==================== wb_arbiter
==> wb_arbiter/placement.png <==
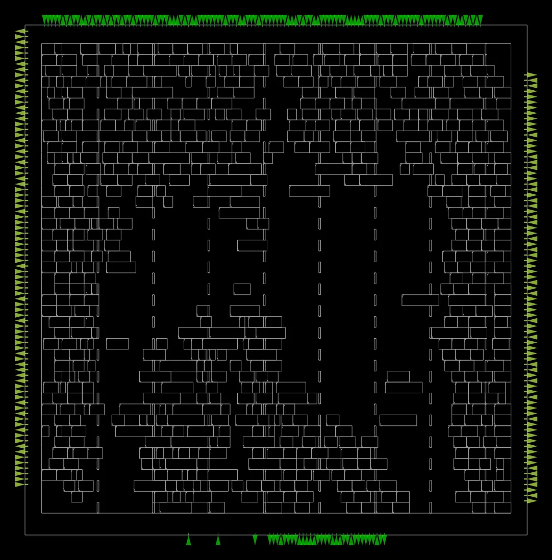
==> wb_arbiter/wires.png <==
Bar = 50 um.
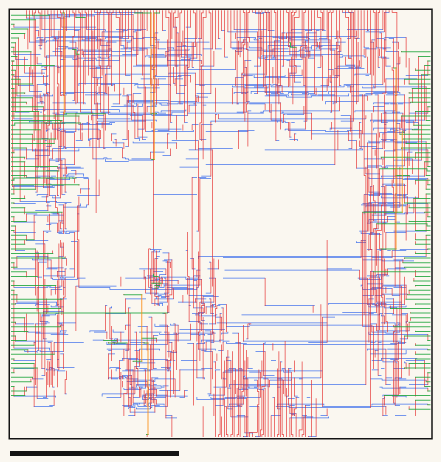
[src/rtl/wb_arbiter.sv]
// Round-robin Wishbone arbiter that lets M masters share one interconnect port.
// Includes a bus watchdog that ends a stalled strobe by returning err to the granted master.
module wb_arbiter #(
  parameter int M       = 2,
  parameter int TIMEOUT = 255
) (
  input  logic                clk_in,
  input  logic                reset_in,
  input  logic [M-1:0]        wb_cyc_in,
  input  logic [M-1:0]        wb_stb_in,
  input  logic [M-1:0]        wb_we_in,
  input  logic [M-1:0][3:0]   wb_sel_in,
  input  logic [M-1:0][31:0]  wb_addr_in,
  input  logic [M-1:0][31:0]  wb_wdata_in,
  output logic [M-1:0][31:0]  wb_rdata_in,
  output logic [M-1:0]        wb_ack_in,
  output logic [M-1:0]        wb_err_in,
  output logic                wb_cyc_out,
  output logic                wb_stb_out,
  output logic                wb_we_out,
  output logic [3:0]          wb_sel_out,
  output logic [31:0]         wb_addr_out,
  output logic [31:0]         wb_wdata_out,
  input  logic [31:0]         wb_rdata_out,
  input  logic                wb_ack_out,
  input  logic                wb_err_out
);

  localparam int GW   = $clog2(M);
  localparam int WD_W = ($clog2(TIMEOUT + 1) > 8) ? $clog2(TIMEOUT + 1) : 8;
  localparam logic             WD_EN   = (TIMEOUT > 0);
  localparam logic [WD_W-1:0]  WD_LAST = (TIMEOUT > 0) ? WD_W'(TIMEOUT - 1) : '0;

  typedef enum logic {IDLE, BUSY} state_t;

  state_t          r_state;
  logic [GW-1:0]   r_grant;
  logic [GW-1:0]   r_rr_ptr;
  logic [WD_W-1:0] r_wd_cnt;

  logic          w_busy;
  logic          w_g_cyc;
  logic          w_g_stb;
  logic          w_route;
  logic          w_fire;
  logic          w_found;
  logic [GW-1:0] w_winner;
  logic [GW-1:0] w_next_ptr;

  assign w_busy     = (r_state == BUSY);
  assign w_g_cyc    = wb_cyc_in[r_grant];
  assign w_g_stb    = wb_stb_in[r_grant];
  assign w_route    = w_busy && w_g_cyc;
  assign w_next_ptr = (r_grant == GW'(M - 1)) ? '0 : r_grant + 1'b1;
  // A slave ack/err on the terminal cycle takes precedence over the watchdog.
  assign w_fire     = WD_EN && w_route && w_g_stb && !wb_ack_out && !wb_err_out &&
                      (r_wd_cnt == WD_LAST);

  always_comb begin
    w_found  = 1'b0;
    w_winner = r_rr_ptr;
    for (int i = 0; i < M; i++) begin
      if (!w_found && wb_cyc_in[(int'(r_rr_ptr) + i) % M]) begin
        w_found  = 1'b1;
        w_winner = GW'((int'(r_rr_ptr) + i) % M);
      end
    end
  end

  assign wb_cyc_out   = w_route && !w_fire;
  assign wb_stb_out   = w_route && w_g_stb && !w_fire;
  assign wb_we_out    = w_busy && wb_we_in[r_grant];
  assign wb_sel_out   = w_busy ? wb_sel_in[r_grant]   : 4'h0;
  assign wb_addr_out  = w_busy ? wb_addr_in[r_grant]  : 32'h0;
  assign wb_wdata_out = w_busy ? wb_wdata_in[r_grant] : 32'h0;

  // Responses reach only the granted master, and are dropped once it lets go of cyc.
  always_comb begin
    wb_ack_in   = '0;
    wb_err_in   = '0;
    wb_rdata_in = '0;
    for (int i = 0; i < M; i++) begin
      if (w_route && (r_grant == GW'(i))) begin
        wb_ack_in[i]   = wb_ack_out;
        wb_err_in[i]   = wb_err_out || w_fire;
        wb_rdata_in[i] = wb_rdata_out;
      end
    end
  end

  always_ff @(posedge clk_in) begin
    if (reset_in) begin
      r_state  <= IDLE;
      r_grant  <= '0;
      r_rr_ptr <= '0;
      r_wd_cnt <= '0;
    end else begin
      case (r_state)
        IDLE: begin
          r_wd_cnt <= '0;
          if (w_found) begin
            r_grant <= w_winner;
            r_state <= BUSY;
          end
        end
        BUSY: begin
          if (!w_g_cyc) begin
            r_state  <= IDLE;
            r_rr_ptr <= w_next_ptr;
            r_wd_cnt <= '0;
          end else if (WD_EN && w_g_stb && !wb_ack_out && !wb_err_out && !w_fire) begin
            r_wd_cnt <= r_wd_cnt + 1'b1;
          end else begin
            r_wd_cnt <= '0;
          end
        end
        default: r_state <= IDLE;
      endcase
    end
  end

endmodule

[config.mk]
export PLATFORM = sky130hd
export DESIGN_NAME = wb_arbiter
export DESIGN_NICKNAME = d
export VERILOG_FILES = /design/src/rtl/wb_arbiter.sv
export SDC_FILE = /design/constraint.sdc
export NUM_CORES = 1
export LEC_CHECK = 0
export CORE_AREA = 4 4 121 123
export DETAILED_ROUTE_END_ITERATION = 8
export DIE_AREA = 0 0 125 127
export PLACE_DENSITY = 0.64
export SLEW_MARGIN = 30
export SYNTH_ARGS = -nofsm -noshare
export SYNTH_HDL_FRONTEND = slang
export SYNTH_SLANG_ARGS = --single-unit
[constraint.sdc]
create_clock -name clk_in -period 1.29 [get_ports clk_in]
set_input_delay 0.129 -clock clk_in [delete_from_list [all_inputs] [get_ports clk_in]]
set_output_delay 0.129 -clock clk_in [all_outputs]
set_load 0.02 [all_outputs]
==> flow_summary.rst <==
Metrics
=======

.. list-table::
   :header-rows: 1

   * - Metric
     - Value
   * - Outcome
     - finished with violations
   * - Failing checks
     - setup timing
   * - Setup ws final
     - -0.327 ns
   * - Area of the synthesized netlist per yosys stat
     - approximately 2100 um2
   * - Most frequent cells in the layout
     - sky130_fd_sc_hd__clkdlybuf4s50_1 (175), sky130_fd_sc_hd__buf_6 (110), sky130_fd_sc_hd__and2_4 (61), sky130_fd_sc_hd__mux2i_1 (49), sky130_fd_sc_hd__nor2_2 (42)
   * - Setup-violating endpoint count in the final report
     - 146
   * - Fill count
     - ~1300
   * - Proportion of cell area occupied by registers
     - 0.0351
   * - RSZ-0062 raised after global routing
     - yes
   * - Cell type group with the largest total delay on the critical path
     - buffers and inverters
   * - Number of standard cells in the final layout excluding fillers
     - roughly 830
   * - Per-instance average area after synthesis
     - slightly below 7 um2
   * - Fraction of power consumed by combinational cells
     - 0.702
   * - Commonest cells in the netlist
     - sky130_fd_sc_hd__nor2_1 (73), sky130_fd_sc_hd__mux2i_1 (70), sky130_fd_sc_hd__and2_1 (66)
   * - Sequential cell fraction of total power
     - 0.117
   * - Number of antenna violations at the first check in global routing
     - 0
## Picture notes: wb_arbiter/placement.png
core outline area: 13700 um2
Taps Inserted: 180

## Picture notes: wb_arbiter/wires.png
| color | layer | wire length |
|---|---|---|
| blue | metal 1 | 5140 um |
| orange | metal 4 | 228 um |
| green | metal 3 | 1060 um |
| red | metal 2 | 7650 um |
total via count in the routed design: 3497
total detailed-routing wirelength: 14100 um


==================== prog_loader_flat
==> prog_loader_flat/sizes.png <==
Bar = 20 um.
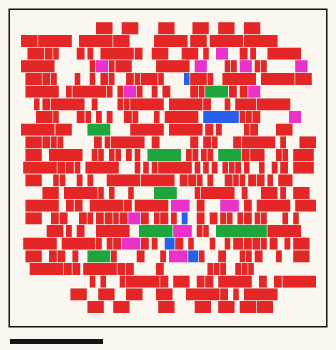
==> prog_loader_flat/wires.png <==
Bar = 20 um.
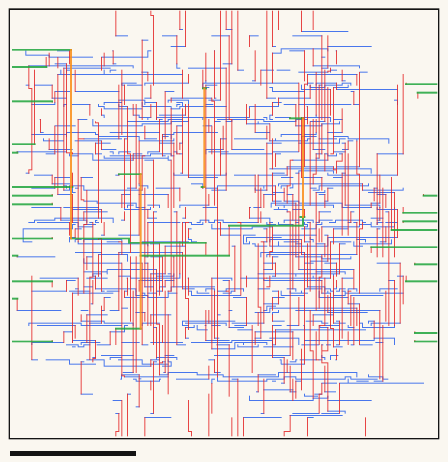
$ cat src/rtl/prog_loader_if.sv
// prog_loader host/memory bundle.
// Byte input, reload and instruction-memory write side.
interface prog_loader_if #(
  parameter int ADDR_W = 8
);
  logic              i_valid;
  logic [7:0]        i_byte;
  logic              i_reload;
  logic              o_inCmd;
  logic              o_we;
  logic [ADDR_W-1:0] o_waddr;
  logic [15:0]       o_wdata;
  logic              o_done;
  logic              o_ovf;
  logic [ADDR_W:0]   o_word_cnt;

  modport master (
    output i_valid, i_byte, i_reload,
    input  o_inCmd, o_we, o_waddr, o_wdata,
    input  o_done, o_ovf, o_word_cnt
  );

  modport slave (
    input  i_valid, i_byte, i_reload,
    output o_inCmd, o_we, o_waddr, o_wdata,
    output o_done, o_ovf, o_word_cnt
  );
endinterface

$ cat src/rtl/prog_loader.sv
// prog_loader: byte-serial loader into instruction memory.
// Pairs bytes hi/lo into words, writes them at an auto-incrementing address.
module prog_loader #(
  parameter int          ADDR_W = 8,
  parameter logic [15:0] TERM   = 16'hFFFF
) (
  input logic          clk,
  input logic          rst,
  prog_loader_if.slave bus
);
  typedef enum logic [1:0] {
    LOAD_HI,
    LOAD_LO,
    DONE
  } state_t;

  state_t            state, state_n;
  logic [7:0]        hi, hi_n;
  logic [ADDR_W:0]   cnt, cnt_n;
  logic              we_n;
  logic [ADDR_W-1:0] waddr_n;
  logic [15:0]       wdata_n;
  logic              ovf_n;
  logic [15:0]       word;

  assign word           = {hi, bus.i_byte};
  assign bus.o_word_cnt = cnt;

  // State, counter and registered outputs.
  always_ff @(posedge clk) begin
    if (rst) begin
      state       <= LOAD_HI;
      hi          <= '0;
      cnt         <= '0;
      bus.o_we    <= 1'b0;
      bus.o_waddr <= '0;
      bus.o_wdata <= '0;
      bus.o_ovf   <= 1'b0;
      bus.o_inCmd <= 1'b1;
      bus.o_done  <= 1'b0;
    end else begin
      state       <= state_n;
      hi          <= hi_n;
      cnt         <= cnt_n;
      bus.o_we    <= we_n;
      bus.o_waddr <= waddr_n;
      bus.o_wdata <= wdata_n;
      bus.o_ovf   <= ovf_n;
      bus.o_inCmd <= (state_n != DONE);
      bus.o_done  <= (state_n == DONE);
    end
  end

  // Next-state: byte pairing, write issue, full/terminator/reload.
  always_comb begin
    state_n = state;
    hi_n    = hi;
    cnt_n   = cnt;
    we_n    = 1'b0;
    waddr_n = bus.o_waddr;
    wdata_n = bus.o_wdata;
    ovf_n   = bus.o_ovf;
    unique case (state)
      LOAD_HI: begin
        if (bus.i_valid) begin
          hi_n    = bus.i_byte;
          state_n = LOAD_LO;
        end
      end
      LOAD_LO: begin
        if (bus.i_valid) begin
          if (word == TERM) begin
            state_n = DONE;
          end else begin
            we_n    = 1'b1;
            waddr_n = cnt[ADDR_W-1:0];
            wdata_n = word;
            cnt_n   = cnt + 1'b1;
            // Last slot just written: stop rather than wrap.
            if (&cnt[ADDR_W-1:0]) begin
              state_n = DONE;
              ovf_n   = 1'b1;
            end else begin
              state_n = LOAD_HI;
            end
          end
        end
      end
      DONE: begin
        if (bus.i_reload) begin
          state_n = LOAD_HI;
          cnt_n   = '0;
          ovf_n   = 1'b0;
        end
      end
      default: state_n = LOAD_HI;
    endcase
  end
endmodule

$ cat src/flat_wrapper.sv
// flat-port wrapper written by rule: the top's interface ports become plain ports
module prog_loader_flat 
#(
  parameter int          ADDR_W = 8,
  parameter logic [15:0] TERM   = 16'hFFFF
)
  (clk, rst, bus_i_valid, bus_i_byte, bus_i_reload, bus_o_inCmd, bus_o_we, bus_o_waddr, bus_o_wdata, bus_o_done, bus_o_ovf, bus_o_word_cnt);
  prog_loader_if #(.ADDR_W(ADDR_W)) bus_i ();
  input logic clk;
  input logic rst;
  input wire logic [$bits(bus_i.i_valid)-1:0] bus_i_valid;
  input wire logic [$bits(bus_i.i_byte)-1:0] bus_i_byte;
  input wire logic [$bits(bus_i.i_reload)-1:0] bus_i_reload;
  output wire logic [$bits(bus_i.o_inCmd)-1:0] bus_o_inCmd;
  output wire logic [$bits(bus_i.o_we)-1:0] bus_o_we;
  output wire logic [$bits(bus_i.o_waddr)-1:0] bus_o_waddr;
  output wire logic [$bits(bus_i.o_wdata)-1:0] bus_o_wdata;
  output wire logic [$bits(bus_i.o_done)-1:0] bus_o_done;
  output wire logic [$bits(bus_i.o_ovf)-1:0] bus_o_ovf;
  output wire logic [$bits(bus_i.o_word_cnt)-1:0] bus_o_word_cnt;
  assign bus_i.i_valid = bus_i_valid;
  assign bus_i.i_byte = bus_i_byte;
  assign bus_i.i_reload = bus_i_reload;
  assign bus_o_inCmd = bus_i.o_inCmd;
  assign bus_o_we = bus_i.o_we;
  assign bus_o_waddr = bus_i.o_waddr;
  assign bus_o_wdata = bus_i.o_wdata;
  assign bus_o_done = bus_i.o_done;
  assign bus_o_ovf = bus_i.o_ovf;
  assign bus_o_word_cnt = bus_i.o_word_cnt;
  prog_loader #(.ADDR_W(ADDR_W), .TERM(TERM)) u_core (.clk(clk), .rst(rst), .bus(bus_i));
endmodule
$ cat config.mk
export PLATFORM = sky130hd
export DESIGN_NAME = prog_loader_flat
export DESIGN_NICKNAME = d
export VERILOG_FILES = /design/src/rtl/prog_loader_if.sv /design/src/rtl/prog_loader.sv /design/src/flat_wrapper.sv
export SDC_FILE = /design/constraint.sdc
export NUM_CORES = 1
export LEC_CHECK = 0
export ABC_AREA = 1
export CORE_MARGIN = 2
export CORE_UTILIZATION = 48
export CTS_CLUSTER_SIZE = 24
export DETAILED_ROUTE_END_ITERATION = 8
export PLACE_DENSITY_LB_ADDON = 0.1
export SYNTH_ARGS = -nofsm -noshare
export SYNTH_HDL_FRONTEND = slang
export SYNTH_SLANG_ARGS = --single-unit
$ cat constraint.sdc
create_clock -name clk -period 1.8 [get_ports clk]
set_input_delay 0.18 -clock clk [delete_from_list [all_inputs] [get_ports clk]]
set_output_delay 0.18 -clock clk [all_outputs]
set_load 0.05 [all_outputs]
==> flow_summary.rst <==
Metrics
=======

.. list-table::
   :header-rows: 1

   * - Metric
     - Value
   * - Via density per instance
     - just under 5
   * - Post-route total power
     - roughly 2.2 mW
   * - Reg area
     - roughly 940 um2
   * - Multi-input gate count
     - between 150 and 200
   * - Number of enable-type register cells in the synthesized netlist
     - 0
   * - Placed cells
     - 361
   * - Synthesized registers
     - 47
   * - Stages on worst setup path
     - 2
   * - Clock net power
     - between 0.7 and 0.8 mW
   * - Arrival time at the worst endpoint
     - between 1.5 and 2 ns
   * - Clock sinks
     - approximately 47
   * - Drt first pass iters
     - 4
   * - Non-clock buffers
     - between 50 and 60
   * - Hold Path Sink
     - u_core.bus.o_ovf$_SDFFE_PP0P_
   * - Register name with the most flops
     - u_core.bus.o_wdata
   * - WL met1
     - a little over 2000 um
   * - Hold WC Path Type
     - flip-flop to flip-flop
   * - Outcome
     - completed
   * - CTS tree
     - done
   * - Largest stage delay, worst path
     - approximately 0.81 ns
   * - Top achievable clock speed
     - between 500 and 600 MHz
   * - GRT busiest layer
     - met2
   * - Final weighted congestion of routability-driven global placement
     - between 0.7 and 0.8
   * - Final-layout clock buffer total
     - 6
   * - Per-instance average area after synthesis
     - approximately 7.4 um2
About prog_loader_flat/sizes.png:
| color | size | cells | share |
|---|---|---|---|
| blue | _2 cells | 5 | 1.6% |
| red | _0 and _1 cells | 291 | 92% |
| magenta | _3 and _4 cells | 14 | 4.4% |
| green | _6 and larger | 8 | 2.5% |
setup ws final: 0.0395 ns
fin area: 2620 um2

About prog_loader_flat/wires.png:
| color | layer | wire length |
|---|---|---|
| blue | metal 1 | 2050 um |
| red | metal 2 | 2090 um |
| green | metal 3 | 179 um |
| orange | metal 4 | 85.7 um |
Wirelength per Cell: 12.0 um
total detailed-routing wirelength: 4400 um


==================== fetch_unit
==> fetch_unit/wires.png <==
Bar = 20 um.
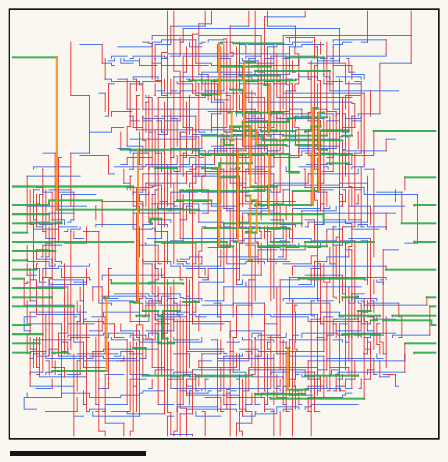
==> fetch_unit/layer_met3.png <==
Bar = 20 um.
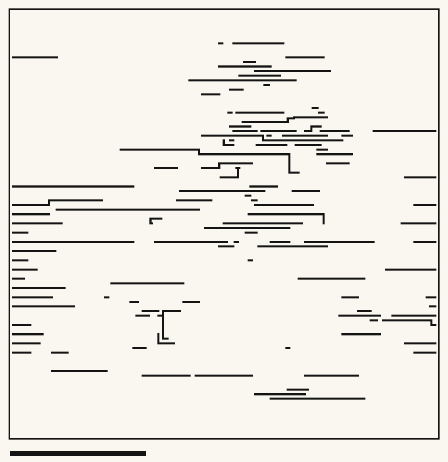
--- src/rtl/fetch_unit.sv ---
// Fetch stage for the 9-bit stack machine: owns the PC, samples the
// combinational ROM output into a fetch register, and handles
// run/halt control, decode stalls, branch redirects and halt detection.
module fetch_unit #(
    parameter int unsigned           PC_W    = 8,
    parameter int unsigned           INST_W  = 9,
    parameter logic [INST_W-1:0]     HALT_OP = INST_W'(9'h1FF),
    parameter int unsigned           CNT_W   = 16
) (
    input  logic              CLK,
    input  logic              reset,
    input  logic              start,
    input  logic              stall,
    input  logic              redirect,
    input  logic [PC_W-1:0]   branch_target,
    input  logic [INST_W-1:0] inst_in,
    output logic [PC_W-1:0]   PC,
    output logic [INST_W-1:0] inst_out,
    output logic              inst_valid,
    output logic              halted,
    output logic [CNT_W-1:0]  run_cycles
);

    typedef enum logic [1:0] {
        ST_IDLE = 2'd0,
        ST_RUN  = 2'd1,
        ST_HALT = 2'd2
    } state_t;

    state_t              r_state;
    logic [PC_W-1:0]     r_pc;
    logic [INST_W-1:0]   r_inst;
    logic                r_valid;
    logic                r_halted;
    logic [CNT_W-1:0]    r_cnt;

    state_t              w_state_nxt;
    logic [PC_W-1:0]     w_pc_nxt;
    logic [INST_W-1:0]   w_inst_nxt;
    logic                w_valid_nxt;
    logic [CNT_W-1:0]    w_cnt_nxt;
    logic [CNT_W-1:0]    w_cnt_inc;
    logic                w_is_halt_op;

    // Saturating run-cycle increment and halt-opcode decode of the ROM word.
    always_comb begin
        w_cnt_inc    = (r_cnt == {CNT_W{1'b1}}) ? r_cnt : r_cnt + CNT_W'(1);
        w_is_halt_op = (inst_in == HALT_OP);
    end

    // Next-state and next-register values; redirect beats stall beats halt.
    always_comb begin
        w_state_nxt = r_state;
        w_pc_nxt    = r_pc;
        w_inst_nxt  = r_inst;
        w_valid_nxt = r_valid;
        w_cnt_nxt   = r_cnt;

        unique case (r_state)
            ST_IDLE: begin
                w_pc_nxt    = '0;
                w_valid_nxt = 1'b0;
                if (start) begin
                    w_state_nxt = ST_RUN;
                    w_cnt_nxt   = '0;
                end
            end

            ST_RUN: begin
                w_cnt_nxt = w_cnt_inc;
                if (redirect) begin
                    // Flush the wrong-path fetch; keep the last good word.
                    w_pc_nxt    = branch_target;
                    w_valid_nxt = 1'b0;
                end else if (stall) begin
                    w_pc_nxt    = r_pc;
                end else if (w_is_halt_op) begin
                    // Hand the halt word to decode, park the PC on it.
                    w_inst_nxt  = HALT_OP;
                    w_valid_nxt = 1'b1;
                    w_state_nxt = ST_HALT;
                end else begin
                    w_inst_nxt  = inst_in;
                    w_valid_nxt = 1'b1;
                    w_pc_nxt    = r_pc + PC_W'(1);
                end
            end

            ST_HALT: begin
                w_valid_nxt = 1'b0;
                if (start) begin
                    w_pc_nxt    = '0;
                    w_cnt_nxt   = '0;
                    w_state_nxt = ST_RUN;
                end
            end

            default: begin
                w_state_nxt = ST_IDLE;
                w_pc_nxt    = '0;
                w_valid_nxt = 1'b0;
                w_cnt_nxt   = '0;
            end
        endcase
    end

    // State and fetch registers; synchronous reset wins over everything.
    always_ff @(posedge CLK) begin
        if (reset) begin
            r_state  <= ST_IDLE;
            r_pc     <= '0;
            r_inst   <= '0;
            r_valid  <= 1'b0;
            r_halted <= 1'b0;
            r_cnt    <= '0;
        end else begin
            r_state  <= w_state_nxt;
            r_pc     <= w_pc_nxt;
            r_inst   <= w_inst_nxt;
            r_valid  <= w_valid_nxt;
            r_halted <= (w_state_nxt == ST_HALT);
            r_cnt    <= w_cnt_nxt;
        end
    end

    // Output drive straight from the registers.
    always_comb begin
        PC         = r_pc;
        inst_out   = r_inst;
        inst_valid = r_valid;
        halted     = r_halted;
        run_cycles = r_cnt;
    end

endmodule

--- config.mk ---
export PLATFORM = sky130hd
export DESIGN_NAME = fetch_unit
export DESIGN_NICKNAME = d
export VERILOG_FILES = /design/src/rtl/fetch_unit.sv
export SDC_FILE = /design/constraint.sdc
export NUM_CORES = 1
export LEC_CHECK = 0
export ABC_AREA = 1
export CORE_MARGIN = 2
export CORE_UTILIZATION = 60
export DETAILED_ROUTE_END_ITERATION = 16
export DONT_BUFFER_PORTS = 1
export PLACE_DENSITY = 0.86
export SKIP_CTS_REPAIR_TIMING = 1
export SYNTH_ARGS = -nofsm -noshare
export SYNTH_HDL_FRONTEND = slang
export SYNTH_SLANG_ARGS = --single-unit
export TNS_END_PERCENT = 10
--- constraint.sdc ---
create_clock -name CLK -period 1.7 [get_ports CLK]
set_clock_uncertainty 0.2 [all_clocks]
set_input_delay 0.255 -clock CLK [delete_from_list [all_inputs] [get_ports CLK]]
set_output_delay 0.255 -clock CLK [all_outputs]
set_load 0.01 [all_outputs]
==> flow_summary.rst <==
Metrics
=======

.. list-table::
   :header-rows: 1

   * - Metric
     - Value
   * - Hold Slack
     - -0.260 ns
   * - Failing checks
     - hold timing
   * - Boundary Pins
     - 57
   * - Clock Path Buffers
     - 2
   * - Global Route met2 Usage
     - 0.481
   * - Row cnt
     - 21
   * - Switching power
     - 0.455 mW
   * - Number of hold violations in the final report
     - 24
   * - Switching Fraction
     - 0.243
   * - Stages on worst setup path
     - 8
   * - Met3 Routed Length
     - slightly above 600 um
   * - Outcome
     - finished with violations
   * - Fraction of power consumed by combinational cells
     - 0.097
   * - Flip-flop count of the largest register, all copies and words added
     - 16
   * - Dominant cell area share
     - 0.354
   * - Number of antenna violations at the first check in global routing
     - 0
   * - Net count after synthesis
     - ~350
   * - Simple share
     - 0.415
   * - Core outline area
     - 3340 um2
   * - Most used flip-flop cell
     - sky130_fd_sc_hd__dfxtp_1
## Picture notes: fetch_unit/wires.png
| color | layer | wire length |
|---|---|---|
| orange | metal 4 | 180 um |
| blue | metal 1 | 2390 um |
| green | metal 3 | 619 um |
| red | metal 2 | 2970 um |
total via count in the routed design: 2430
total detailed-routing wirelength: 6150 um
Total Routing Usage GR: 0.281

## Picture notes: fetch_unit/layer_met3.png
nets with wire on the layer: 77
longest straight run: 20.9 um
share of all routed wire: 10%
main direction: horizontal
met3 demand-to-capacity share in global routing: 0.0661


==================== baud_tick_generator
==> baud_tick_generator/layer_met3.png <==
Bar = 20 um.
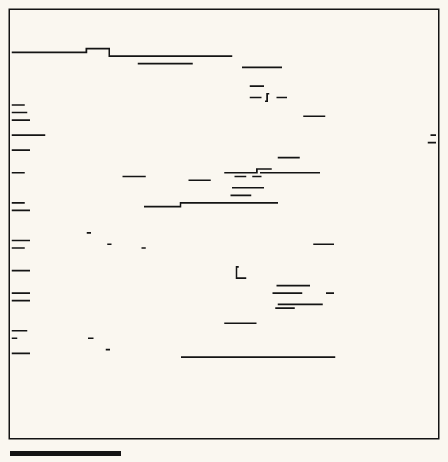
==> baud_tick_generator/placement.png <==
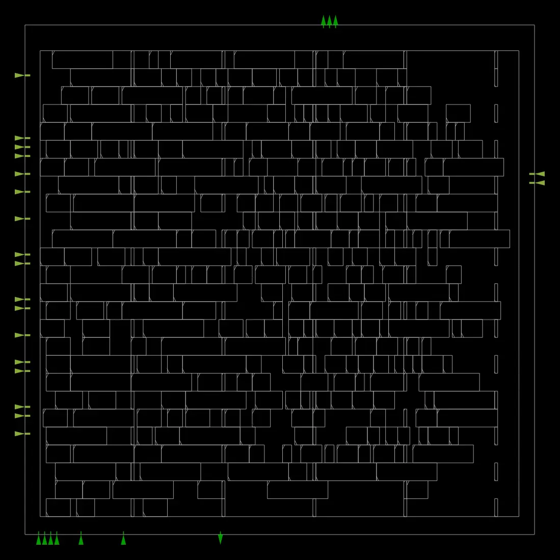
File: src/rtl/baud_tick_generator.sv
// baud_tick_generator
//
// Programmable oversampling tick generator for the UART. The host writes a
// fixed-point divisor (integer part in the upper NB_DIV_INT bits, fraction in
// the lower NB_DIV_FRAC bits) at run time. Each oversample period lasts
// int (+1 when the fractional accumulator carries) system clocks. Bit-centre
// and end-of-bit strobes are decoded from the oversample counter. The RX path
// can restart the tick/bit phase with i_sync on a start-bit edge.
//
// Optional feature macro: BAUD_TICK_FRAC_EN
//   defined   - fractional accumulator present, period alternates int / int+1
//   undefined - fraction bits of i_div_data and DEFAULT_DIV are ignored, N = int
//
// Ports:
//   i_clock      system clock, rising edge
//   i_reset_n    asynchronous active-low reset
//   i_enable     low freezes all counters and suppresses all ticks
//   i_sync       single-cycle pulse restarting the tick and bit phase
//   i_div_valid  divisor write request
//   i_div_data   new divisor, fixed point {int, frac}
//   o_div_ack    one-cycle pulse the cycle after a written divisor goes active
//   o_tick       oversample tick, one cycle wide
//   o_mid_tick   tick at the bit centre
//   o_bit_tick   tick at the end of each bit
module baud_tick_generator #(
  parameter int SYS_CLOCK   = 100000000,
  parameter int BAUD_RATE   = 9600,
  parameter int OVERSAMPLE  = 16,
  parameter int NB_DIV_INT  = 16,
  parameter int NB_DIV_FRAC = 4,
  parameter logic [NB_DIV_INT+NB_DIV_FRAC-1:0] DEFAULT_DIV =
    (NB_DIV_INT+NB_DIV_FRAC)'(
      (64'(SYS_CLOCK) * (64'd1 << NB_DIV_FRAC) + 64'(BAUD_RATE * OVERSAMPLE) / 64'd2)
      / 64'(BAUD_RATE * OVERSAMPLE))
) (
  input  logic                              i_clock,
  input  logic                              i_reset_n,
  input  logic                              i_enable,
  input  logic                              i_sync,
  input  logic                              i_div_valid,
  input  logic [NB_DIV_INT+NB_DIV_FRAC-1:0] i_div_data,
  output logic                              o_div_ack,
  output logic                              o_tick,
  output logic                              o_mid_tick,
  output logic                              o_bit_tick
);

  localparam int OS_W = $clog2(OVERSAMPLE);
  localparam logic [OS_W-1:0] OS_MID  = OS_W'(OVERSAMPLE / 2 - 1);
  localparam logic [OS_W-1:0] OS_LAST = OS_W'(OVERSAMPLE - 1);
  localparam logic [NB_DIV_INT-1:0] INT_MIN = NB_DIV_INT'(2);
  localparam logic [NB_DIV_INT-1:0] INT_ONE = NB_DIV_INT'(1);

  // Integer divisors below 2 would make a zero/one-cycle period; treat them as 2.
  function automatic logic [NB_DIV_INT-1:0] clamp_int(input logic [NB_DIV_INT-1:0] v);
    return (v < INT_MIN) ? INT_MIN : v;
  endfunction

  localparam logic [NB_DIV_INT-1:0] DEF_INT = clamp_int(DEFAULT_DIV[NB_DIV_INT+NB_DIV_FRAC-1:NB_DIV_FRAC]);

  logic [NB_DIV_INT-1:0] div_int_q, div_int_d;
  logic [NB_DIV_INT-1:0] shadow_int_q, shadow_int_d;
  logic                  pending_q, pending_d;
  logic [NB_DIV_INT-1:0] cnt_q, cnt_d;
  logic [OS_W-1:0]       os_q, os_d;
  logic                  ack_q, ack_d;

`ifdef BAUD_TICK_FRAC_EN
  localparam logic [NB_DIV_FRAC-1:0] DEF_FRAC = DEFAULT_DIV[NB_DIV_FRAC-1:0];

  logic [NB_DIV_FRAC-1:0] div_frac_q, div_frac_d;
  logic [NB_DIV_FRAC-1:0] shadow_frac_q, shadow_frac_d;
  logic [NB_DIV_FRAC-1:0] acc_q, acc_d;
  logic                   extra_q, extra_d;
`else
  // Fraction bits are deliberately ignored in the integer-only build.
  logic unused_frac;
  assign unused_frac = ^i_div_data[NB_DIV_FRAC-1:0];
`endif

  logic [NB_DIV_INT-1:0] period_last;
  logic                  terminal;
  logic                  tick;
  logic                  apply;

  // Terminal count is N-1 where N = int + extra. int >= 2, so N-1 never
  // underflows and int-1+extra always fits in NB_DIV_INT bits.
`ifdef BAUD_TICK_FRAC_EN
  assign period_last = div_int_q - INT_ONE + {{(NB_DIV_INT-1){1'b0}}, extra_q};
`else
  assign period_last = div_int_q - INT_ONE;
`endif

  assign terminal = (cnt_q == period_last);
  // Sync wins over a coincident terminal count, so no tick is issued then.
  assign tick     = i_enable & terminal & ~i_sync;
  assign apply    = pending_q & (tick | i_sync);

  assign o_tick     = tick;
  assign o_mid_tick = tick & (os_q == OS_MID);
  assign o_bit_tick = tick & (os_q == OS_LAST);
  assign o_div_ack  = ack_q;

  // Next-state logic. A write in the same cycle as an application refills the
  // shadow and keeps pending set, so the later write is applied next.
  always_comb begin
    div_int_d    = div_int_q;
    shadow_int_d = shadow_int_q;
    pending_d    = pending_q;
    cnt_d        = cnt_q;
    os_d         = os_q;
    ack_d        = apply;
`ifdef BAUD_TICK_FRAC_EN
    div_frac_d    = div_frac_q;
    shadow_frac_d = shadow_frac_q;
    acc_d         = acc_q;
    extra_d       = extra_q;
`endif

    if (apply) begin
      div_int_d = clamp_int(shadow_int_q);
      pending_d = 1'b0;
`ifdef BAUD_TICK_FRAC_EN
      div_frac_d = shadow_frac_q;
`endif
    end

    if (i_div_valid) begin
      shadow_int_d = i_div_data[NB_DIV_INT+NB_DIV_FRAC-1:NB_DIV_FRAC];
      pending_d    = 1'b1;
`ifdef BAUD_TICK_FRAC_EN
      shadow_frac_d = i_div_data[NB_DIV_FRAC-1:0];
`endif
    end

    if (i_sync) begin
      cnt_d = '0;
      os_d  = '0;
`ifdef BAUD_TICK_FRAC_EN
      acc_d   = '0;
      extra_d = 1'b0;
`endif
    end else if (tick) begin
      cnt_d = '0;
      os_d  = (os_q == OS_LAST) ? '0 : os_q + OS_W'(1);
`ifdef BAUD_TICK_FRAC_EN
      // A freshly applied divisor starts with a clean accumulator; otherwise
      // the carry out of acc + frac stretches the next period by one cycle.
      if (apply) begin
        acc_d   = '0;
        extra_d = 1'b0;
      end else begin
        {extra_d, acc_d} = {1'b0, acc_q} + {1'b0, div_frac_q};
      end
`endif
    end else if (i_enable) begin
      cnt_d = cnt_q + INT_ONE;
    end
  end

  always_ff @(posedge i_clock or negedge i_reset_n) begin
    if (!i_reset_n) begin
      div_int_q    <= DEF_INT;
      shadow_int_q <= '0;
      pending_q    <= 1'b0;
      cnt_q        <= '0;
      os_q         <= '0;
      ack_q        <= 1'b0;
`ifdef BAUD_TICK_FRAC_EN
      div_frac_q    <= DEF_FRAC;
      shadow_frac_q <= '0;
      acc_q         <= '0;
      extra_q       <= 1'b0;
`endif
    end else begin
      div_int_q    <= div_int_d;
      shadow_int_q <= shadow_int_d;
      pending_q    <= pending_d;
      cnt_q        <= cnt_d;
      os_q         <= os_d;
      ack_q        <= ack_d;
`ifdef BAUD_TICK_FRAC_EN
      div_frac_q    <= div_frac_d;
      shadow_frac_q <= shadow_frac_d;
      acc_q         <= acc_d;
      extra_q       <= extra_d;
`endif
    end
  end

endmodule

File: config.mk
export PLATFORM = sky130hd
export DESIGN_NAME = baud_tick_generator
export DESIGN_NICKNAME = d
export VERILOG_FILES = /design/src/rtl/baud_tick_generator.sv
export SDC_FILE = /design/constraint.sdc
export NUM_CORES = 1
export LEC_CHECK = 0
export ABC_AREA = 0
export CORE_MARGIN = 2
export CORE_UTILIZATION = 57
export DETAILED_ROUTE_END_ITERATION = 16
export GPL_ROUTABILITY_DRIVEN = 0
export PLACE_DENSITY = 0.82
export SLEW_MARGIN = 40
export SYNTH_ARGS = -nofsm -noshare
export SYNTH_HDL_FRONTEND = slang
export SYNTH_SLANG_ARGS = --single-unit
export TNS_END_PERCENT = 50
File: constraint.sdc
create_clock -name i_clock -period 3.7 [get_ports i_clock]
set_input_delay 0.74 -clock i_clock [delete_from_list [all_inputs] [get_ports i_clock]]
set_output_delay 0.74 -clock i_clock [all_outputs]
set_load 0.02 [all_outputs]
==> flow_summary.rst <==
Metrics
=======

.. list-table::
   :header-rows: 1

   * - Metric
     - Value
   * - Synthesis warning total
     - 0
   * - Setup-violating endpoint count in the final report
     - 0
   * - Worst-margin pin slew
     - around 0.79 ns
   * - Highest-delay cell along the critical path
     - sky130_fd_sc_hd__or4_4
   * - DRC violation count after routing
     - 0
   * - Registers with the most flip-flops
     - cnt_q: 16 flops, div_int_q: 16 flops, shadow_int_q: 16 flops
   * - Worst reg2reg endpoint
     - div_int_q[13]$_DFFE_PN0P_
   * - Final critical path time including I/O delays and setup
     - around 3.6 ns
   * - Commonest cells in the netlist
     - sky130_fd_sc_hd__dfrtp_1 (49), sky130_fd_sc_hd__nor2_1 (28), sky130_fd_sc_hd__xor2_1 (20)
   * - Inverters
     - 7
   * - Reg-to-Reg Start
     - div_int_q[8]$_DFFE_PN0P_
   * - Post-route ant nets
     - 0
   * - Sequential cell fraction of total power
     - 0.495
   * - Number of violations of the max-capacitance limit
     - 0
   * - Final-layout non-clock buffer area share
     - 0.0968
   * - Reported sequential group power
     - between 0.7 and 0.8 mW
   * - Cell area after placement
     - roughly 3400 um2
   * - Complex Gates by Area
     - 0.135
   * - Outcome
     - completed
   * - Multi-input gate count
     - ~210
   * - Amount of wire on met2 after detailed routing
     - ~3100 um
   * - Clock Path Buffers
     - 2
   * - Total Die Area
     - 5980 um2
## Picture notes: baud_tick_generator/layer_met3.png
nets with wire on the layer: 42
share of all routed wire: 3.9%
longest straight run: 27.6 um
wire length on this layer: 248 um
main direction: horizontal
total detailed-routing wirelength: 6430 um
total via count in the routed design: 2371
met3 demand-to-capacity share in global routing: 0.0372

## Picture notes: baud_tick_generator/placement.png
row cnt: 26
core outline area: 5140 um2
fill count: 418
proportion of cell area occupied by registers: 0.383
core utilization of the finished layout: 0.689


==================== v_mem_arb
==> v_mem_arb/sizes.png <==
Bar = 20 um.
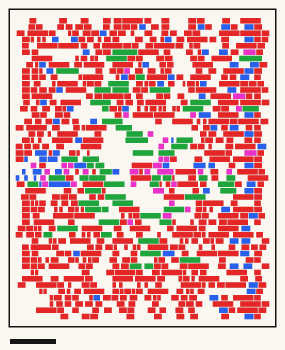
==> v_mem_arb/layer_met4.png <==
Supply wires on this layer in gray. Cells faint in the background.
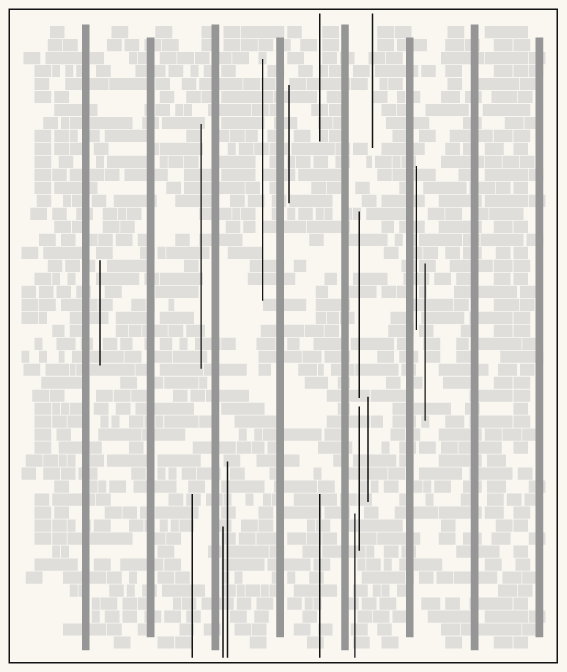
## src/rtl/v_mem_arb.sv

```systemverilog
// Round-robin arbiter for core v's single memory port. One transaction is in
// flight at a time: accept -> issue downstream -> wait for response -> route back.
//
// state   | meaning
// IDLE    | no transaction; round-robin search over req_vld_i, accept winner
// ISSUE   | latched request presented downstream until mem_req_rdy_i
// WAIT    | request handed off; waiting for mem_rsp_vld_i
module v_mem_arb #(
    parameter int N_REQ  = 2,
    parameter int ADDR_W = 32,
    parameter int DATA_W = 32
) (
    input  logic                    clk,
    input  logic                    rst,
    input  logic [N_REQ-1:0]        req_vld_i,
    input  logic [N_REQ-1:0]        req_wr_i,
    input  logic [N_REQ*ADDR_W-1:0] req_addr_i,
    input  logic [N_REQ*DATA_W-1:0] req_wdata_i,
    output logic [N_REQ-1:0]        req_rdy_o,
    output logic                    mem_req_vld_o,
    input  logic                    mem_req_rdy_i,
    output logic                    mem_req_wr_o,
    output logic [ADDR_W-1:0]       mem_req_addr_o,
    output logic [DATA_W-1:0]       mem_req_wdata_o,
    input  logic                    mem_rsp_vld_i,
    input  logic [DATA_W-1:0]       mem_rsp_rdata_i,
    output logic [N_REQ-1:0]        rsp_vld_o,
    output logic [DATA_W-1:0]       rsp_rdata_o,
    output logic                    busy_o,
    output logic                    err_o
);

    localparam int PTR_W = (N_REQ > 1) ? $clog2(N_REQ) : 1;
    localparam logic [PTR_W:0]   NREQ_W  = (PTR_W+1)'(N_REQ);
    localparam logic [PTR_W-1:0] PTR_MAX = PTR_W'(N_REQ - 1);

    localparam logic [1:0] S_IDLE  = 2'd0;
    localparam logic [1:0] S_ISSUE = 2'd1;
    localparam logic [1:0] S_WAIT  = 2'd2;

    logic [1:0]         r_state;
    logic [PTR_W-1:0]   r_rr_ptr;
    logic [PTR_W-1:0]   r_owner;
    logic               r_wr;
    logic [ADDR_W-1:0]  r_addr;
    logic [DATA_W-1:0]  r_wdata;
    logic [DATA_W-1:0]  r_rdata;
    logic [N_REQ-1:0]   r_rsp_vld;
    logic               r_err;

    logic [2*N_REQ-1:0] w_vld_dbl;
    logic [2*N_REQ-1:0] w_vld_rot;
    logic [PTR_W-1:0]   w_off;
    logic [PTR_W:0]     w_sum;
    logic [PTR_W-1:0]   w_winner;
    logic               w_any;
    logic [N_REQ-1:0]   w_grant;
    logic               w_sel_wr;
    logic [ADDR_W-1:0]  w_sel_addr;
    logic [DATA_W-1:0]  w_sel_wdata;
    logic [PTR_W-1:0]   w_ptr_next;

    // Rotate the request vector so bit 0 is the requester at rr_ptr; the lowest
    // set bit of the rotated view is the round-robin winner's offset.
    always_comb begin
        w_vld_dbl = {req_vld_i, req_vld_i};
        w_vld_rot = w_vld_dbl >> r_rr_ptr;
        w_off     = '0;
        w_any     = 1'b0;
        for (int k = N_REQ - 1; k >= 0; k--) begin
            if (w_vld_rot[k]) begin
                w_any = 1'b1;
                w_off = PTR_W'(k);
            end
        end
        w_sum    = {1'b0, r_rr_ptr} + {1'b0, w_off};
        w_winner = (w_sum >= NREQ_W) ? PTR_W'(w_sum - NREQ_W) : w_sum[PTR_W-1:0];
        w_grant  = w_any ? (N_REQ'(1) << w_winner) : '0;
    end

    always_comb begin
        w_sel_wr    = 1'b0;
        w_sel_addr  = '0;
        w_sel_wdata = '0;
        for (int i = 0; i < N_REQ; i++) begin
            if (w_winner == PTR_W'(i)) begin
                w_sel_wr    = req_wr_i[i];
                w_sel_addr  = req_addr_i[i*ADDR_W +: ADDR_W];
                w_sel_wdata = req_wdata_i[i*DATA_W +: DATA_W];
            end
        end
    end

    assign w_ptr_next = (r_owner == PTR_MAX) ? '0 : r_owner + 1'b1;

    always_ff @(posedge clk or negedge rst) begin
        if (!rst) begin
            r_state   <= S_IDLE;
            r_rr_ptr  <= '0;
            r_owner   <= '0;
            r_wr      <= 1'b0;
            r_addr    <= '0;
            r_wdata   <= '0;
            r_rdata   <= '0;
            r_rsp_vld <= '0;
            r_err     <= 1'b0;
        end else begin
            r_rsp_vld <= '0;
            if (mem_rsp_vld_i && (r_state != S_WAIT))
                r_err <= 1'b1;
            case (r_state)
                S_IDLE: begin
                    if (w_any) begin
                        r_owner <= w_winner;
                        r_wr    <= w_sel_wr;
                        r_addr  <= w_sel_addr;
                        r_wdata <= w_sel_wdata;
                        r_state <= S_ISSUE;
                    end
                end
                S_ISSUE: begin
                    if (mem_req_rdy_i)
                        r_state <= S_WAIT;
                end
                S_WAIT: begin
                    if (mem_rsp_vld_i) begin
                        r_rdata   <= mem_rsp_rdata_i;
                        r_rsp_vld <= N_REQ'(1) << r_owner;
                        r_rr_ptr  <= w_ptr_next;
                        r_state   <= S_IDLE;
                    end
                end
                default: r_state <= S_IDLE;
            endcase
        end
    end

    // Gated by rst so no accept strobe escapes while the arbiter is held in reset.
    assign req_rdy_o       = ((r_state == S_IDLE) && rst) ? w_grant : '0;
    assign mem_req_vld_o   = (r_state == S_ISSUE);
    assign mem_req_wr_o    = r_wr;
    assign mem_req_addr_o  = r_addr;
    assign mem_req_wdata_o = r_wdata;
    assign rsp_vld_o       = r_rsp_vld;
    assign rsp_rdata_o     = r_rdata;
    assign busy_o          = (r_state != S_IDLE);
    assign err_o           = r_err;

endmodule

```

## config.mk

```make
export PLATFORM = sky130hd
export DESIGN_NAME = v_mem_arb
export DESIGN_NICKNAME = d
export VERILOG_FILES = /design/src/rtl/v_mem_arb.sv
export SDC_FILE = /design/constraint.sdc
export NUM_CORES = 1
export LEC_CHECK = 0
export CAP_MARGIN = 20
export CORE_ASPECT_RATIO = 1.2
export CORE_MARGIN = 2
export CORE_UTILIZATION = 36
export DETAILED_ROUTE_END_ITERATION = 6
export PLACE_DENSITY_LB_ADDON = 0.08
export SETUP_SLACK_MARGIN = 0.02
export SYNTH_ARGS = -nofsm -noshare
export SYNTH_HDL_FRONTEND = slang
export SYNTH_SLANG_ARGS = --single-unit
```

## constraint.sdc

```tcl
create_clock -name clk -period 1.33 [get_ports clk]
set_input_delay 0.1995 -clock clk [delete_from_list [all_inputs] [get_ports clk]]
set_output_delay 0.1995 -clock clk [all_outputs]
set_load 0.01 [all_outputs]
```

==> flow_summary.rst <==
Metrics
=======

.. list-table::
   :header-rows: 1

   * - Metric
     - Value
   * - Setup slack at placement
     - -0.388 ns
   * - Setup ws final
     - -0.262 ns
   * - Synthesized registers
     - 104
   * - Core outline area
     - 14400 um2
   * - Clock Root Buffer
     - sky130_fd_sc_hd__clkbuf_16
   * - Clock Path Buffers
     - 2
   * - Worst-margin pin slew
     - 0.812 ns
   * - Number of antenna cells inserted
     - 0
   * - Global Route met2 Usage
     - 0.387
   * - Highest-delay cell along the critical path
     - sky130_fd_sc_hd__dfrtp_2
   * - Simple share
     - 0.0745
   * - Setup-violating endpoint count in the final report
     - between 90 and 100
   * - Multi-input gate area
     - approximately 2500 um2
   * - Outcome
     - finished with violations
   * - Failing checks
     - setup timing
   * - Boundary Pins
     - around 270
   * - Distinct cell type count after synthesis
     - 24
   * - Number of antenna violations at the first check in global routing
     - 0
## Picture notes: v_mem_arb/sizes.png
| color | size | cells | share |
|---|---|---|---|
| magenta | _3 and _4 cells | 34 | 4.4% |
| red | _0 and _1 cells | 603 | 78% |
| blue | _2 cells | 77 | 10% |
| green | _6 and larger | 58 | 7.5% |
Non-clock buffers: 336
fin area: 9200 um2
setup ws final: -0.262 ns

## Picture notes: v_mem_arb/layer_met4.png
longest straight run: 51.0 um
nets with wire on the layer: 14
wire length on this layer: 525 um
share of all routed wire: 2.4%
total detailed-routing wirelength: 22100 um
total via count in the routed design: 5740


==================== pc_gen
==> pc_gen/wires.png <==
Bar = 20 um.
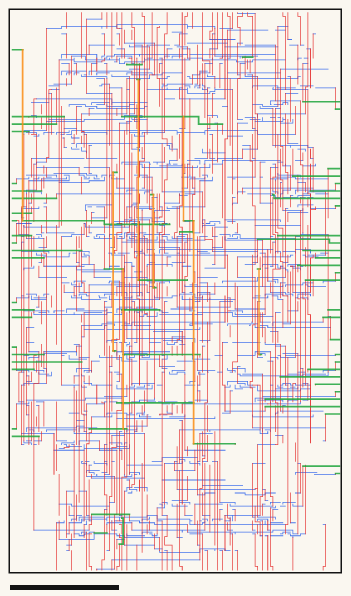
==> pc_gen/placement.png <==
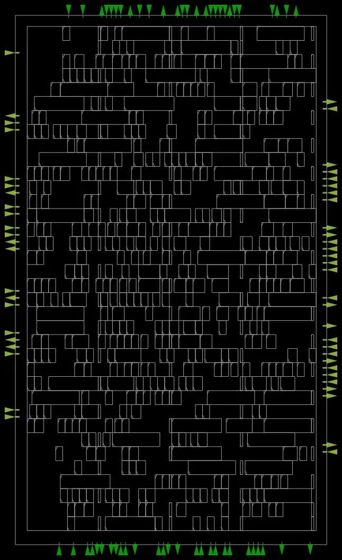
==> pc_gen/sizes.png <==
Bar = 20 um.
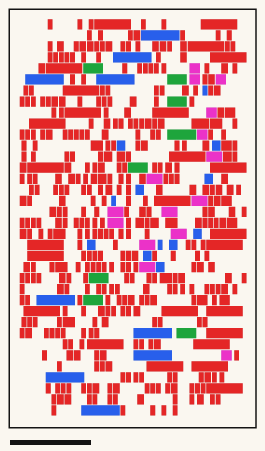
--- config.mk ---
export PLATFORM = sky130hd
export DESIGN_NAME = pc_gen
export DESIGN_NICKNAME = d
export VERILOG_FILES = /design/src/rtl/pc_gen_pkg.sv /design/src/rtl/pc_gen.sv
export SDC_FILE = /design/constraint.sdc
export NUM_CORES = 1
export LEC_CHECK = 0
export ABC_AREA = 1
export CORE_ASPECT_RATIO = 1.75
export CORE_MARGIN = 2
export CORE_UTILIZATION = 51
export DETAILED_ROUTE_END_ITERATION = 10
export DONT_BUFFER_PORTS = 1
export PLACE_DENSITY = 0.66
export SYNTH_ARGS = -nofsm -noshare
export SYNTH_HDL_FRONTEND = slang
export SYNTH_SLANG_ARGS = --single-unit
--- constraint.sdc ---
create_clock -name clk -period 2 [get_ports clk]
set_input_delay 0.6 -clock clk [delete_from_list [all_inputs] [get_ports clk]]
set_output_delay 0.6 -clock clk [all_outputs]
set_load 0.005 [all_outputs]
--- src/rtl/pc_gen_pkg.sv ---
`default_nettype none
// ============================================================================
// Module      : pc_gen_pkg
// Description : Shared address-bus defines and PC-generator state encodings.
// Revision    : 1.0 - initial release
// ============================================================================

`ifndef ADDR_BUS_WIDTH
`define ADDR_BUS_WIDTH 32
`endif

`ifndef ADDR_BUS
`define ADDR_BUS `ADDR_BUS_WIDTH-1:0
`endif

`ifndef RESET_PC
`define RESET_PC 32'hbfc00000
`endif

package pc_gen_pkg;

    localparam logic [1:0] S_RESET  = 2'd0;
    localparam logic [1:0] S_RUN    = 2'd1;
    localparam logic [1:0] S_BUBBLE = 2'd2;

    // Instruction fetch needs word alignment; any low-bit set is a fault.
    function automatic logic is_misaligned(input logic [1:0] low_bits);
        return (low_bits != 2'b00);
    endfunction

endpackage : pc_gen_pkg

`default_nettype wire

--- src/rtl/pc_gen.sv ---
`default_nettype none
// ============================================================================
// Module      : pc_gen
// Description : Fetch-PC generator with flush/predictor redirect and
//               valid/ready handshake toward fetch and the PC pipe register.
// Revision    : 1.0 - initial release
// ============================================================================

module pc_gen
    import pc_gen_pkg::*;
#(
    parameter int                    ADDR_WIDTH = `ADDR_BUS_WIDTH,
    parameter logic [ADDR_WIDTH-1:0] RESET_PC   = ADDR_WIDTH'(`RESET_PC),
    parameter int                    PC_STEP    = 4
) (
    input  logic                  clk,
    input  logic                  rst,
    input  logic                  flush,
    input  logic [ADDR_WIDTH-1:0] flush_pc,
    input  logic                  bp_redirect,
    input  logic [ADDR_WIDTH-1:0] bp_pc,
    input  logic                  stall_next_stage,
    input  logic                  if_ready,
    output logic                  pc_valid,
    output logic [ADDR_WIDTH-1:0] pc_out,
    output logic                  pc_misaligned,
    output logic                  pc_accept
);

    localparam logic [ADDR_WIDTH-1:0] C_PC_STEP = ADDR_WIDTH'(PC_STEP);

    logic [1:0]            r_state;
    logic [1:0]            w_state_nxt;
    logic [ADDR_WIDTH-1:0] r_pc;
    logic [ADDR_WIDTH-1:0] w_pc_nxt;
    logic                  r_misaligned;
    logic                  w_misaligned_nxt;
    logic                  w_valid;
    logic                  w_accept;

    assign w_valid  = (r_state == S_RUN);
    assign w_accept = w_valid & if_ready & ~stall_next_stage & ~flush;

    always_ff @(posedge clk or posedge rst) begin
        if (rst) begin
            r_state      <= S_RESET;
            r_pc         <= RESET_PC;
            r_misaligned <= 1'b0;
        end else begin
            r_state      <= w_state_nxt;
            r_pc         <= w_pc_nxt;
            r_misaligned <= w_misaligned_nxt;
        end
    end

    // Redirect priority: flush beats predictor beats sequential advance.
    always_comb begin
        w_state_nxt = r_state;
        w_pc_nxt    = r_pc;
        if (flush) begin
            w_pc_nxt    = flush_pc;
            w_state_nxt = S_BUBBLE;
        end else if (bp_redirect) begin
            w_pc_nxt    = bp_pc;
            w_state_nxt = S_RUN;
        end else begin
            if (w_accept) begin
                w_pc_nxt = r_pc + C_PC_STEP;
            end
            w_state_nxt = S_RUN;
        end
        w_misaligned_nxt = (w_state_nxt == S_RUN) && is_misaligned(w_pc_nxt[1:0]);
    end

    assign pc_valid      = w_valid;
    assign pc_out        = r_pc;
    assign pc_misaligned = r_misaligned;
    assign pc_accept     = w_accept;

endmodule : pc_gen

`default_nettype wire
==> flow_summary.rst <==
Metrics
=======

.. list-table::
   :header-rows: 1

   * - Metric
     - Value
   * - Total Die Area
     - 6220 um2
   * - IR drop worst, VDD
     - 0.000519 V
   * - Proportion of synthesized chip area in sequential cells
     - 0.312
   * - Tool Warnings
     - 26
   * - Endpoint of the most critical setup path
     - pc_out[26]$_DFFE_PP1P_
   * - Amount of wire on met2 after detailed routing
     - 4310 um
   * - Most used flip-flop cell
     - sky130_fd_sc_hd__dfrtp_1
   * - H-tree depth
     - 2
   * - Data required, critical path
     - between 2 and 2.5 ns
   * - Simple share
     - 0.496
   * - Final-layout clock buffer total
     - 8
   * - Post-route ant nets
     - 0
   * - Core utilization of the finished layout
     - 0.550
   * - Cell area after placement
     - between 2000 and 3000 um2
   * - Worst reg2reg endpoint
     - pc_out[26]$_DFFE_PP1P_
   * - Largest stage delay, worst path
     - 0.45 ns
   * - Worst-margin pin slew
     - around 0.48 ns
   * - Total of cells resized after clock tree synthesis
     - 0
   * - Number of buffers inserted during clock tree synthesis
     - 5
   * - Flip-flop count of the largest register, all copies and words added
     - 32
   * - Outcome
     - completed
   * - Global-route wire length before repair
     - about 12000 um
   * - Source of the critical timing path
     - pc_out[2]$_DFFE_PP0P_
   * - Clock sinks
     - 35
   * - Synthesis warning total
     - 0
   * - GRT busiest layer
     - met2
   * - Clock network area share
     - 0.0331
   * - Final sum of negative setup slack
     - 0 ns
About pc_gen/wires.png:
| color | layer | wire length |
|---|---|---|
| red | metal 2 | 4310 um |
| orange | metal 4 | 222 um |
| blue | metal 1 | 2910 um |
| green | metal 3 | 391 um |
Total Routing Usage GR: 0.261
Wirelength per Cell: 14.2 um
total detailed-routing wirelength: 7830 um
total via count in the routed design: 2875

About pc_gen/placement.png:
row cnt: 36
number of standard cells in the final layout excluding fillers: 553

About pc_gen/sizes.png:
| color | size | cells | share |
|---|---|---|---|
| green | _6 and larger | 8 | 1.7% |
| magenta | _3 and _4 cells | 15 | 3.1% |
| blue | _2 cells | 21 | 4.4% |
| red | _0 and _1 cells | 433 | 91% |
layout overhead on the synthesized area: 6.24%
fin area: 3020 um2


==================== multicycle_cu
==> multicycle_cu/sizes.png <==
Bar = 20 um.
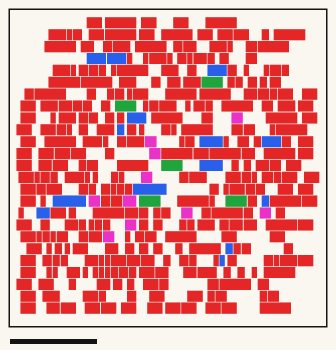
==> multicycle_cu/wires.png <==
Bar = 20 um.
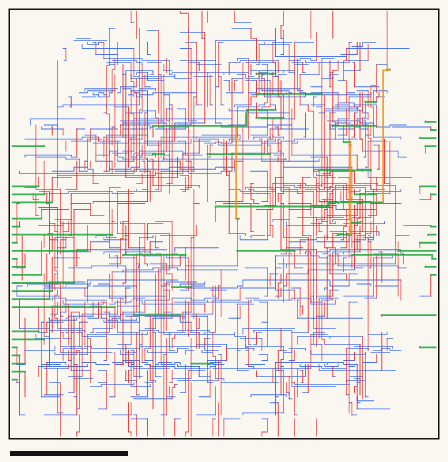
**config.mk**
```make
export PLATFORM = sky130hd
export DESIGN_NAME = multicycle_cu
export DESIGN_NICKNAME = d
export VERILOG_FILES = /design/src/rtl/multicycle_cu_pkg.sv /design/src/rtl/multicycle_cu_alu_decoder.sv /design/src/rtl/multicycle_cu.sv
export SDC_FILE = /design/constraint.sdc
export NUM_CORES = 1
export LEC_CHECK = 0
export CAP_MARGIN = 20
export CORE_UTILIZATION = 49
export DETAILED_ROUTE_END_ITERATION = 8
export PLACE_DENSITY_LB_ADDON = 0.2
export SLEW_MARGIN = 0
export SYNTH_ARGS = -nofsm -noshare
export SYNTH_HDL_FRONTEND = slang
export SYNTH_SLANG_ARGS = --single-unit
```
**constraint.sdc**
```tcl
create_clock -name clk -period 2.8 [get_ports clk]
set_clock_uncertainty 0.05 [all_clocks]
set_input_delay 0.28 -clock clk [delete_from_list [all_inputs] [get_ports clk]]
set_output_delay 0.28 -clock clk [all_outputs]
set_load 0.005 [all_outputs]
```
**src/rtl/multicycle_cu_pkg.sv**
```systemverilog
// Shared definitions for the multicycle control unit.
//   state_t        : the eleven FSM states
//   OP_*           : supported RV32I opcodes
//   ALU_*          : alu_control codes driven to the datapath ALU
//   ALUOP_*        : internal FSM-to-alu_decoder operation class
//   RES_/SRCA_/SRCB_/IMM_* : datapath select encodings
//   imm_src_of()   : immediate-type decode from the opcode alone
package multicycle_cu_pkg;

  typedef enum logic [3:0] {
    S_FETCH    = 4'd0,
    S_DECODE   = 4'd1,
    S_MEMADR   = 4'd2,
    S_MEMREAD  = 4'd3,
    S_MEMWB    = 4'd4,
    S_MEMWRITE = 4'd5,
    S_EXEC_R   = 4'd6,
    S_EXEC_I   = 4'd7,
    S_ALUWB    = 4'd8,
    S_BEQ      = 4'd9,
    S_JAL      = 4'd10
  } state_t;

  localparam logic [6:0] OP_LW  = 7'b0000011;
  localparam logic [6:0] OP_SW  = 7'b0100011;
  localparam logic [6:0] OP_R   = 7'b0110011;
  localparam logic [6:0] OP_I   = 7'b0010011;
  localparam logic [6:0] OP_BEQ = 7'b1100011;
  localparam logic [6:0] OP_JAL = 7'b1101111;

  localparam logic [2:0] ALU_ADD = 3'b000;
  localparam logic [2:0] ALU_SUB = 3'b001;
  localparam logic [2:0] ALU_AND = 3'b010;
  localparam logic [2:0] ALU_OR  = 3'b011;
  localparam logic [2:0] ALU_SLT = 3'b101;

  localparam logic [1:0] ALUOP_ADD   = 2'b00;
  localparam logic [1:0] ALUOP_SUB   = 2'b01;
  localparam logic [1:0] ALUOP_FUNCT = 2'b10;

  localparam logic [1:0] RES_ALUOUT = 2'b00;
  localparam logic [1:0] RES_DATA   = 2'b01;
  localparam logic [1:0] RES_ALU    = 2'b10;

  localparam logic [1:0] SRCA_PC    = 2'b00;
  localparam logic [1:0] SRCA_OLDPC = 2'b01;
  localparam logic [1:0] SRCA_RD1   = 2'b10;

  localparam logic [1:0] SRCB_RD2  = 2'b00;
  localparam logic [1:0] SRCB_IMM  = 2'b01;
  localparam logic [1:0] SRCB_FOUR = 2'b10;

  localparam logic [1:0] IMM_I = 2'b00;
  localparam logic [1:0] IMM_S = 2'b01;
  localparam logic [1:0] IMM_B = 2'b10;
  localparam logic [1:0] IMM_J = 2'b11;

  function automatic logic [1:0] imm_src_of(input logic [6:0] op);
    case (op)
      OP_SW:   return IMM_S;
      OP_BEQ:  return IMM_B;
      OP_JAL:  return IMM_J;
      default: return IMM_I;
    endcase
  endfunction

endpackage

```
**src/rtl/multicycle_cu_alu_decoder.sv**
```systemverilog
// ALU operation decoder (purely combinational).
//   alu_op      in  2  operation class from the FSM (add / sub / funct-decoded)
//   funct3      in  3  instr[14:12]
//   funct7b5    in  1  instr[30]
//   op5         in  1  instr[5]; distinguishes R-type from I-type
//   alu_control out 3  ALU operation code
module alu_decoder
  import multicycle_cu_pkg::*;
(
  input  logic [1:0] alu_op,
  input  logic [2:0] funct3,
  input  logic       funct7b5,
  input  logic       op5,
  output logic [2:0] alu_control
);

  always_comb begin
    alu_control = ALU_ADD;
    case (alu_op)
      ALUOP_SUB: alu_control = ALU_SUB;
      ALUOP_FUNCT: begin
        case (funct3)
          // addi has no funct7 field, so subtraction needs both op5 and funct7b5
          3'b000:  alu_control = (op5 && funct7b5) ? ALU_SUB : ALU_ADD;
          3'b010:  alu_control = ALU_SLT;
          3'b110:  alu_control = ALU_OR;
          3'b111:  alu_control = ALU_AND;
          default: alu_control = ALU_ADD;
        endcase
      end
      default: alu_control = ALU_ADD;
    endcase
  end

endmodule

```
**src/rtl/multicycle_cu.sv**
```systemverilog
// Multicycle control unit for an RV32I-subset datapath (lw, sw, R/I ALU, beq, jal).
// Moore FSM sequencing fetch/decode/execute/memory/writeback; drives every
// datapath select and enable, waits on mem_ready and counts retired instructions.
//   clk, reset (sync, active-high)
//   op, funct3, funct7b5 : instruction fields from IR
//   zero                 : ALU zero flag (branch decision)
//   mem_ready            : memory access completes this cycle
//   pc_write, adr_src, mem_write, ir_write, reg_write : datapath enables/selects
//   result_src, alu_src_a, alu_src_b, alu_control, imm_src : datapath selects
//   illegal_op           : one-cycle pulse in DECODE for an unsupported opcode
//   instret              : retired-instruction count (wraps)
module multicycle_cu
  import multicycle_cu_pkg::*;
#(
  parameter int INSTRET_W = 32
) (
  input  logic                 clk,
  input  logic                 reset,
  input  logic [6:0]           op,
  input  logic [2:0]           funct3,
  input  logic                 funct7b5,
  input  logic                 zero,
  input  logic                 mem_ready,
  output logic                 pc_write,
  output logic                 adr_src,
  output logic                 mem_write,
  output logic                 ir_write,
  output logic                 reg_write,
  output logic [1:0]           result_src,
  output logic [1:0]           alu_src_a,
  output logic [1:0]           alu_src_b,
  output logic [2:0]           alu_control,
  output logic [1:0]           imm_src,
  output logic                 illegal_op,
  output logic [INSTRET_W-1:0] instret
);

  state_t                 state_reg, state_next;
  logic [INSTRET_W-1:0]   instret_reg;
  logic [1:0]             alu_op;
  logic [2:0]             alu_control_dec;
  logic                   retire;

  alu_decoder u_alu_decoder (
    .alu_op      (alu_op),
    .funct3      (funct3),
    .funct7b5    (funct7b5),
    .op5         (op[5]),
    .alu_control (alu_control_dec)
  );

  always_ff @(posedge clk) begin
    if (reset) begin
      state_reg   <= S_FETCH;
      instret_reg <= '0;
    end else begin
      state_reg <= state_next;
      if (retire) instret_reg <= instret_reg + INSTRET_W'(1);
    end
  end

  assign instret = instret_reg;

  always_comb begin
    state_next = state_reg;
    pc_write   = 1'b0;
    adr_src    = 1'b0;
    mem_write  = 1'b0;
    ir_write   = 1'b0;
    reg_write  = 1'b0;
    result_src = RES_ALUOUT;
    alu_src_a  = SRCA_PC;
    alu_src_b  = SRCB_RD2;
    alu_op     = ALUOP_ADD;
    illegal_op = 1'b0;
    retire     = 1'b0;

    case (state_reg)
      S_FETCH: begin
        alu_src_b  = SRCB_FOUR;
        result_src = RES_ALU;
        ir_write   = mem_ready;
        pc_write   = mem_ready;
        if (mem_ready) state_next = S_DECODE;
      end
      S_DECODE: begin
        // Precompute old_pc + imm so BEQ/JAL find the target in ALUOut
        alu_src_a = SRCA_OLDPC;
        alu_src_b = SRCB_IMM;
        case (op)
          OP_LW, OP_SW: state_next = S_MEMADR;
          OP_R:         state_next = S_EXEC_R;
          OP_I:         state_next = S_EXEC_I;
          OP_BEQ:       state_next = S_BEQ;
          OP_JAL:       state_next = S_JAL;
          default: begin
            state_next = S_FETCH;
            illegal_op = 1'b1;
          end
        endcase
      end
      S_MEMADR: begin
        alu_src_a  = SRCA_RD1;
        alu_src_b  = SRCB_IMM;
        state_next = op[5] ? S_MEMWRITE : S_MEMREAD;
      end
      S_MEMREAD: begin
        adr_src = 1'b1;
        if (mem_ready) state_next = S_MEMWB;
      end
      S_MEMWB: begin
        result_src = RES_DATA;
        reg_write  = 1'b1;
        retire     = 1'b1;
        state_next = S_FETCH;
      end
      S_MEMWRITE: begin
        adr_src   = 1'b1;
        mem_write = 1'b1;
        if (mem_ready) begin
          retire     = 1'b1;
          state_next = S_FETCH;
        end
      end
      S_EXEC_R: begin
        alu_src_a  = SRCA_RD1;
        alu_op     = ALUOP_FUNCT;
        state_next = S_ALUWB;
      end
      S_EXEC_I: begin
        alu_src_a  = SRCA_RD1;
        alu_src_b  = SRCB_IMM;
        alu_op     = ALUOP_FUNCT;
        state_next = S_ALUWB;
      end
      S_ALUWB: begin
        reg_write  = 1'b1;
        retire     = 1'b1;
        state_next = S_FETCH;
      end
      S_BEQ: begin
        alu_src_a  = SRCA_RD1;
        alu_op     = ALUOP_SUB;
        pc_write   = zero;
        retire     = 1'b1;
        state_next = S_FETCH;
      end
      S_JAL: begin
        // PC <= target from ALUOut while the ALU forms old_pc + 4 for rd
        alu_src_a  = SRCA_OLDPC;
        alu_src_b  = SRCB_FOUR;
        pc_write   = 1'b1;
        state_next = S_ALUWB;
      end
      default: state_next = S_FETCH;
    endcase

    alu_control = alu_control_dec;
    imm_src     = imm_src_of(op);

    // Reset cycle: everything quiet so an aborted store never writes
    if (reset) begin
      pc_write    = 1'b0;
      adr_src     = 1'b0;
      mem_write   = 1'b0;
      ir_write    = 1'b0;
      reg_write   = 1'b0;
      result_src  = 2'b00;
      alu_src_a   = 2'b00;
      alu_src_b   = 2'b00;
      alu_control = 3'b000;
      imm_src     = 2'b00;
      illegal_op  = 1'b0;
      retire      = 1'b0;
    end
  end

endmodule

```
==> flow_summary.rst <==
Metrics
=======

.. list-table::
   :header-rows: 1

   * - Metric
     - Value
   * - Endpoint of the most critical setup path
     - alu_control[2]
   * - Async set or reset register ratio after synthesis
     - 0
   * - Per-instance average area after synthesis
     - 8.12 um2
   * - Met3 demand-to-capacity share in global routing
     - 0.0556
   * - Post-route total power
     - roughly 0.97 mW
   * - Row cnt
     - 25
   * - Distinct cell type count after synthesis
     - 51
   * - Clock sinks
     - 36
   * - Floorplan core density
     - 0.513
   * - Area of the synthesized netlist per yosys stat
     - between 2000 and 2500 um2
   * - Count of buffers added by post-CTS timing repair for setup
     - 0
   * - Dominant cell area share
     - 0.298
   * - Proportion of cell area occupied by registers
     - 0.228
   * - Reg area
     - approximately 720 um2
   * - Cells along the critical path
     - nor2b_1, nand3_1, ha_1, nor4b_1, and3_1, clkdlybuf4s50_1
   * - Uppermost layer routed
     - met4
   * - Post-route ant nets
     - 0
   * - Final-layout clock buffer total
     - 5
   * - Die width
     - 72.3 um
   * - Stages on worst setup path
     - 6
   * - Share of power burned in the clock network
     - 0.379
   * - Multi-input gate share of the layout cell area
     - 0.488
   * - Clock Root Buffer
     - sky130_fd_sc_hd__clkbuf_8
   * - Outcome
     - completed
## Picture notes: multicycle_cu/sizes.png
| color | size | cells | share |
|---|---|---|---|
| blue | _2 cells | 14 | 4.0% |
| magenta | _3 and _4 cells | 10 | 2.8% |
| green | _6 and larger | 5 | 1.4% |
| red | _0 and _1 cells | 325 | 92% |
fin area: 3170 um2
Non-clock buffers: 72
setup ws final: 0.233 ns
layout overhead on the synthesized area: 30.9%

## Picture notes: multicycle_cu/wires.png
| color | layer | wire length |
|---|---|---|
| red | metal 2 | 2760 um |
| blue | metal 1 | 2740 um |
| orange | metal 4 | 54.6 um |
| green | metal 3 | 318 um |
Total Routing Usage GR: 0.234
total via count in the routed design: 2465
total detailed-routing wirelength: 5870 um


==================== strip_frame_buffer_flat
==> strip_frame_buffer_flat/placement.png <==
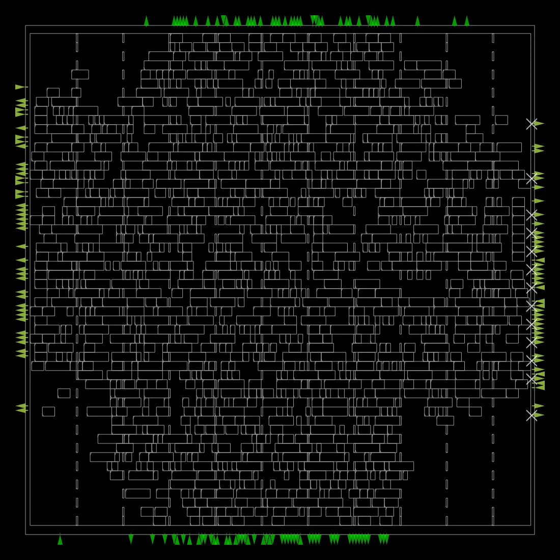
==> strip_frame_buffer_flat/sizes.png <==
Bar = 50 um.
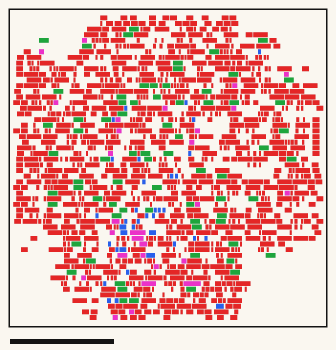
==> src/rtl/strip_frame_buffer_if.sv <==
// Pixel write / clear / commit port of the strip frame buffer.
// The producer (pattern generator, UART loader) is the master; the buffer is the slave.
interface strip_frame_buffer_if #(
    parameter int IDX_W = 3
);
    logic             wr_valid;
    logic             wr_ready;
    logic [IDX_W-1:0] wr_index;
    logic [23:0]      wr_color;
    logic             clear;
    logic             commit;

    modport master (
        output wr_valid, wr_index, wr_color, clear, commit,
        input  wr_ready
    );

    modport slave (
        input  wr_valid, wr_index, wr_color, clear, commit,
        output wr_ready
    );
endinterface

==> src/rtl/strip_frame_buffer.sv <==
// Double-buffered LED colour store. Writes land in the back bank; a commit copies
// back -> front during the encoder's inter-frame gap so the strip never sees a torn frame.
//
// state   | meaning
// --------+--------------------------------------------------------------
// ST_IDLE | no swap outstanding; writes, clears and commits are accepted
// ST_PEND | commit accepted; back bank frozen until the encoder goes idle
module strip_frame_buffer #(
    parameter int LENGTH = 5,
    parameter int IDX_W  = $clog2(LENGTH + 1),
    parameter int CNT_W  = 16
) (
    input  logic                  clk_i,
    input  logic                  rst_i,
    strip_frame_buffer_if.slave   wr_if,
    input  logic                  sending_data_i,
    output logic [LENGTH*24-1:0]  strip_o,
    output logic                  commit_pend_o,
    output logic                  err_oob_o,
    output logic [CNT_W-1:0]      frame_count_o
);

    typedef enum logic {ST_IDLE, ST_PEND} state_t;

    state_t           state_q;
    logic             sd_meta_q;
    logic             sd_sync_q;
    logic [23:0]      back_q  [LENGTH];
    logic [23:0]      back_d  [LENGTH];
    logic [23:0]      front_q [LENGTH];
    logic             err_oob_q;
    logic             err_oob_d;
    logic [CNT_W-1:0] frame_count_q;
    logic             idx_oob;

    assign idx_oob        = (wr_if.wr_index >= IDX_W'(LENGTH));
    assign wr_if.wr_ready = !rst_i && (state_q == ST_IDLE);

    // Back bank after this cycle's clear and write; clear applies first so a
    // same-cycle write survives it.
    always_comb begin
        back_d    = back_q;
        err_oob_d = err_oob_q;
        if (wr_if.clear) begin
            for (int i = 0; i < LENGTH; i++) back_d[i] = '0;
        end
        if (wr_if.wr_valid) begin
            if (idx_oob) begin
                err_oob_d = 1'b1;
            end else begin
                for (int i = 0; i < LENGTH; i++) begin
                    if (wr_if.wr_index == IDX_W'(i)) back_d[i] = wr_if.wr_color;
                end
            end
        end
    end

    // Busy-flag synchronizer, bank updates and the commit/swap state machine.
    always_ff @(posedge clk_i) begin
        if (rst_i) begin
            state_q       <= ST_IDLE;
            sd_meta_q     <= 1'b1;
            sd_sync_q     <= 1'b1;
            err_oob_q     <= 1'b0;
            frame_count_q <= '0;
            for (int i = 0; i < LENGTH; i++) begin
                back_q[i]  <= '0;
                front_q[i] <= '0;
            end
        end else begin
            sd_meta_q <= sending_data_i;
            sd_sync_q <= sd_meta_q;
            case (state_q)
                ST_IDLE: begin
                    back_q    <= back_d;
                    err_oob_q <= err_oob_d;
                    if (wr_if.commit) state_q <= ST_PEND;
                end
                ST_PEND: begin
                    if (!sd_sync_q) begin
                        front_q       <= back_q;
                        frame_count_q <= frame_count_q + CNT_W'(1);
                        state_q       <= ST_IDLE;
                    end
                end
                default: state_q <= ST_IDLE;
            endcase
        end
    end

    // Flatten the front bank; LED 0 sits in the low 24 bits.
    always_comb begin
        strip_o = '0;
        for (int i = 0; i < LENGTH; i++) strip_o[i*24 +: 24] = front_q[i];
    end

    assign commit_pend_o = (state_q == ST_PEND);
    assign err_oob_o     = err_oob_q;
    assign frame_count_o = frame_count_q;

endmodule

==> src/flat_wrapper.sv <==
// flat-port wrapper written by rule: the top's interface ports become plain ports
module strip_frame_buffer_flat 
#(
    parameter int LENGTH = 5,
    parameter int IDX_W  = $clog2(LENGTH + 1),
    parameter int CNT_W  = 16
)
  (clk_i, rst_i, sending_data_i, strip_o, commit_pend_o, err_oob_o, frame_count_o, wr_if_wr_valid, wr_if_wr_index, wr_if_wr_color, wr_if_clear, wr_if_commit, wr_if_wr_ready);
  strip_frame_buffer_if #(.IDX_W(IDX_W)) wr_if_i ();
  input  logic clk_i;
  input  logic rst_i;
  input  logic sending_data_i;
  output logic [LENGTH*24-1:0] strip_o;
  output logic commit_pend_o;
  output logic err_oob_o;
  output logic [CNT_W-1:0] frame_count_o;
  input wire logic [$bits(wr_if_i.wr_valid)-1:0] wr_if_wr_valid;
  input wire logic [$bits(wr_if_i.wr_index)-1:0] wr_if_wr_index;
  input wire logic [$bits(wr_if_i.wr_color)-1:0] wr_if_wr_color;
  input wire logic [$bits(wr_if_i.clear)-1:0] wr_if_clear;
  input wire logic [$bits(wr_if_i.commit)-1:0] wr_if_commit;
  output wire logic [$bits(wr_if_i.wr_ready)-1:0] wr_if_wr_ready;
  assign wr_if_i.wr_valid = wr_if_wr_valid;
  assign wr_if_i.wr_index = wr_if_wr_index;
  assign wr_if_i.wr_color = wr_if_wr_color;
  assign wr_if_i.clear = wr_if_clear;
  assign wr_if_i.commit = wr_if_commit;
  assign wr_if_wr_ready = wr_if_i.wr_ready;
  strip_frame_buffer #(.LENGTH(LENGTH), .IDX_W(IDX_W), .CNT_W(CNT_W)) u_core (.clk_i(clk_i), .rst_i(rst_i), .wr_if(wr_if_i), .sending_data_i(sending_data_i), .strip_o(strip_o), .commit_pend_o(commit_pend_o), .err_oob_o(err_oob_o), .frame_count_o(frame_count_o));
endmodule
==> config.mk <==
export PLATFORM = sky130hd
export DESIGN_NAME = strip_frame_buffer_flat
export DESIGN_NICKNAME = d
export VERILOG_FILES = /design/src/rtl/strip_frame_buffer_if.sv /design/src/rtl/strip_frame_buffer.sv /design/src/flat_wrapper.sv
export SDC_FILE = /design/constraint.sdc
export NUM_CORES = 1
export LEC_CHECK = 0
export CAP_MARGIN = 20
export CORE_UTILIZATION = 40
export CTS_BUF_LIST = sky130_fd_sc_hd__clkbuf_4 sky130_fd_sc_hd__clkbuf_8
export DETAILED_ROUTE_END_ITERATION = 7
export GPL_TIMING_DRIVEN = 0
export PLACE_DENSITY = 0.67
export SETUP_SLACK_MARGIN = 0.5
export SYNTH_ARGS = -nofsm -noshare
export SYNTH_HDL_FRONTEND = slang
export SYNTH_SLANG_ARGS = --single-unit
==> constraint.sdc <==
create_clock -name clk_i -period 3.43 [get_ports clk_i]
set_clock_uncertainty 0.2 [all_clocks]
set_input_delay 0.686 -clock clk_i [delete_from_list [all_inputs] [get_ports clk_i]]
set_output_delay 0.686 -clock clk_i [all_outputs]
set_load 0.02 [all_outputs]
==> flow_summary.rst <==
Metrics
=======

.. list-table::
   :header-rows: 1

   * - Metric
     - Value
   * - Logic depth of the worst register-to-register path
     - 6
   * - Fraction of synthesized area in multiplexers
     - 0.00612
   * - Hold path depth
     - 1
   * - Top area cell types
     - sky130_fd_sc_hd__dfxtp_1 (58%), sky130_fd_sc_hd__nand2_1 (10%), sky130_fd_sc_hd__a21oi_1 (6.8%)
   * - Share of final-layout standard cells stronger than drive strength 1
     - 0.113
   * - Largest contributor to cell area by class
     - flip-flops and latches
   * - Final-layout clock buffer total
     - around 67
   * - Data required, critical path
     - around 2.5 ns
   * - Highest-delay cell along the critical path
     - sky130_fd_sc_hd__clkdlybuf4s50_1
   * - Static leakage
     - 4.28 nW
   * - Worst reg2reg endpoint
     - u_core.strip_o[79]$_SDFFE_PP0P_
   * - Global Route met2 Usage
     - 0.354
   * - Most used flip-flop cell
     - sky130_fd_sc_hd__dfxtp_1
   * - Total detailed-routing wirelength
     - between 20000 and 30000 um
   * - DRC violation count after routing
     - 26
   * - Failing checks
     - DRC
   * - Hold Path Sink
     - u_core.sd_sync_q$_SDFF_PP1_
   * - Post-route total power
     - 6.12 mW
   * - Hold WC Path Type
     - flip-flop to flip-flop
   * - Clock-pin slew on the worst setup and hold paths
     - 0.06 ns
   * - Outcome
     - finished with violations
   * - Total Die Area
     - 23100 um2
   * - Via count of the first global-routing pass
     - ~7000
   * - Setup slack at placement
     - -0.679 ns
   * - Hold-fix buffers at CTS
     - 0
   * - Reg-to-Reg Start
     - u_core.commit_pend_o$_SDFF_PP0_
   * - Net count after synthesis
     - around 1000
About strip_frame_buffer_flat/placement.png:
Taps Inserted: 280
num sequential: 260

About strip_frame_buffer_flat/sizes.png:
| color | size | cells | share |
|---|---|---|---|
| magenta | _3 and _4 cells | 28 | 2.3% |
| green | _6 and larger | 72 | 6.0% |
| red | _0 and _1 cells | 1068 | 89% |
| blue | _2 cells | 36 | 3.0% |
layout overhead on the synthesized area: 32.9%
Non-clock buffers: 247


==================== pdpu_shift_arbiter
==> pdpu_shift_arbiter/wires.png <==
Bar = 20 um.
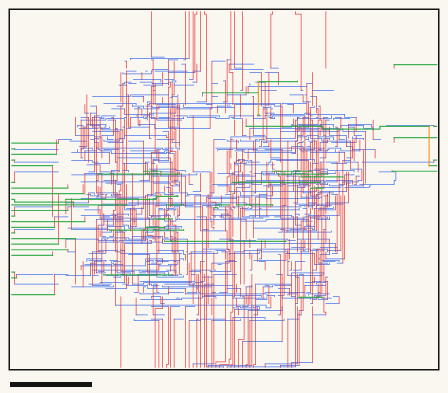
==> pdpu_shift_arbiter/sizes.png <==
Bar = 20 um.
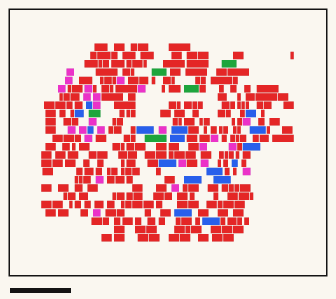
File: config.mk
export PLATFORM = sky130hd
export DESIGN_NAME = pdpu_shift_arbiter
export DESIGN_NICKNAME = d
export VERILOG_FILES = /design/src/rtl/pdpu_shift_arbiter_pkg.sv /design/src/rtl/pdpu_shift_arbiter_barrel_shifter.sv /design/src/rtl/pdpu_shift_arbiter.sv
export SDC_FILE = /design/constraint.sdc
export NUM_CORES = 1
export LEC_CHECK = 0
export CORE_ASPECT_RATIO = 0.8
export CORE_MARGIN = 10
export CORE_UTILIZATION = 35
export DETAILED_ROUTE_END_ITERATION = 10
export PLACE_DENSITY = 0.65
export SYNTH_ARGS = -nofsm -noshare
export SYNTH_HDL_FRONTEND = slang
export SYNTH_SLANG_ARGS = --single-unit
File: constraint.sdc
create_clock -name clk_i -period 3.9 [get_ports clk_i]
set_clock_uncertainty 0.2 [all_clocks]
set_input_delay 0.78 -clock clk_i [delete_from_list [all_inputs] [get_ports clk_i]]
set_output_delay 0.78 -clock clk_i [all_outputs]
set_load 0.01 [all_outputs]
File: src/rtl/pdpu_shift_arbiter_pkg.sv
`default_nettype none
// ============================================================================
// Module : pdpu_shift_pkg
// Purpose: Shared types and helpers for the PDPU shift arbiter slice.
//          - shift_dir_e : logical shift direction encoding used on req_dir_i
//          - id_width()  : width of a requester index for a given count
// Config : PDPU_SHIFT_STICKY_EN (used by pdpu_shift_arbiter, not here)
// Rev    : 1.0  initial release
// ============================================================================
package pdpu_shift_pkg;

  typedef enum logic {
    SHIFT_LEFT  = 1'b0,
    SHIFT_RIGHT = 1'b1
  } shift_dir_e;

  // A single requester still needs one bit so the id port never collapses
  // to zero width.
  function automatic int id_width(input int n);
    return (n > 1) ? $clog2(n) : 1;
  endfunction

endpackage : pdpu_shift_pkg
`default_nettype wire

File: src/rtl/pdpu_shift_arbiter_barrel_shifter.sv
`default_nettype none
// ============================================================================
// Module : barrel_shifter
// Purpose: Zero-filling logarithmic barrel shifter, one direction per instance.
//          MODE = 0 : logical left shift
//          MODE = 1 : logical right shift
// Ports  : operand_i  in  WIDTH        value to shift
//          amount_i   in  SHIFT_WIDTH  shift amount (0 .. 2**SHIFT_WIDTH-1)
//          result_o   out WIDTH        shifted value
// Config : none
// Rev    : 1.0  initial release
// ============================================================================
module barrel_shifter
  import pdpu_shift_pkg::*;
#(
  parameter int WIDTH       = 8,
  parameter int SHIFT_WIDTH = 3,
  parameter int MODE        = 0
) (
  input  logic [WIDTH-1:0]       operand_i,
  input  logic [SHIFT_WIDTH-1:0] amount_i,
  output logic [WIDTH-1:0]       result_o
);

  // w_stage[s] is the operand after the amount bits below s have been applied.
  logic [WIDTH-1:0] w_stage [0:SHIFT_WIDTH];

  assign w_stage[0] = operand_i;

  for (genvar s = 0; s < SHIFT_WIDTH; s++) begin : g_stage
    if ((2 ** s) >= WIDTH) begin : g_flush
      // A stage that moves by WIDTH or more clears the word in either mode;
      // this is what makes amt >= WIDTH yield zero.
      assign w_stage[s+1] = amount_i[s] ? '0 : w_stage[s];
    end else if (MODE == 0) begin : g_left
      assign w_stage[s+1] = amount_i[s] ? (w_stage[s] << (2 ** s)) : w_stage[s];
    end else begin : g_right
      assign w_stage[s+1] = amount_i[s] ? (w_stage[s] >> (2 ** s)) : w_stage[s];
    end
  end

  assign result_o = w_stage[SHIFT_WIDTH];

endmodule : barrel_shifter
`default_nettype wire

File: src/rtl/pdpu_shift_arbiter.sv
`default_nettype none
// ============================================================================
// Module : pdpu_shift_arbiter
// Purpose: Round-robin sharing of one logical shifter between NUM_REQ
//          requesters, valid/ready on both sides, one registered output stage.
// Ports  : clk_i          in   clock, rising edge
//          rst_ni         in   synchronous active-low reset
//          req_valid_i    in   [NUM_REQ]            request valid
//          req_ready_o    out  [NUM_REQ]            request accept (one-hot/zero)
//          req_operand_i  in   [NUM_REQ*WIDTH]      operands, requester k at k*WIDTH
//          req_amount_i   in   [NUM_REQ*SHIFT_WIDTH] amounts, requester k at k*SHIFT_WIDTH
//          req_dir_i      in   [NUM_REQ]            0 = left, 1 = right
//          rsp_valid_o    out  response valid
//          rsp_ready_i    in   downstream accepts response
//          rsp_result_o   out  [WIDTH]              shifted operand
//          rsp_id_o       out  [ID_W]               granted requester index
//          rsp_sticky_o   out  OR of bits lost on a right shift
// Config : PDPU_SHIFT_STICKY_EN - when defined, rsp_sticky_o is computed and
//          registered; otherwise it is tied to 0.
// Rev    : 1.0  initial release
// ============================================================================
module pdpu_shift_arbiter
  import pdpu_shift_pkg::*;
#(
  parameter  int WIDTH       = 8,
  parameter  int SHIFT_WIDTH = 3,
  parameter  int NUM_REQ     = 4,
  localparam int ID_W        = id_width(NUM_REQ)
) (
  input  logic                           clk_i,
  input  logic                           rst_ni,
  input  logic [NUM_REQ-1:0]             req_valid_i,
  output logic [NUM_REQ-1:0]             req_ready_o,
  input  logic [NUM_REQ*WIDTH-1:0]       req_operand_i,
  input  logic [NUM_REQ*SHIFT_WIDTH-1:0] req_amount_i,
  input  logic [NUM_REQ-1:0]             req_dir_i,
  output logic                           rsp_valid_o,
  input  logic                           rsp_ready_i,
  output logic [WIDTH-1:0]               rsp_result_o,
  output logic [ID_W-1:0]                rsp_id_o,
  output logic                           rsp_sticky_o
);

  // --------------------------------------------------------------------------
  // State
  // --------------------------------------------------------------------------
  logic             rsp_valid_q,  rsp_valid_d;
  logic [WIDTH-1:0] rsp_result_q, rsp_result_d;
  logic [ID_W-1:0]  rsp_id_q,     rsp_id_d;
  logic [ID_W-1:0]  rr_ptr_q,     rr_ptr_d;

  // --------------------------------------------------------------------------
  // Arbitration
  // --------------------------------------------------------------------------
  logic               w_accept;
  logic               w_found;
  logic               w_fire;
  logic [ID_W-1:0]    w_idx;
  logic [ID_W:0]      w_cand;
  logic [NUM_REQ-1:0] w_grant;

  // The output register can take a new value when empty or draining now.
  assign w_accept = !rsp_valid_q || rsp_ready_i;

  // Scan from rr_ptr upward with wrap. w_cand carries one extra bit so the
  // sum rr_ptr + i (at most 2*NUM_REQ-2) never overflows before the wrap.
  always_comb begin
    w_found = 1'b0;
    w_idx   = '0;
    w_cand  = '0;
    for (int i = 0; i < NUM_REQ; i++) begin
      w_cand = {1'b0, rr_ptr_q} + (ID_W+1)'(i);
      if (w_cand >= (ID_W+1)'(NUM_REQ)) begin
        w_cand = w_cand - (ID_W+1)'(NUM_REQ);
      end
      if (!w_found && req_valid_i[w_cand[ID_W-1:0]]) begin
        w_found = 1'b1;
        w_idx   = w_cand[ID_W-1:0];
      end
    end
  end

  always_comb begin
    w_grant = '0;
    if (w_found) begin
      w_grant[w_idx] = 1'b1;
    end
  end

  assign req_ready_o = w_grant & {NUM_REQ{w_accept}};
  assign w_fire      = w_found && w_accept;

  // --------------------------------------------------------------------------
  // Granted payload and shifters
  // --------------------------------------------------------------------------
  logic [WIDTH-1:0]       w_sel_operand;
  logic [SHIFT_WIDTH-1:0] w_sel_amount;
  shift_dir_e             w_sel_dir;
  logic [WIDTH-1:0]       w_shl_result;
  logic [WIDTH-1:0]       w_shr_result;
  logic [WIDTH-1:0]       w_shift_result;

  assign w_sel_operand = req_operand_i[w_idx*WIDTH +: WIDTH];
  assign w_sel_amount  = req_amount_i[w_idx*SHIFT_WIDTH +: SHIFT_WIDTH];
  assign w_sel_dir     = shift_dir_e'(req_dir_i[w_idx]);

  barrel_shifter #(
    .WIDTH       (WIDTH),
    .SHIFT_WIDTH (SHIFT_WIDTH),
    .MODE        (0)
  ) u_shift_left (
    .operand_i (w_sel_operand),
    .amount_i  (w_sel_amount),
    .result_o  (w_shl_result)
  );

  barrel_shifter #(
    .WIDTH       (WIDTH),
    .SHIFT_WIDTH (SHIFT_WIDTH),
    .MODE        (1)
  ) u_shift_right (
    .operand_i (w_sel_operand),
    .amount_i  (w_sel_amount),
    .result_o  (w_shr_result)
  );

  assign w_shift_result = (w_sel_dir == SHIFT_RIGHT) ? w_shr_result : w_shl_result;

  // --------------------------------------------------------------------------
  // Next state
  // --------------------------------------------------------------------------
  always_comb begin
    rsp_valid_d  = rsp_valid_q;
    rsp_result_d = rsp_result_q;
    rsp_id_d     = rsp_id_q;
    rr_ptr_d     = rr_ptr_q;
    if (w_fire) begin
      rsp_valid_d  = 1'b1;
      rsp_result_d = w_shift_result;
      rsp_id_d     = w_idx;
      rr_ptr_d     = (w_idx == ID_W'(NUM_REQ - 1)) ? '0 : w_idx + ID_W'(1);
    end else if (rsp_ready_i) begin
      rsp_valid_d  = 1'b0;
    end
  end

  always_ff @(posedge clk_i) begin
    if (!rst_ni) begin
      rsp_valid_q  <= 1'b0;
      rsp_result_q <= '0;
      rsp_id_q     <= '0;
      rr_ptr_q     <= '0;
    end else begin
      rsp_valid_q  <= rsp_valid_d;
      rsp_result_q <= rsp_result_d;
      rsp_id_q     <= rsp_id_d;
      rr_ptr_q     <= rr_ptr_d;
    end
  end

  assign rsp_valid_o  = rsp_valid_q;
  assign rsp_result_o = rsp_result_q;
  assign rsp_id_o     = rsp_id_q;

  // --------------------------------------------------------------------------
  // Sticky bit
  // --------------------------------------------------------------------------
`ifdef PDPU_SHIFT_STICKY_EN
  logic             rsp_sticky_q, rsp_sticky_d;
  logic [WIDTH-1:0] w_sticky_mask;
  logic             w_sticky;

  // Mask of the low amt bits, i.e. exactly the bits a right shift discards;
  // an amount reaching WIDTH discards the whole operand.
  always_comb begin
    w_sticky_mask = (WIDTH'(1) << w_sel_amount) - WIDTH'(1);
    if (32'(w_sel_amount) >= WIDTH) begin
      w_sticky_mask = '1;
    end
  end

  assign w_sticky = (w_sel_dir == SHIFT_RIGHT) && (|(w_sel_operand & w_sticky_mask));

  always_comb begin
    rsp_sticky_d = rsp_sticky_q;
    if (w_fire) begin
      rsp_sticky_d = w_sticky;
    end
  end

  always_ff @(posedge clk_i) begin
    if (!rst_ni) begin
      rsp_sticky_q <= 1'b0;
    end else begin
      rsp_sticky_q <= rsp_sticky_d;
    end
  end

  assign rsp_sticky_o = rsp_sticky_q;
`else
  assign rsp_sticky_o = 1'b0;
`endif

endmodule : pdpu_shift_arbiter
`default_nettype wire
==> flow_summary.rst <==
Metrics
=======

.. list-table::
   :header-rows: 1

   * - Metric
     - Value
   * - Number of enable-type register cells in the synthesized netlist
     - 0
   * - Final-layout non-clock buffer area share
     - 0.318
   * - Global-route wire length before repair
     - about 11000 um
   * - Simple share
     - 0.334
   * - Flip-flop count of the largest register, all copies and words added
     - 8
   * - Per-instance average area after synthesis
     - 7.48 um2
   * - Wirelength per Cell
     - roughly 17 um
   * - DRC violation count after routing
     - 0
   * - Taps Inserted
     - between 70 and 80
   * - Outcome
     - completed
   * - Commonest cells in the netlist
     - sky130_fd_sc_hd__nand2_1 (36), sky130_fd_sc_hd__nand3_1 (22), sky130_fd_sc_hd__nor4_1 (14)
   * - Clock Path Buffers
     - 2
   * - Largest stage delay, worst path
     - 0.57 ns
   * - Total buffers and inverters traversed by the critical path
     - 3
   * - Most used flip-flop cell
     - sky130_fd_sc_hd__dfxtp_1
   * - Net count after synthesis
     - 322
   * - Distinct cell type count after synthesis
     - 50
   * - Estimated wirelength of the detail-placed design
     - approximately 5700 um
   * - NumNets Final
     - roughly 400
   * - Crit Path Max Fanout
     - 3
   * - Fraction of met1 tracks used by global routing
     - 0.185
About pdpu_shift_arbiter/wires.png:
| color | layer | wire length |
|---|---|---|
| orange | metal 4 | 17.7 um |
| blue | metal 1 | 3180 um |
| green | metal 3 | 521 um |
| red | metal 2 | 3310 um |
total via count in the routed design: 2343
Total Routing Usage GR: 0.149

About pdpu_shift_arbiter/sizes.png:
| color | size | cells | share |
|---|---|---|---|
| blue | _2 cells | 16 | 4.8% |
| red | _0 and _1 cells | 289 | 86% |
| green | _6 and larger | 5 | 1.5% |
| magenta | _3 and _4 cells | 25 | 7.5% |
fin area: 2880 um2
Non-clock buffers: 96
setup ws final: 0.187 ns


==================== seq_divider8
<file path="src/rtl/seq_divider8.sv">
// ----------------------------------------------------------------------------
// seq_divider8
//   Multi-cycle unsigned restoring divider for DIV-class instructions.
//   Operands are accepted on a start handshake. One quotient bit is resolved
//   per clock by trial subtraction. Results are returned with a one-cycle
//   done pulse.
//
// Ports
//   clk          rising-edge clock
//   rst_n        asynchronous active-low reset; aborts any in-flight divide
//   start        request; operands are sampled when start=1 and busy=0
//   dividend     unsigned dividend (WIDTH bits)
//   divisor      unsigned divisor (WIDTH bits)
//   busy         high while a division is in progress
//   done         one-cycle pulse when the results are updated
//   quotient     result quotient, held until the next completion
//   remainder    result remainder, held until the next completion
//   div_by_zero  set with done when the divisor was 0, held until the next
//                completion
// ----------------------------------------------------------------------------
module seq_divider8 #(
  parameter int unsigned WIDTH = 8
) (
  input  logic             clk,
  input  logic             rst_n,
  input  logic             start,
  input  logic [WIDTH-1:0] dividend,
  input  logic [WIDTH-1:0] divisor,
  output logic             busy,
  output logic             done,
  output logic [WIDTH-1:0] quotient,
  output logic [WIDTH-1:0] remainder,
  output logic             div_by_zero
);

  localparam int unsigned CW = $clog2(WIDTH);
  localparam logic [CW-1:0] LAST = CW'(WIDTH - 1);

  typedef enum logic [1:0] {
    IDLE = 2'd0,
    RUN  = 2'd1,
    ZERO = 2'd2
  } state_t;

  state_t           state_q;
  logic [WIDTH-1:0] q_q;          // dividend shift register / quotient bits
  logic [WIDTH-1:0] d_q;          // latched divisor
  // Partial remainder. Its top bit is always 0 after a restoring step
  // (R < D), so only the low WIDTH bits are stored.
  logic [WIDTH-1:0] r_q;
  logic [CW-1:0]    cnt_q;
  logic             busy_q;
  logic             done_q;
  logic [WIDTH-1:0] quotient_q;
  logic [WIDTH-1:0] remainder_q;
  logic             dbz_q;

  logic [WIDTH:0]   trial_s;
  logic [WIDTH:0]   trial_t;
  logic [WIDTH-1:0] q_d;
  logic [WIDTH-1:0] r_d;

  // One restoring iteration: shift in the next dividend bit, trial-subtract
  // the divisor and keep the difference only if it did not go negative.
  always_comb begin
    trial_s = {r_q, q_q[WIDTH-1]};
    trial_t = trial_s - {1'b0, d_q};
    q_d     = {q_q[WIDTH-2:0], ~trial_t[WIDTH]};
    // When restoring, S < D <= 2^WIDTH-1, so S's top bit is 0 and can be dropped.
    r_d     = trial_t[WIDTH] ? trial_s[WIDTH-1:0] : trial_t[WIDTH-1:0];
  end

  always_ff @(posedge clk or negedge rst_n) begin
    if (!rst_n) begin
      state_q     <= IDLE;
      q_q         <= '0;
      d_q         <= '0;
      r_q         <= '0;
      cnt_q       <= '0;
      busy_q      <= 1'b0;
      done_q      <= 1'b0;
      quotient_q  <= '0;
      remainder_q <= '0;
      dbz_q       <= 1'b0;
    end else begin
      done_q <= 1'b0;
      case (state_q)
        IDLE: begin
          if (start) begin
            q_q     <= dividend;
            d_q     <= divisor;
            r_q     <= '0;
            cnt_q   <= '0;
            busy_q  <= 1'b1;
            state_q <= (divisor == '0) ? ZERO : RUN;
          end
        end
        RUN: begin
          q_q   <= q_d;
          r_q   <= r_d;
          cnt_q <= cnt_q + 1'b1;
          if (cnt_q == LAST) begin
            quotient_q  <= q_d;
            remainder_q <= r_d;
            dbz_q       <= 1'b0;
            busy_q      <= 1'b0;
            done_q      <= 1'b1;
            state_q     <= IDLE;
          end
        end
        ZERO: begin
          quotient_q  <= '1;
          remainder_q <= q_q;
          dbz_q       <= 1'b1;
          busy_q      <= 1'b0;
          done_q      <= 1'b1;
          state_q     <= IDLE;
        end
        default: state_q <= IDLE;
      endcase
    end
  end

  assign busy        = busy_q;
  assign done        = done_q;
  assign quotient    = quotient_q;
  assign remainder   = remainder_q;
  assign div_by_zero = dbz_q;

endmodule

</file>
<file path="config.mk">
export PLATFORM = sky130hd
export DESIGN_NAME = seq_divider8
export DESIGN_NICKNAME = d
export VERILOG_FILES = /design/src/rtl/seq_divider8.sv
export SDC_FILE = /design/constraint.sdc
export NUM_CORES = 1
export LEC_CHECK = 0
export CAP_MARGIN = 20
export CORE_MARGIN = 2
export CORE_UTILIZATION = 50
export DETAILED_ROUTE_END_ITERATION = 6
export PLACE_DENSITY = 0.83
export REMOVE_ABC_BUFFERS = 1
export SLEW_MARGIN = 20
export SYNTH_ARGS = -nofsm -noshare
export SYNTH_HDL_FRONTEND = slang
export SYNTH_SLANG_ARGS = --single-unit
</file>
<file path="constraint.sdc">
create_clock -name clk -period 4.4 [get_ports clk]
set_input_delay 0.88 -clock clk [delete_from_list [all_inputs] [get_ports clk]]
set_output_delay 0.88 -clock clk [all_outputs]
set_load 0.005 [all_outputs]
</file>
==> seq_divider8/wires.png <==
Bar = 20 um.
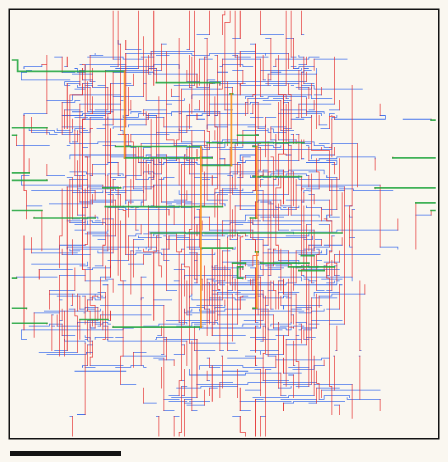
| color | layer | wire length |
|---|---|---|
| blue | metal 1 | 2710 um |
| orange | metal 4 | 84.3 um |
| green | metal 3 | 284 um |
| red | metal 2 | 2980 um |
Total Routing Usage GR: 0.217
Wirelength per Cell: 16.0 um
total via count in the routed design: 2208
total detailed-routing wirelength: 6050 um

==> seq_divider8/placement.png <==
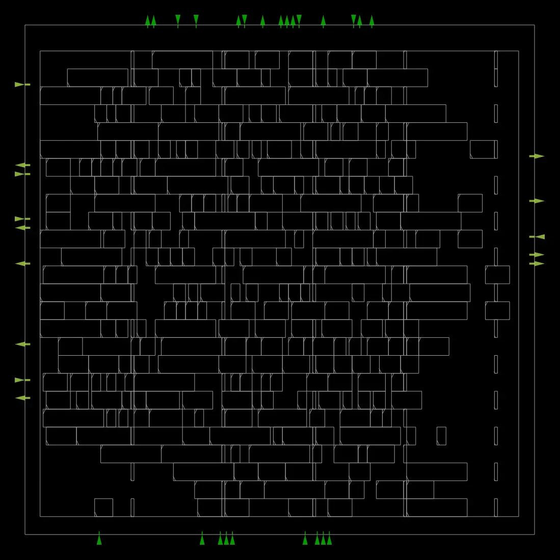
fill count: 441
num sequential: 48
row cnt: 26
core utilization of the finished layout: 0.622
core outline area: 5140 um2

==> flow_summary.rst <==
Metrics
=======

.. list-table::
   :header-rows: 1

   * - Metric
     - Value
   * - Outcome
     - completed
   * - Clock network area share
     - 0.0286
   * - Final weighted congestion of routability-driven global placement
     - slightly above 0.8
   * - Uppermost layer routed
     - met4
   * - Highest-delay cell along the critical path
     - sky130_fd_sc_hd__fa_1
   * - Commonest cells in the netlist
     - sky130_fd_sc_hd__dfrtp_1 (48), sky130_fd_sc_hd__a21oi_1 (27), sky130_fd_sc_hd__nand2_1 (24)
   * - Clock sinks
     - about 48
   * - Clock latency on the worst-skew pair
     - 0.31 ns
   * - Adder-Cell Fraction of Synth Area
     - 0.0725
   * - Dominant cell area share
     - 0.446
   * - Distinct cell type count after synthesis
     - around 44
   * - Fraction of synthesized area in multiplexers
     - 0.0897
   * - Dominant non-sequential cell family after synthesis
     - AND-OR/OR-AND gates
   * - Worst slew slack as a fraction of its limit
     - 0.459
   * - NumNets Final
     - ~340
   * - Reported sequential group power
     - about 0.75 mW
   * - Placed cells
     - around 370
   * - Die width
     - 77.4 um
   * - Boundary Pins
     - 38
   * - P_int
     - approximately 1.3 mW
   * - Reg-to-Reg Start
     - q_q[7]$_DFFE_PN0P_
   * - Estimated wirelength of the detail-placed design
     - between 4000 and 5000 um
   * - IR drop worst, VDD
     - approximately 0.00036 V
   * - Worst reg2reg endpoint
     - remainder[5]$_DFFE_PN0P_
   * - Source of the critical timing path
     - q_q[7]$_DFFE_PN0P_
   * - Data required, critical path
     - roughly 4.6 ns
   * - Hold-fix buffers at CTS
     - 0
   * - Total Die Area
     - ~6000 um2
   * - Cells along the critical path
     - inv_1, ha_1, inv_1, fa_1, a211oi_2, o211a_1, o211a_1, mux2i_1, a211oi_2

==================== reg_scoreboard_flat
[config.mk]
export PLATFORM = sky130hd
export DESIGN_NAME = reg_scoreboard_flat
export DESIGN_NICKNAME = d
export VERILOG_FILES = /design/src/rtl/reg_scoreboard_if.sv /design/src/rtl/reg_scoreboard.sv /design/src/flat_wrapper.sv
export SDC_FILE = /design/constraint.sdc
export NUM_CORES = 2
export LEC_CHECK = 0
export ABC_CLOCK_PERIOD_IN_PS = 41200
export CAP_MARGIN = 10
export CORE_MARGIN = 10
export CORE_UTILIZATION = 40
export CTS_CLUSTER_SIZE = 30
export DETAILED_ROUTE_END_ITERATION = 12
export HOLD_SLACK_MARGIN = 0.12
export SLEW_MARGIN = 20
export SYNTH_ARGS = -nofsm -noshare
export SYNTH_HDL_FRONTEND = slang
export SYNTH_SLANG_ARGS = --single-unit
[constraint.sdc]
create_clock -name clk -period 41.2 [get_ports clk]
set_clock_uncertainty 0.05 [all_clocks]
set_input_delay 12.36 -clock clk [delete_from_list [all_inputs] [get_ports clk]]
set_output_delay 12.36 -clock clk [all_outputs]
set_load 0.01 [all_outputs]
[src/rtl/reg_scoreboard_if.sv]
// Issue / write-back / status bundle between decode, write-back and
// the register scoreboard.
interface reg_scoreboard_if #(
  parameter int XLEN = 32,
  parameter int NREG = 32,
  parameter int NRD  = 2
);
  localparam int AW = $clog2(NREG);

  logic              iss_valid;
  logic [AW-1:0]     iss_rd;
  logic              iss_rd_en;
  logic [NRD*AW-1:0] iss_rs;
  logic [NRD-1:0]    iss_rs_en;
  logic              iss_stall;
  logic [NRD*XLEN-1:0] rs_data;
  logic              wb_valid;
  logic [AW-1:0]     wb_rd;
  logic [XLEN-1:0]   wb_data;
  logic              flush;
  logic [NREG-1:0]   pending;
  logic [AW:0]       pend_cnt;

  modport master (
    output iss_valid, iss_rd, iss_rd_en, iss_rs, iss_rs_en,
    output wb_valid, wb_rd, wb_data, flush,
    input  iss_stall, rs_data, pending, pend_cnt
  );

  modport slave (
    input  iss_valid, iss_rd, iss_rd_en, iss_rs, iss_rs_en,
    input  wb_valid, wb_rd, wb_data, flush,
    output iss_stall, rs_data, pending, pend_cnt
  );
endinterface

[src/rtl/reg_scoreboard.sv]
// Register file with pending-write scoreboard, write-through bypass
// and RAW/WAW issue stall.
module reg_scoreboard #(
  parameter int XLEN = 32,
  parameter int NREG = 32,
  parameter int NRD  = 2
) (
  input logic clk,
  input logic reset,
  reg_scoreboard_if.slave bus
);
  localparam int AW = $clog2(NREG);

  logic [XLEN-1:0] regs_q [NREG];
  logic [NREG-1:0] pend_q, pend_d;
  logic [AW:0]     cnt_q, cnt_d;

  logic [NRD*XLEN-1:0] rs_data_c;
  logic [AW-1:0]       rs_a;
  logic                byp;
  logic                src_haz;
  logic                rd_haz;
  logic                stall;
  logic                accept;
  logic                wb_we;

  assign wb_we = bus.wb_valid && (bus.wb_rd != '0);

  always_comb begin
    rs_data_c = '0;
    rs_a      = '0;
    byp       = 1'b0;
    src_haz   = 1'b0;
    for (int k = 0; k < NRD; k++) begin
      rs_a = bus.iss_rs[k*AW +: AW];
      byp  = bus.wb_valid && (bus.wb_rd == rs_a);
      if (rs_a == '0)
        rs_data_c[k*XLEN +: XLEN] = '0;
      else if (byp)
        rs_data_c[k*XLEN +: XLEN] = bus.wb_data;
      else
        rs_data_c[k*XLEN +: XLEN] = regs_q[rs_a];
      if (bus.iss_rs_en[k] && (rs_a != '0) && pend_q[rs_a] && !byp)
        src_haz = 1'b1;
    end
  end

  // A write-back landing this cycle resolves both RAW and WAW on that reg.
  assign rd_haz = bus.iss_rd_en && (bus.iss_rd != '0) &&
                  pend_q[bus.iss_rd] &&
                  !(bus.wb_valid && (bus.wb_rd == bus.iss_rd));
  assign stall  = bus.iss_valid && (src_haz || rd_haz);
  assign accept = bus.iss_valid && !stall && !bus.flush;

  always_comb begin
    pend_d = pend_q;
    if (wb_we)
      pend_d[bus.wb_rd] = 1'b0;
    if (accept && bus.iss_rd_en && (bus.iss_rd != '0))
      pend_d[bus.iss_rd] = 1'b1;
    if (bus.flush)
      pend_d = '0;
    pend_d[0] = 1'b0;
    cnt_d = '0;
    for (int i = 0; i < NREG; i++)
      cnt_d = cnt_d + {{AW{1'b0}}, pend_d[i]};
  end

  always_ff @(posedge clk or posedge reset) begin
    if (reset) begin
      pend_q <= '0;
      cnt_q  <= '0;
      for (int i = 0; i < NREG; i++)
        regs_q[i] <= '0;
    end else begin
      pend_q <= pend_d;
      cnt_q  <= cnt_d;
      if (wb_we)
        regs_q[bus.wb_rd] <= bus.wb_data;
    end
  end

  assign bus.iss_stall = stall;
  assign bus.rs_data   = rs_data_c;
  assign bus.pending   = pend_q;
  assign bus.pend_cnt  = cnt_q;
endmodule

[src/flat_wrapper.sv]
// flat-port wrapper written by rule: the top's interface ports become plain ports
module reg_scoreboard_flat 
#(
  parameter int XLEN = 32,
  parameter int NREG = 32,
  parameter int NRD  = 2
)
  (clk, reset, bus_iss_valid, bus_iss_rd, bus_iss_rd_en, bus_iss_rs, bus_iss_rs_en, bus_wb_valid, bus_wb_rd, bus_wb_data, bus_flush, bus_iss_stall, bus_rs_data, bus_pending, bus_pend_cnt);
  reg_scoreboard_if #(.XLEN(XLEN), .NREG(NREG), .NRD(NRD)) bus_i ();
  input logic clk;
  input logic reset;
  input wire logic [$bits(bus_i.iss_valid)-1:0] bus_iss_valid;
  input wire logic [$bits(bus_i.iss_rd)-1:0] bus_iss_rd;
  input wire logic [$bits(bus_i.iss_rd_en)-1:0] bus_iss_rd_en;
  input wire logic [$bits(bus_i.iss_rs)-1:0] bus_iss_rs;
  input wire logic [$bits(bus_i.iss_rs_en)-1:0] bus_iss_rs_en;
  input wire logic [$bits(bus_i.wb_valid)-1:0] bus_wb_valid;
  input wire logic [$bits(bus_i.wb_rd)-1:0] bus_wb_rd;
  input wire logic [$bits(bus_i.wb_data)-1:0] bus_wb_data;
  input wire logic [$bits(bus_i.flush)-1:0] bus_flush;
  output wire logic [$bits(bus_i.iss_stall)-1:0] bus_iss_stall;
  output wire logic [$bits(bus_i.rs_data)-1:0] bus_rs_data;
  output wire logic [$bits(bus_i.pending)-1:0] bus_pending;
  output wire logic [$bits(bus_i.pend_cnt)-1:0] bus_pend_cnt;
  assign bus_i.iss_valid = bus_iss_valid;
  assign bus_i.iss_rd = bus_iss_rd;
  assign bus_i.iss_rd_en = bus_iss_rd_en;
  assign bus_i.iss_rs = bus_iss_rs;
  assign bus_i.iss_rs_en = bus_iss_rs_en;
  assign bus_i.wb_valid = bus_wb_valid;
  assign bus_i.wb_rd = bus_wb_rd;
  assign bus_i.wb_data = bus_wb_data;
  assign bus_i.flush = bus_flush;
  assign bus_iss_stall = bus_i.iss_stall;
  assign bus_rs_data = bus_i.rs_data;
  assign bus_pending = bus_i.pending;
  assign bus_pend_cnt = bus_i.pend_cnt;
  reg_scoreboard #(.XLEN(XLEN), .NREG(NREG), .NRD(NRD)) u_core (.clk(clk), .reset(reset), .bus(bus_i));
endmodule
==> reg_scoreboard_flat/wires.png <==
Bar = 100 um.
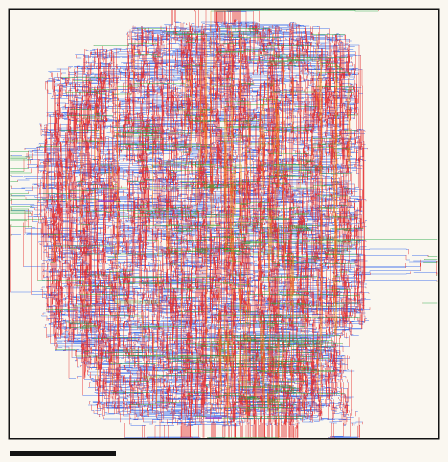
| color | layer | wire length |
|---|---|---|
| green | metal 3 | 11700 um |
| blue | metal 1 | 77.0 mm |
| orange | metal 4 | 7860 um |
| red | metal 2 | 89.7 mm |
| purple | metal 5 | 27.6 um |
Wirelength per Cell: 32.0 um
Total Routing Usage GR: 0.227
total detailed-routing wirelength: 186000 um
total via count in the routed design: 36900

==> flow_summary.rst <==
Metrics
=======

.. list-table::
   :header-rows: 1

   * - Metric
     - Value
   * - Source of the critical timing path
     - bus_iss_rs[1]
   * - Outcome
     - completed
   * - Worst slew slack as a fraction of its limit
     - 0.284
   * - H-tree depth
     - 3
   * - Total buffers and inverters traversed by the critical path
     - 6
   * - Data required, critical path
     - ~29 ns
   * - Multi-input gate share of the layout cell area
     - 0.462
   * - Core outline area
     - around 150000 um2
   * - Hold-fix buffers at CTS
     - 0
   * - Final period utilization
     - 0.729
   * - Clock latency on the worst-skew pair
     - about 0.73 ns
   * - Count of routing violations after the opening detailed-route iteration
     - between 3000 and 4000
   * - Switching power
     - ~0.83 mW
   * - Fin area
     - ~65000 um2
   * - Fill count
     - roughly 13000
   * - Commonest Layout Cell
     - sky130_fd_sc_hd__dfrtp_1
   * - NumNets Final
     - between 3000 and 4000
   * - Top achievable clock speed
     - 33.3 MHz
   * - Switching Fraction
     - 0.271
   * - Post-Synth XOR/XNOR Area
     - 0.00270
   * - Final weighted congestion of routability-driven global placement
     - 0.810
   * - Uppermost layer routed
     - met5
   * - Largest stage delay, worst path
     - roughly 0.84 ns
   * - Cells along the critical path
     - buf_8, buf_4, buf_4, buf_4, mux4_2, mux4_2, nand2_1, nand3_1, o21ai_0, buf_4, nor2_1, clkdlybuf4s50_1
   * - Hold Slack
     - 0.342 ns
   * - Total Die Area
     - between 150000 and 200000 um2
   * - Met3 demand-to-capacity share in global routing
     - 0.0396

==================== pixel_streamer
==> pixel_streamer/layer_met4.png <==
Supply wires on this layer in gray. Cells faint in the background.
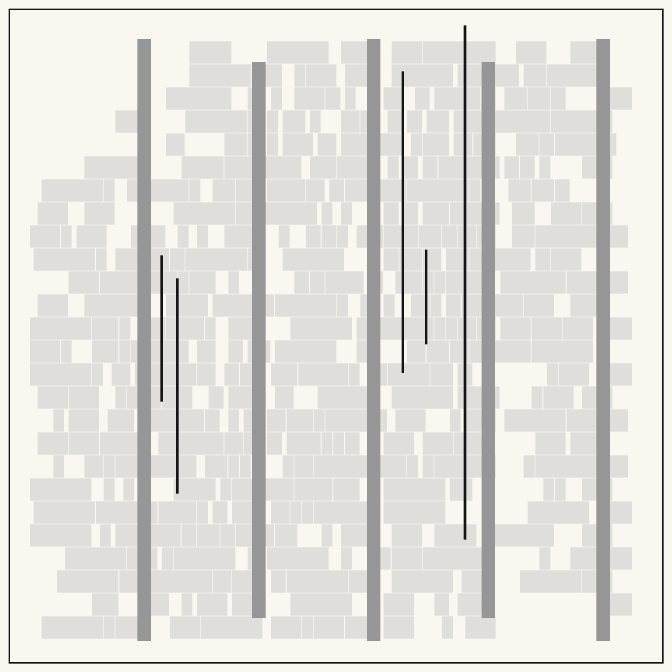
$ cat src/rtl/sobel_pkg.sv
// Shared configuration for the Sobel front end: default frame geometry, the
// widths derived from it, and the pixel streamer's FSM state encoding.
package sobel_pkg;

  localparam int ROW_WIDTH  = 256;
  localparam int HEIGHT     = 256;
  localparam int DATA_WIDTH = 8;

  localparam int ADDR_W = $clog2(ROW_WIDTH * HEIGHT);
  localparam int ROW_W  = $clog2(HEIGHT);
  localparam int COL_W  = $clog2(ROW_WIDTH);

  typedef enum logic [1:0] {
    ST_IDLE,
    ST_STREAM,
    ST_DRAIN,
    ST_DONE
  } state_t;

endpackage

$ cat src/rtl/raster_counter.sv
// Raster position counter: walks (row, col) in scan order with wrap, flagging
// the first pixel, the end of each line and the last pixel of the frame.
module raster_counter
  import sobel_pkg::*;
#(
  parameter int ROW_WIDTH = sobel_pkg::ROW_WIDTH,
  parameter int HEIGHT    = sobel_pkg::HEIGHT
) (
  input  logic                         i_clk,
  input  logic                         i_rst_n,
  input  logic                         i_clr,
  input  logic                         i_adv,
  output logic [$clog2(HEIGHT)-1:0]    o_row,
  output logic [$clog2(ROW_WIDTH)-1:0] o_col,
  output logic                         o_first,
  output logic                         o_eol,
  output logic                         o_last
);

  localparam int RW = $clog2(HEIGHT);
  localparam int CW = $clog2(ROW_WIDTH);
  localparam logic [RW-1:0] ROW_LAST = RW'(HEIGHT - 1);
  localparam logic [CW-1:0] COL_LAST = CW'(ROW_WIDTH - 1);

  logic [RW-1:0] r_row;
  logic [CW-1:0] r_col;

  always_ff @(posedge i_clk) begin
    if (!i_rst_n || i_clr) begin
      r_row <= '0;
      r_col <= '0;
    end else if (i_adv) begin
      if (r_col == COL_LAST) begin
        r_col <= '0;
        r_row <= (r_row == ROW_LAST) ? '0 : r_row + 1'b1;
      end else begin
        r_col <= r_col + 1'b1;
      end
    end
  end

  assign o_row   = r_row;
  assign o_col   = r_col;
  assign o_first = (r_row == '0) && (r_col == '0);
  assign o_eol   = (r_col == COL_LAST);
  assign o_last  = (r_row == ROW_LAST) && (r_col == COL_LAST);

endmodule

$ cat src/rtl/pixel_streamer.sv
// Frame-memory raster reader: issues one read per unpaused cycle and presents
// each returned pixel, with its position and frame/line markers, two edges later.
module pixel_streamer
  import sobel_pkg::*;
#(
  parameter int ROW_WIDTH  = sobel_pkg::ROW_WIDTH,
  parameter int HEIGHT     = sobel_pkg::HEIGHT,
  parameter int DATA_WIDTH = sobel_pkg::DATA_WIDTH
) (
  input  logic                                  clk,
  input  logic                                  rst,
  input  logic                                  start,
  input  logic                                  pause,
  output logic                                  mem_rd_en,
  output logic [$clog2(ROW_WIDTH*HEIGHT)-1:0]   mem_addr,
  input  logic [DATA_WIDTH-1:0]                 mem_rdata,
  output logic                                  recv_data,
  output logic [DATA_WIDTH-1:0]                 pixel,
  output logic [$clog2(HEIGHT)-1:0]             row,
  output logic [$clog2(ROW_WIDTH)-1:0]          col,
  output logic                                  frame_start,
  output logic                                  line_end,
  output logic                                  busy,
  output logic                                  done
);

  localparam int NPIX = ROW_WIDTH * HEIGHT;
  localparam int AW   = $clog2(NPIX);
  localparam int RW   = $clog2(HEIGHT);
  localparam int CW   = $clog2(ROW_WIDTH);
  localparam logic [AW-1:0] LAST_ADDR = AW'(NPIX - 1);

  state_t                r_state;
  logic [AW-1:0]         r_rd_addr;
  logic                  r_busy;
  logic                  r_done;
  logic                  r_rd_vld_p0;
  logic                  r_recv_p1;
  logic                  r_fs_p1;
  logic                  r_le_p1;
  logic                  r_last_p1;
  logic [DATA_WIDTH-1:0] r_pixel_p1;
  logic [RW-1:0]         r_row_p1;
  logic [CW-1:0]         r_col_p1;

  logic                  w_rd_issue;
  logic                  w_pos_clr;
  logic [RW-1:0]         w_pos_row;
  logic [CW-1:0]         w_pos_col;
  logic                  w_pos_first;
  logic                  w_pos_eol;
  logic                  w_pos_last;

  assign w_rd_issue = (r_state == ST_STREAM) && !pause;
  assign w_pos_clr  = (r_state == ST_IDLE);

  always_ff @(posedge clk) begin
    if (!rst) begin
      r_state   <= ST_IDLE;
      r_rd_addr <= '0;
      r_busy    <= 1'b0;
      r_done    <= 1'b0;
    end else begin
      r_done <= 1'b0;
      unique case (r_state)
        ST_IDLE: begin
          if (start) begin
            r_state   <= ST_STREAM;
            r_busy    <= 1'b1;
            r_rd_addr <= '0;
          end
        end
        ST_STREAM: begin
          if (!pause) begin
            if (r_rd_addr == LAST_ADDR) begin
              r_rd_addr <= '0;
              r_state   <= ST_DRAIN;
            end else begin
              r_rd_addr <= r_rd_addr + 1'b1;
            end
          end
        end
        // The last pixel is on the output this cycle: finish on the next edge.
        ST_DRAIN: begin
          if (r_recv_p1 && r_last_p1) begin
            r_state <= ST_DONE;
            r_busy  <= 1'b0;
            r_done  <= 1'b1;
          end
        end
        ST_DONE: r_state <= ST_IDLE;
        default: r_state <= ST_IDLE;
      endcase
    end
  end

  // p0: read accepted by the memory; data returns during the following cycle
  always_ff @(posedge clk) begin
    if (!rst) begin
      r_rd_vld_p0 <= 1'b0;
    end else begin
      r_rd_vld_p0 <= w_rd_issue;
    end
  end

  raster_counter #(
    .ROW_WIDTH(ROW_WIDTH),
    .HEIGHT   (HEIGHT)
  ) u_pos (
    .i_clk  (clk),
    .i_rst_n(rst),
    .i_clr  (w_pos_clr),
    .i_adv  (r_rd_vld_p0),
    .o_row  (w_pos_row),
    .o_col  (w_pos_col),
    .o_first(w_pos_first),
    .o_eol  (w_pos_eol),
    .o_last (w_pos_last)
  );

  // p1: returned pixel registered with its raster position; position holds between pixels
  always_ff @(posedge clk) begin
    if (!rst) begin
      r_recv_p1  <= 1'b0;
      r_fs_p1    <= 1'b0;
      r_le_p1    <= 1'b0;
      r_last_p1  <= 1'b0;
      r_pixel_p1 <= '0;
      r_row_p1   <= '0;
      r_col_p1   <= '0;
    end else begin
      r_recv_p1 <= r_rd_vld_p0;
      r_fs_p1   <= r_rd_vld_p0 && w_pos_first;
      r_le_p1   <= r_rd_vld_p0 && w_pos_eol;
      if (r_rd_vld_p0) begin
        r_pixel_p1 <= mem_rdata;
        r_row_p1   <= w_pos_row;
        r_col_p1   <= w_pos_col;
        r_last_p1  <= w_pos_last;
      end
    end
  end

  assign mem_rd_en   = w_rd_issue;
  assign mem_addr    = r_rd_addr;
  assign recv_data   = r_recv_p1;
  assign pixel       = r_pixel_p1;
  assign row         = r_row_p1;
  assign col         = r_col_p1;
  assign frame_start = r_fs_p1;
  assign line_end    = r_le_p1;
  assign busy        = r_busy;
  assign done        = r_done;

endmodule

$ cat config.mk
export PLATFORM = sky130hd
export DESIGN_NAME = pixel_streamer
export DESIGN_NICKNAME = d
export VERILOG_FILES = /design/src/rtl/sobel_pkg.sv /design/src/rtl/raster_counter.sv /design/src/rtl/pixel_streamer.sv
export SDC_FILE = /design/constraint.sdc
export NUM_CORES = 1
export LEC_CHECK = 0
export CAP_MARGIN = 10
export CORE_MARGIN = 2
export CORE_UTILIZATION = 55
export CTS_CLUSTER_DIAMETER = 40
export CTS_CLUSTER_SIZE = 14
export DETAILED_ROUTE_END_ITERATION = 10
export PLACE_DENSITY = 0.9
export SETUP_SLACK_MARGIN = 0.4
export SYNTH_ARGS = -nofsm -noshare
export SYNTH_HDL_FRONTEND = slang
export SYNTH_HIERARCHICAL = 1
export SYNTH_SLANG_ARGS = --single-unit
$ cat constraint.sdc
create_clock -name clk -period 3 [get_ports clk]
set_input_delay 0.3 -clock clk [delete_from_list [all_inputs] [get_ports clk]]
set_output_delay 0.3 -clock clk [all_outputs]
set_load 0.005 [all_outputs]
==> flow_summary.rst <==
Metrics
=======

.. list-table::
   :header-rows: 1

   * - Metric
     - Value
   * - Core outline area
     - 5140 um2
   * - Global Route met2 Usage
     - 0.404
   * - Cell type group with the largest total delay on the critical path
     - simple AND/OR/NAND/NOR gates
   * - Most used flip-flop cell
     - sky130_fd_sc_hd__dfxtp_1
   * - Hold Path Sink
     - busy$_SDFFE_PN0P_
   * - Multi-input gate area
     - ~1500 um2
   * - Post-route ant nets
     - 0
   * - GRT busiest layer
     - met2
   * - RSZ-0062 raised after global routing
     - no
   * - Global-route wire length before repair
     - about 12000 um
   * - Fill count
     - between 400 and 500
   * - Proportion of cell area occupied by registers
     - 0.350
   * - Met3 Routed Length
     - 533 um
   * - Total of cells resized after clock tree synthesis
     - 0
   * - Fin area
     - approximately 3700 um2
   * - Per-instance average area after synthesis
     - 9.19 um2
   * - Switching power
     - approximately 0.63 mW
   * - Outcome
     - completed
   * - Setup ws final
     - 0.671 ns
   * - CTS tree
     - done
   * - Number of enable-type register cells in the synthesized netlist
     - 0
   * - Row cnt
     - 26
   * - Flip-flop count of the largest register, all copies and words added
     - 16
   * - Clock Path Buffers
     - 2
   * - Setup slack at placement
     - 0.722 ns
   * - Adder-Cell Fraction of Synth Area
     - 0.0383
   * - Endpoint of the most critical setup path
     - mem_addr[6]$_SDFFE_PN0P_
   * - Total Die Area
     - 5950 um2
   * - IR drop worst, VDD
     - ~0.00033 V
   * - Synthesis warning total
     - 6
About pixel_streamer/layer_met4.png:
share of all routed wire: 2.1%
nets with wire on the layer: 4
wire length on this layer: 149 um
longest straight run: 60.5 um
total via count in the routed design: 2672
total detailed-routing wirelength: 6980 um



==> gallery <==
Signal wires by layer.
shot_01.png
Bar = 20 um.
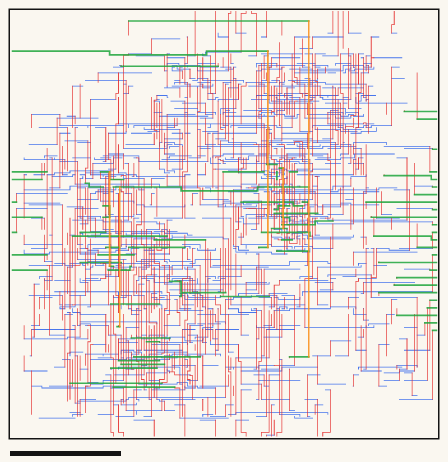
shot_02.png
Bar = 20 um.
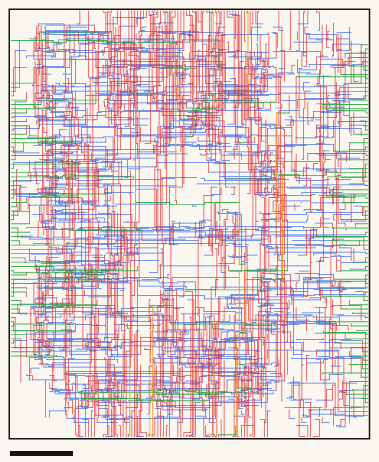
shot_03.png
Bar = 20 um.
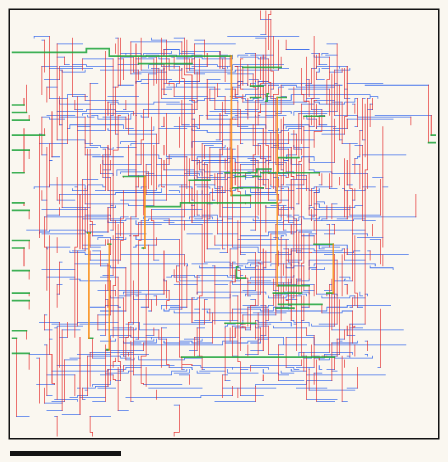
shot_04.png
Bar = 50 um.
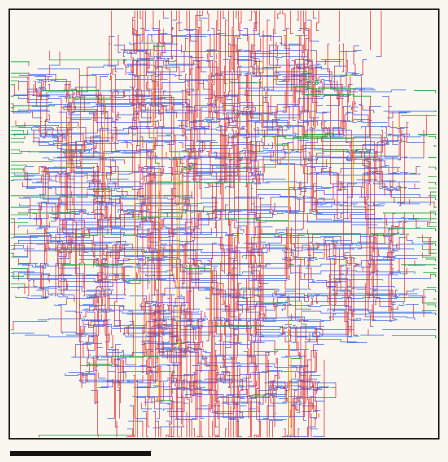
shot_04.png is strip_frame_buffer_flat.
shot_03.png is baud_tick_generator.
shot_02.png is v_mem_arb.
shot_01.png is pixel_streamer.


==> screenshots <==
M3 wires.
image #1
Bar = 20 um.
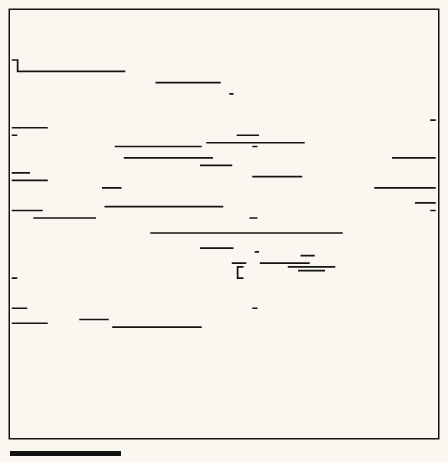
image #2
Bar = 20 um.
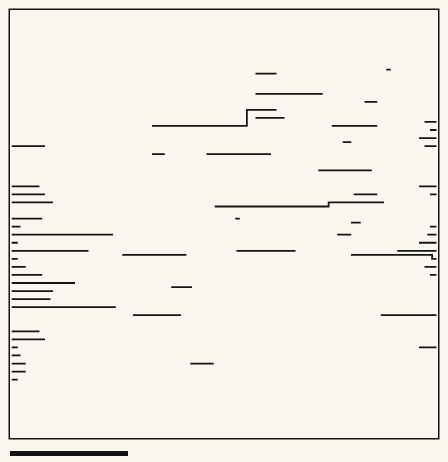
image #3
Bar = 20 um.
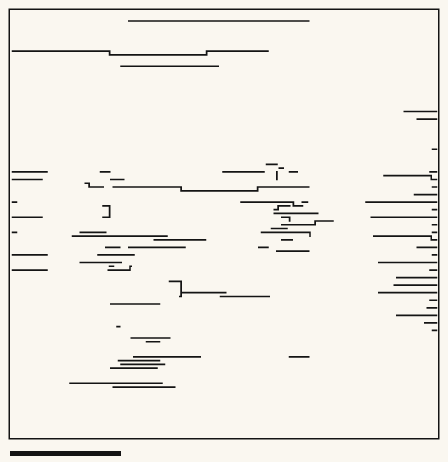
image #4
Bar = 50 um.
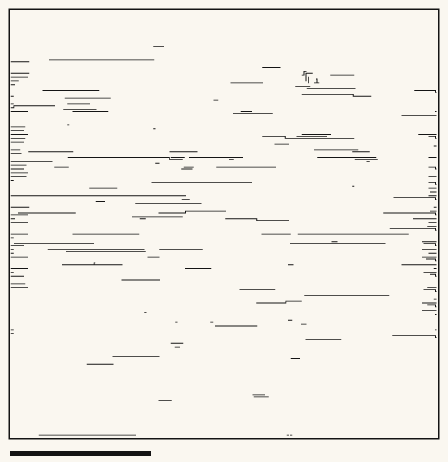
image #5
Bar = 20 um.
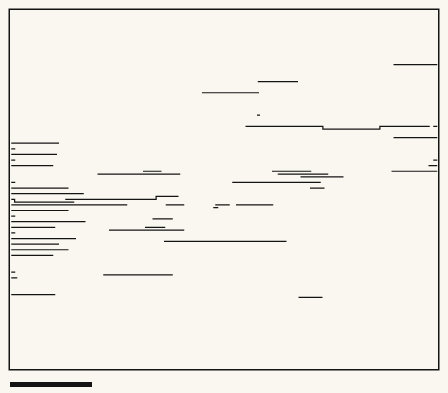
image #6
Bar = 50 um.
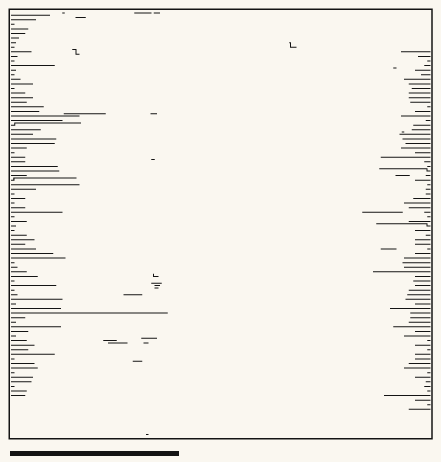
Of these, largest die: image #4
- multicycle_cu = image #2
- seq_divider8 = image #1
- pixel_streamer = image #3
- wb_arbiter = image #6
- strip_frame_buffer_flat = image #4
- pdpu_shift_arbiter = image #5

Power figures rest on the tool's default switching activity, not on a simulated workload.
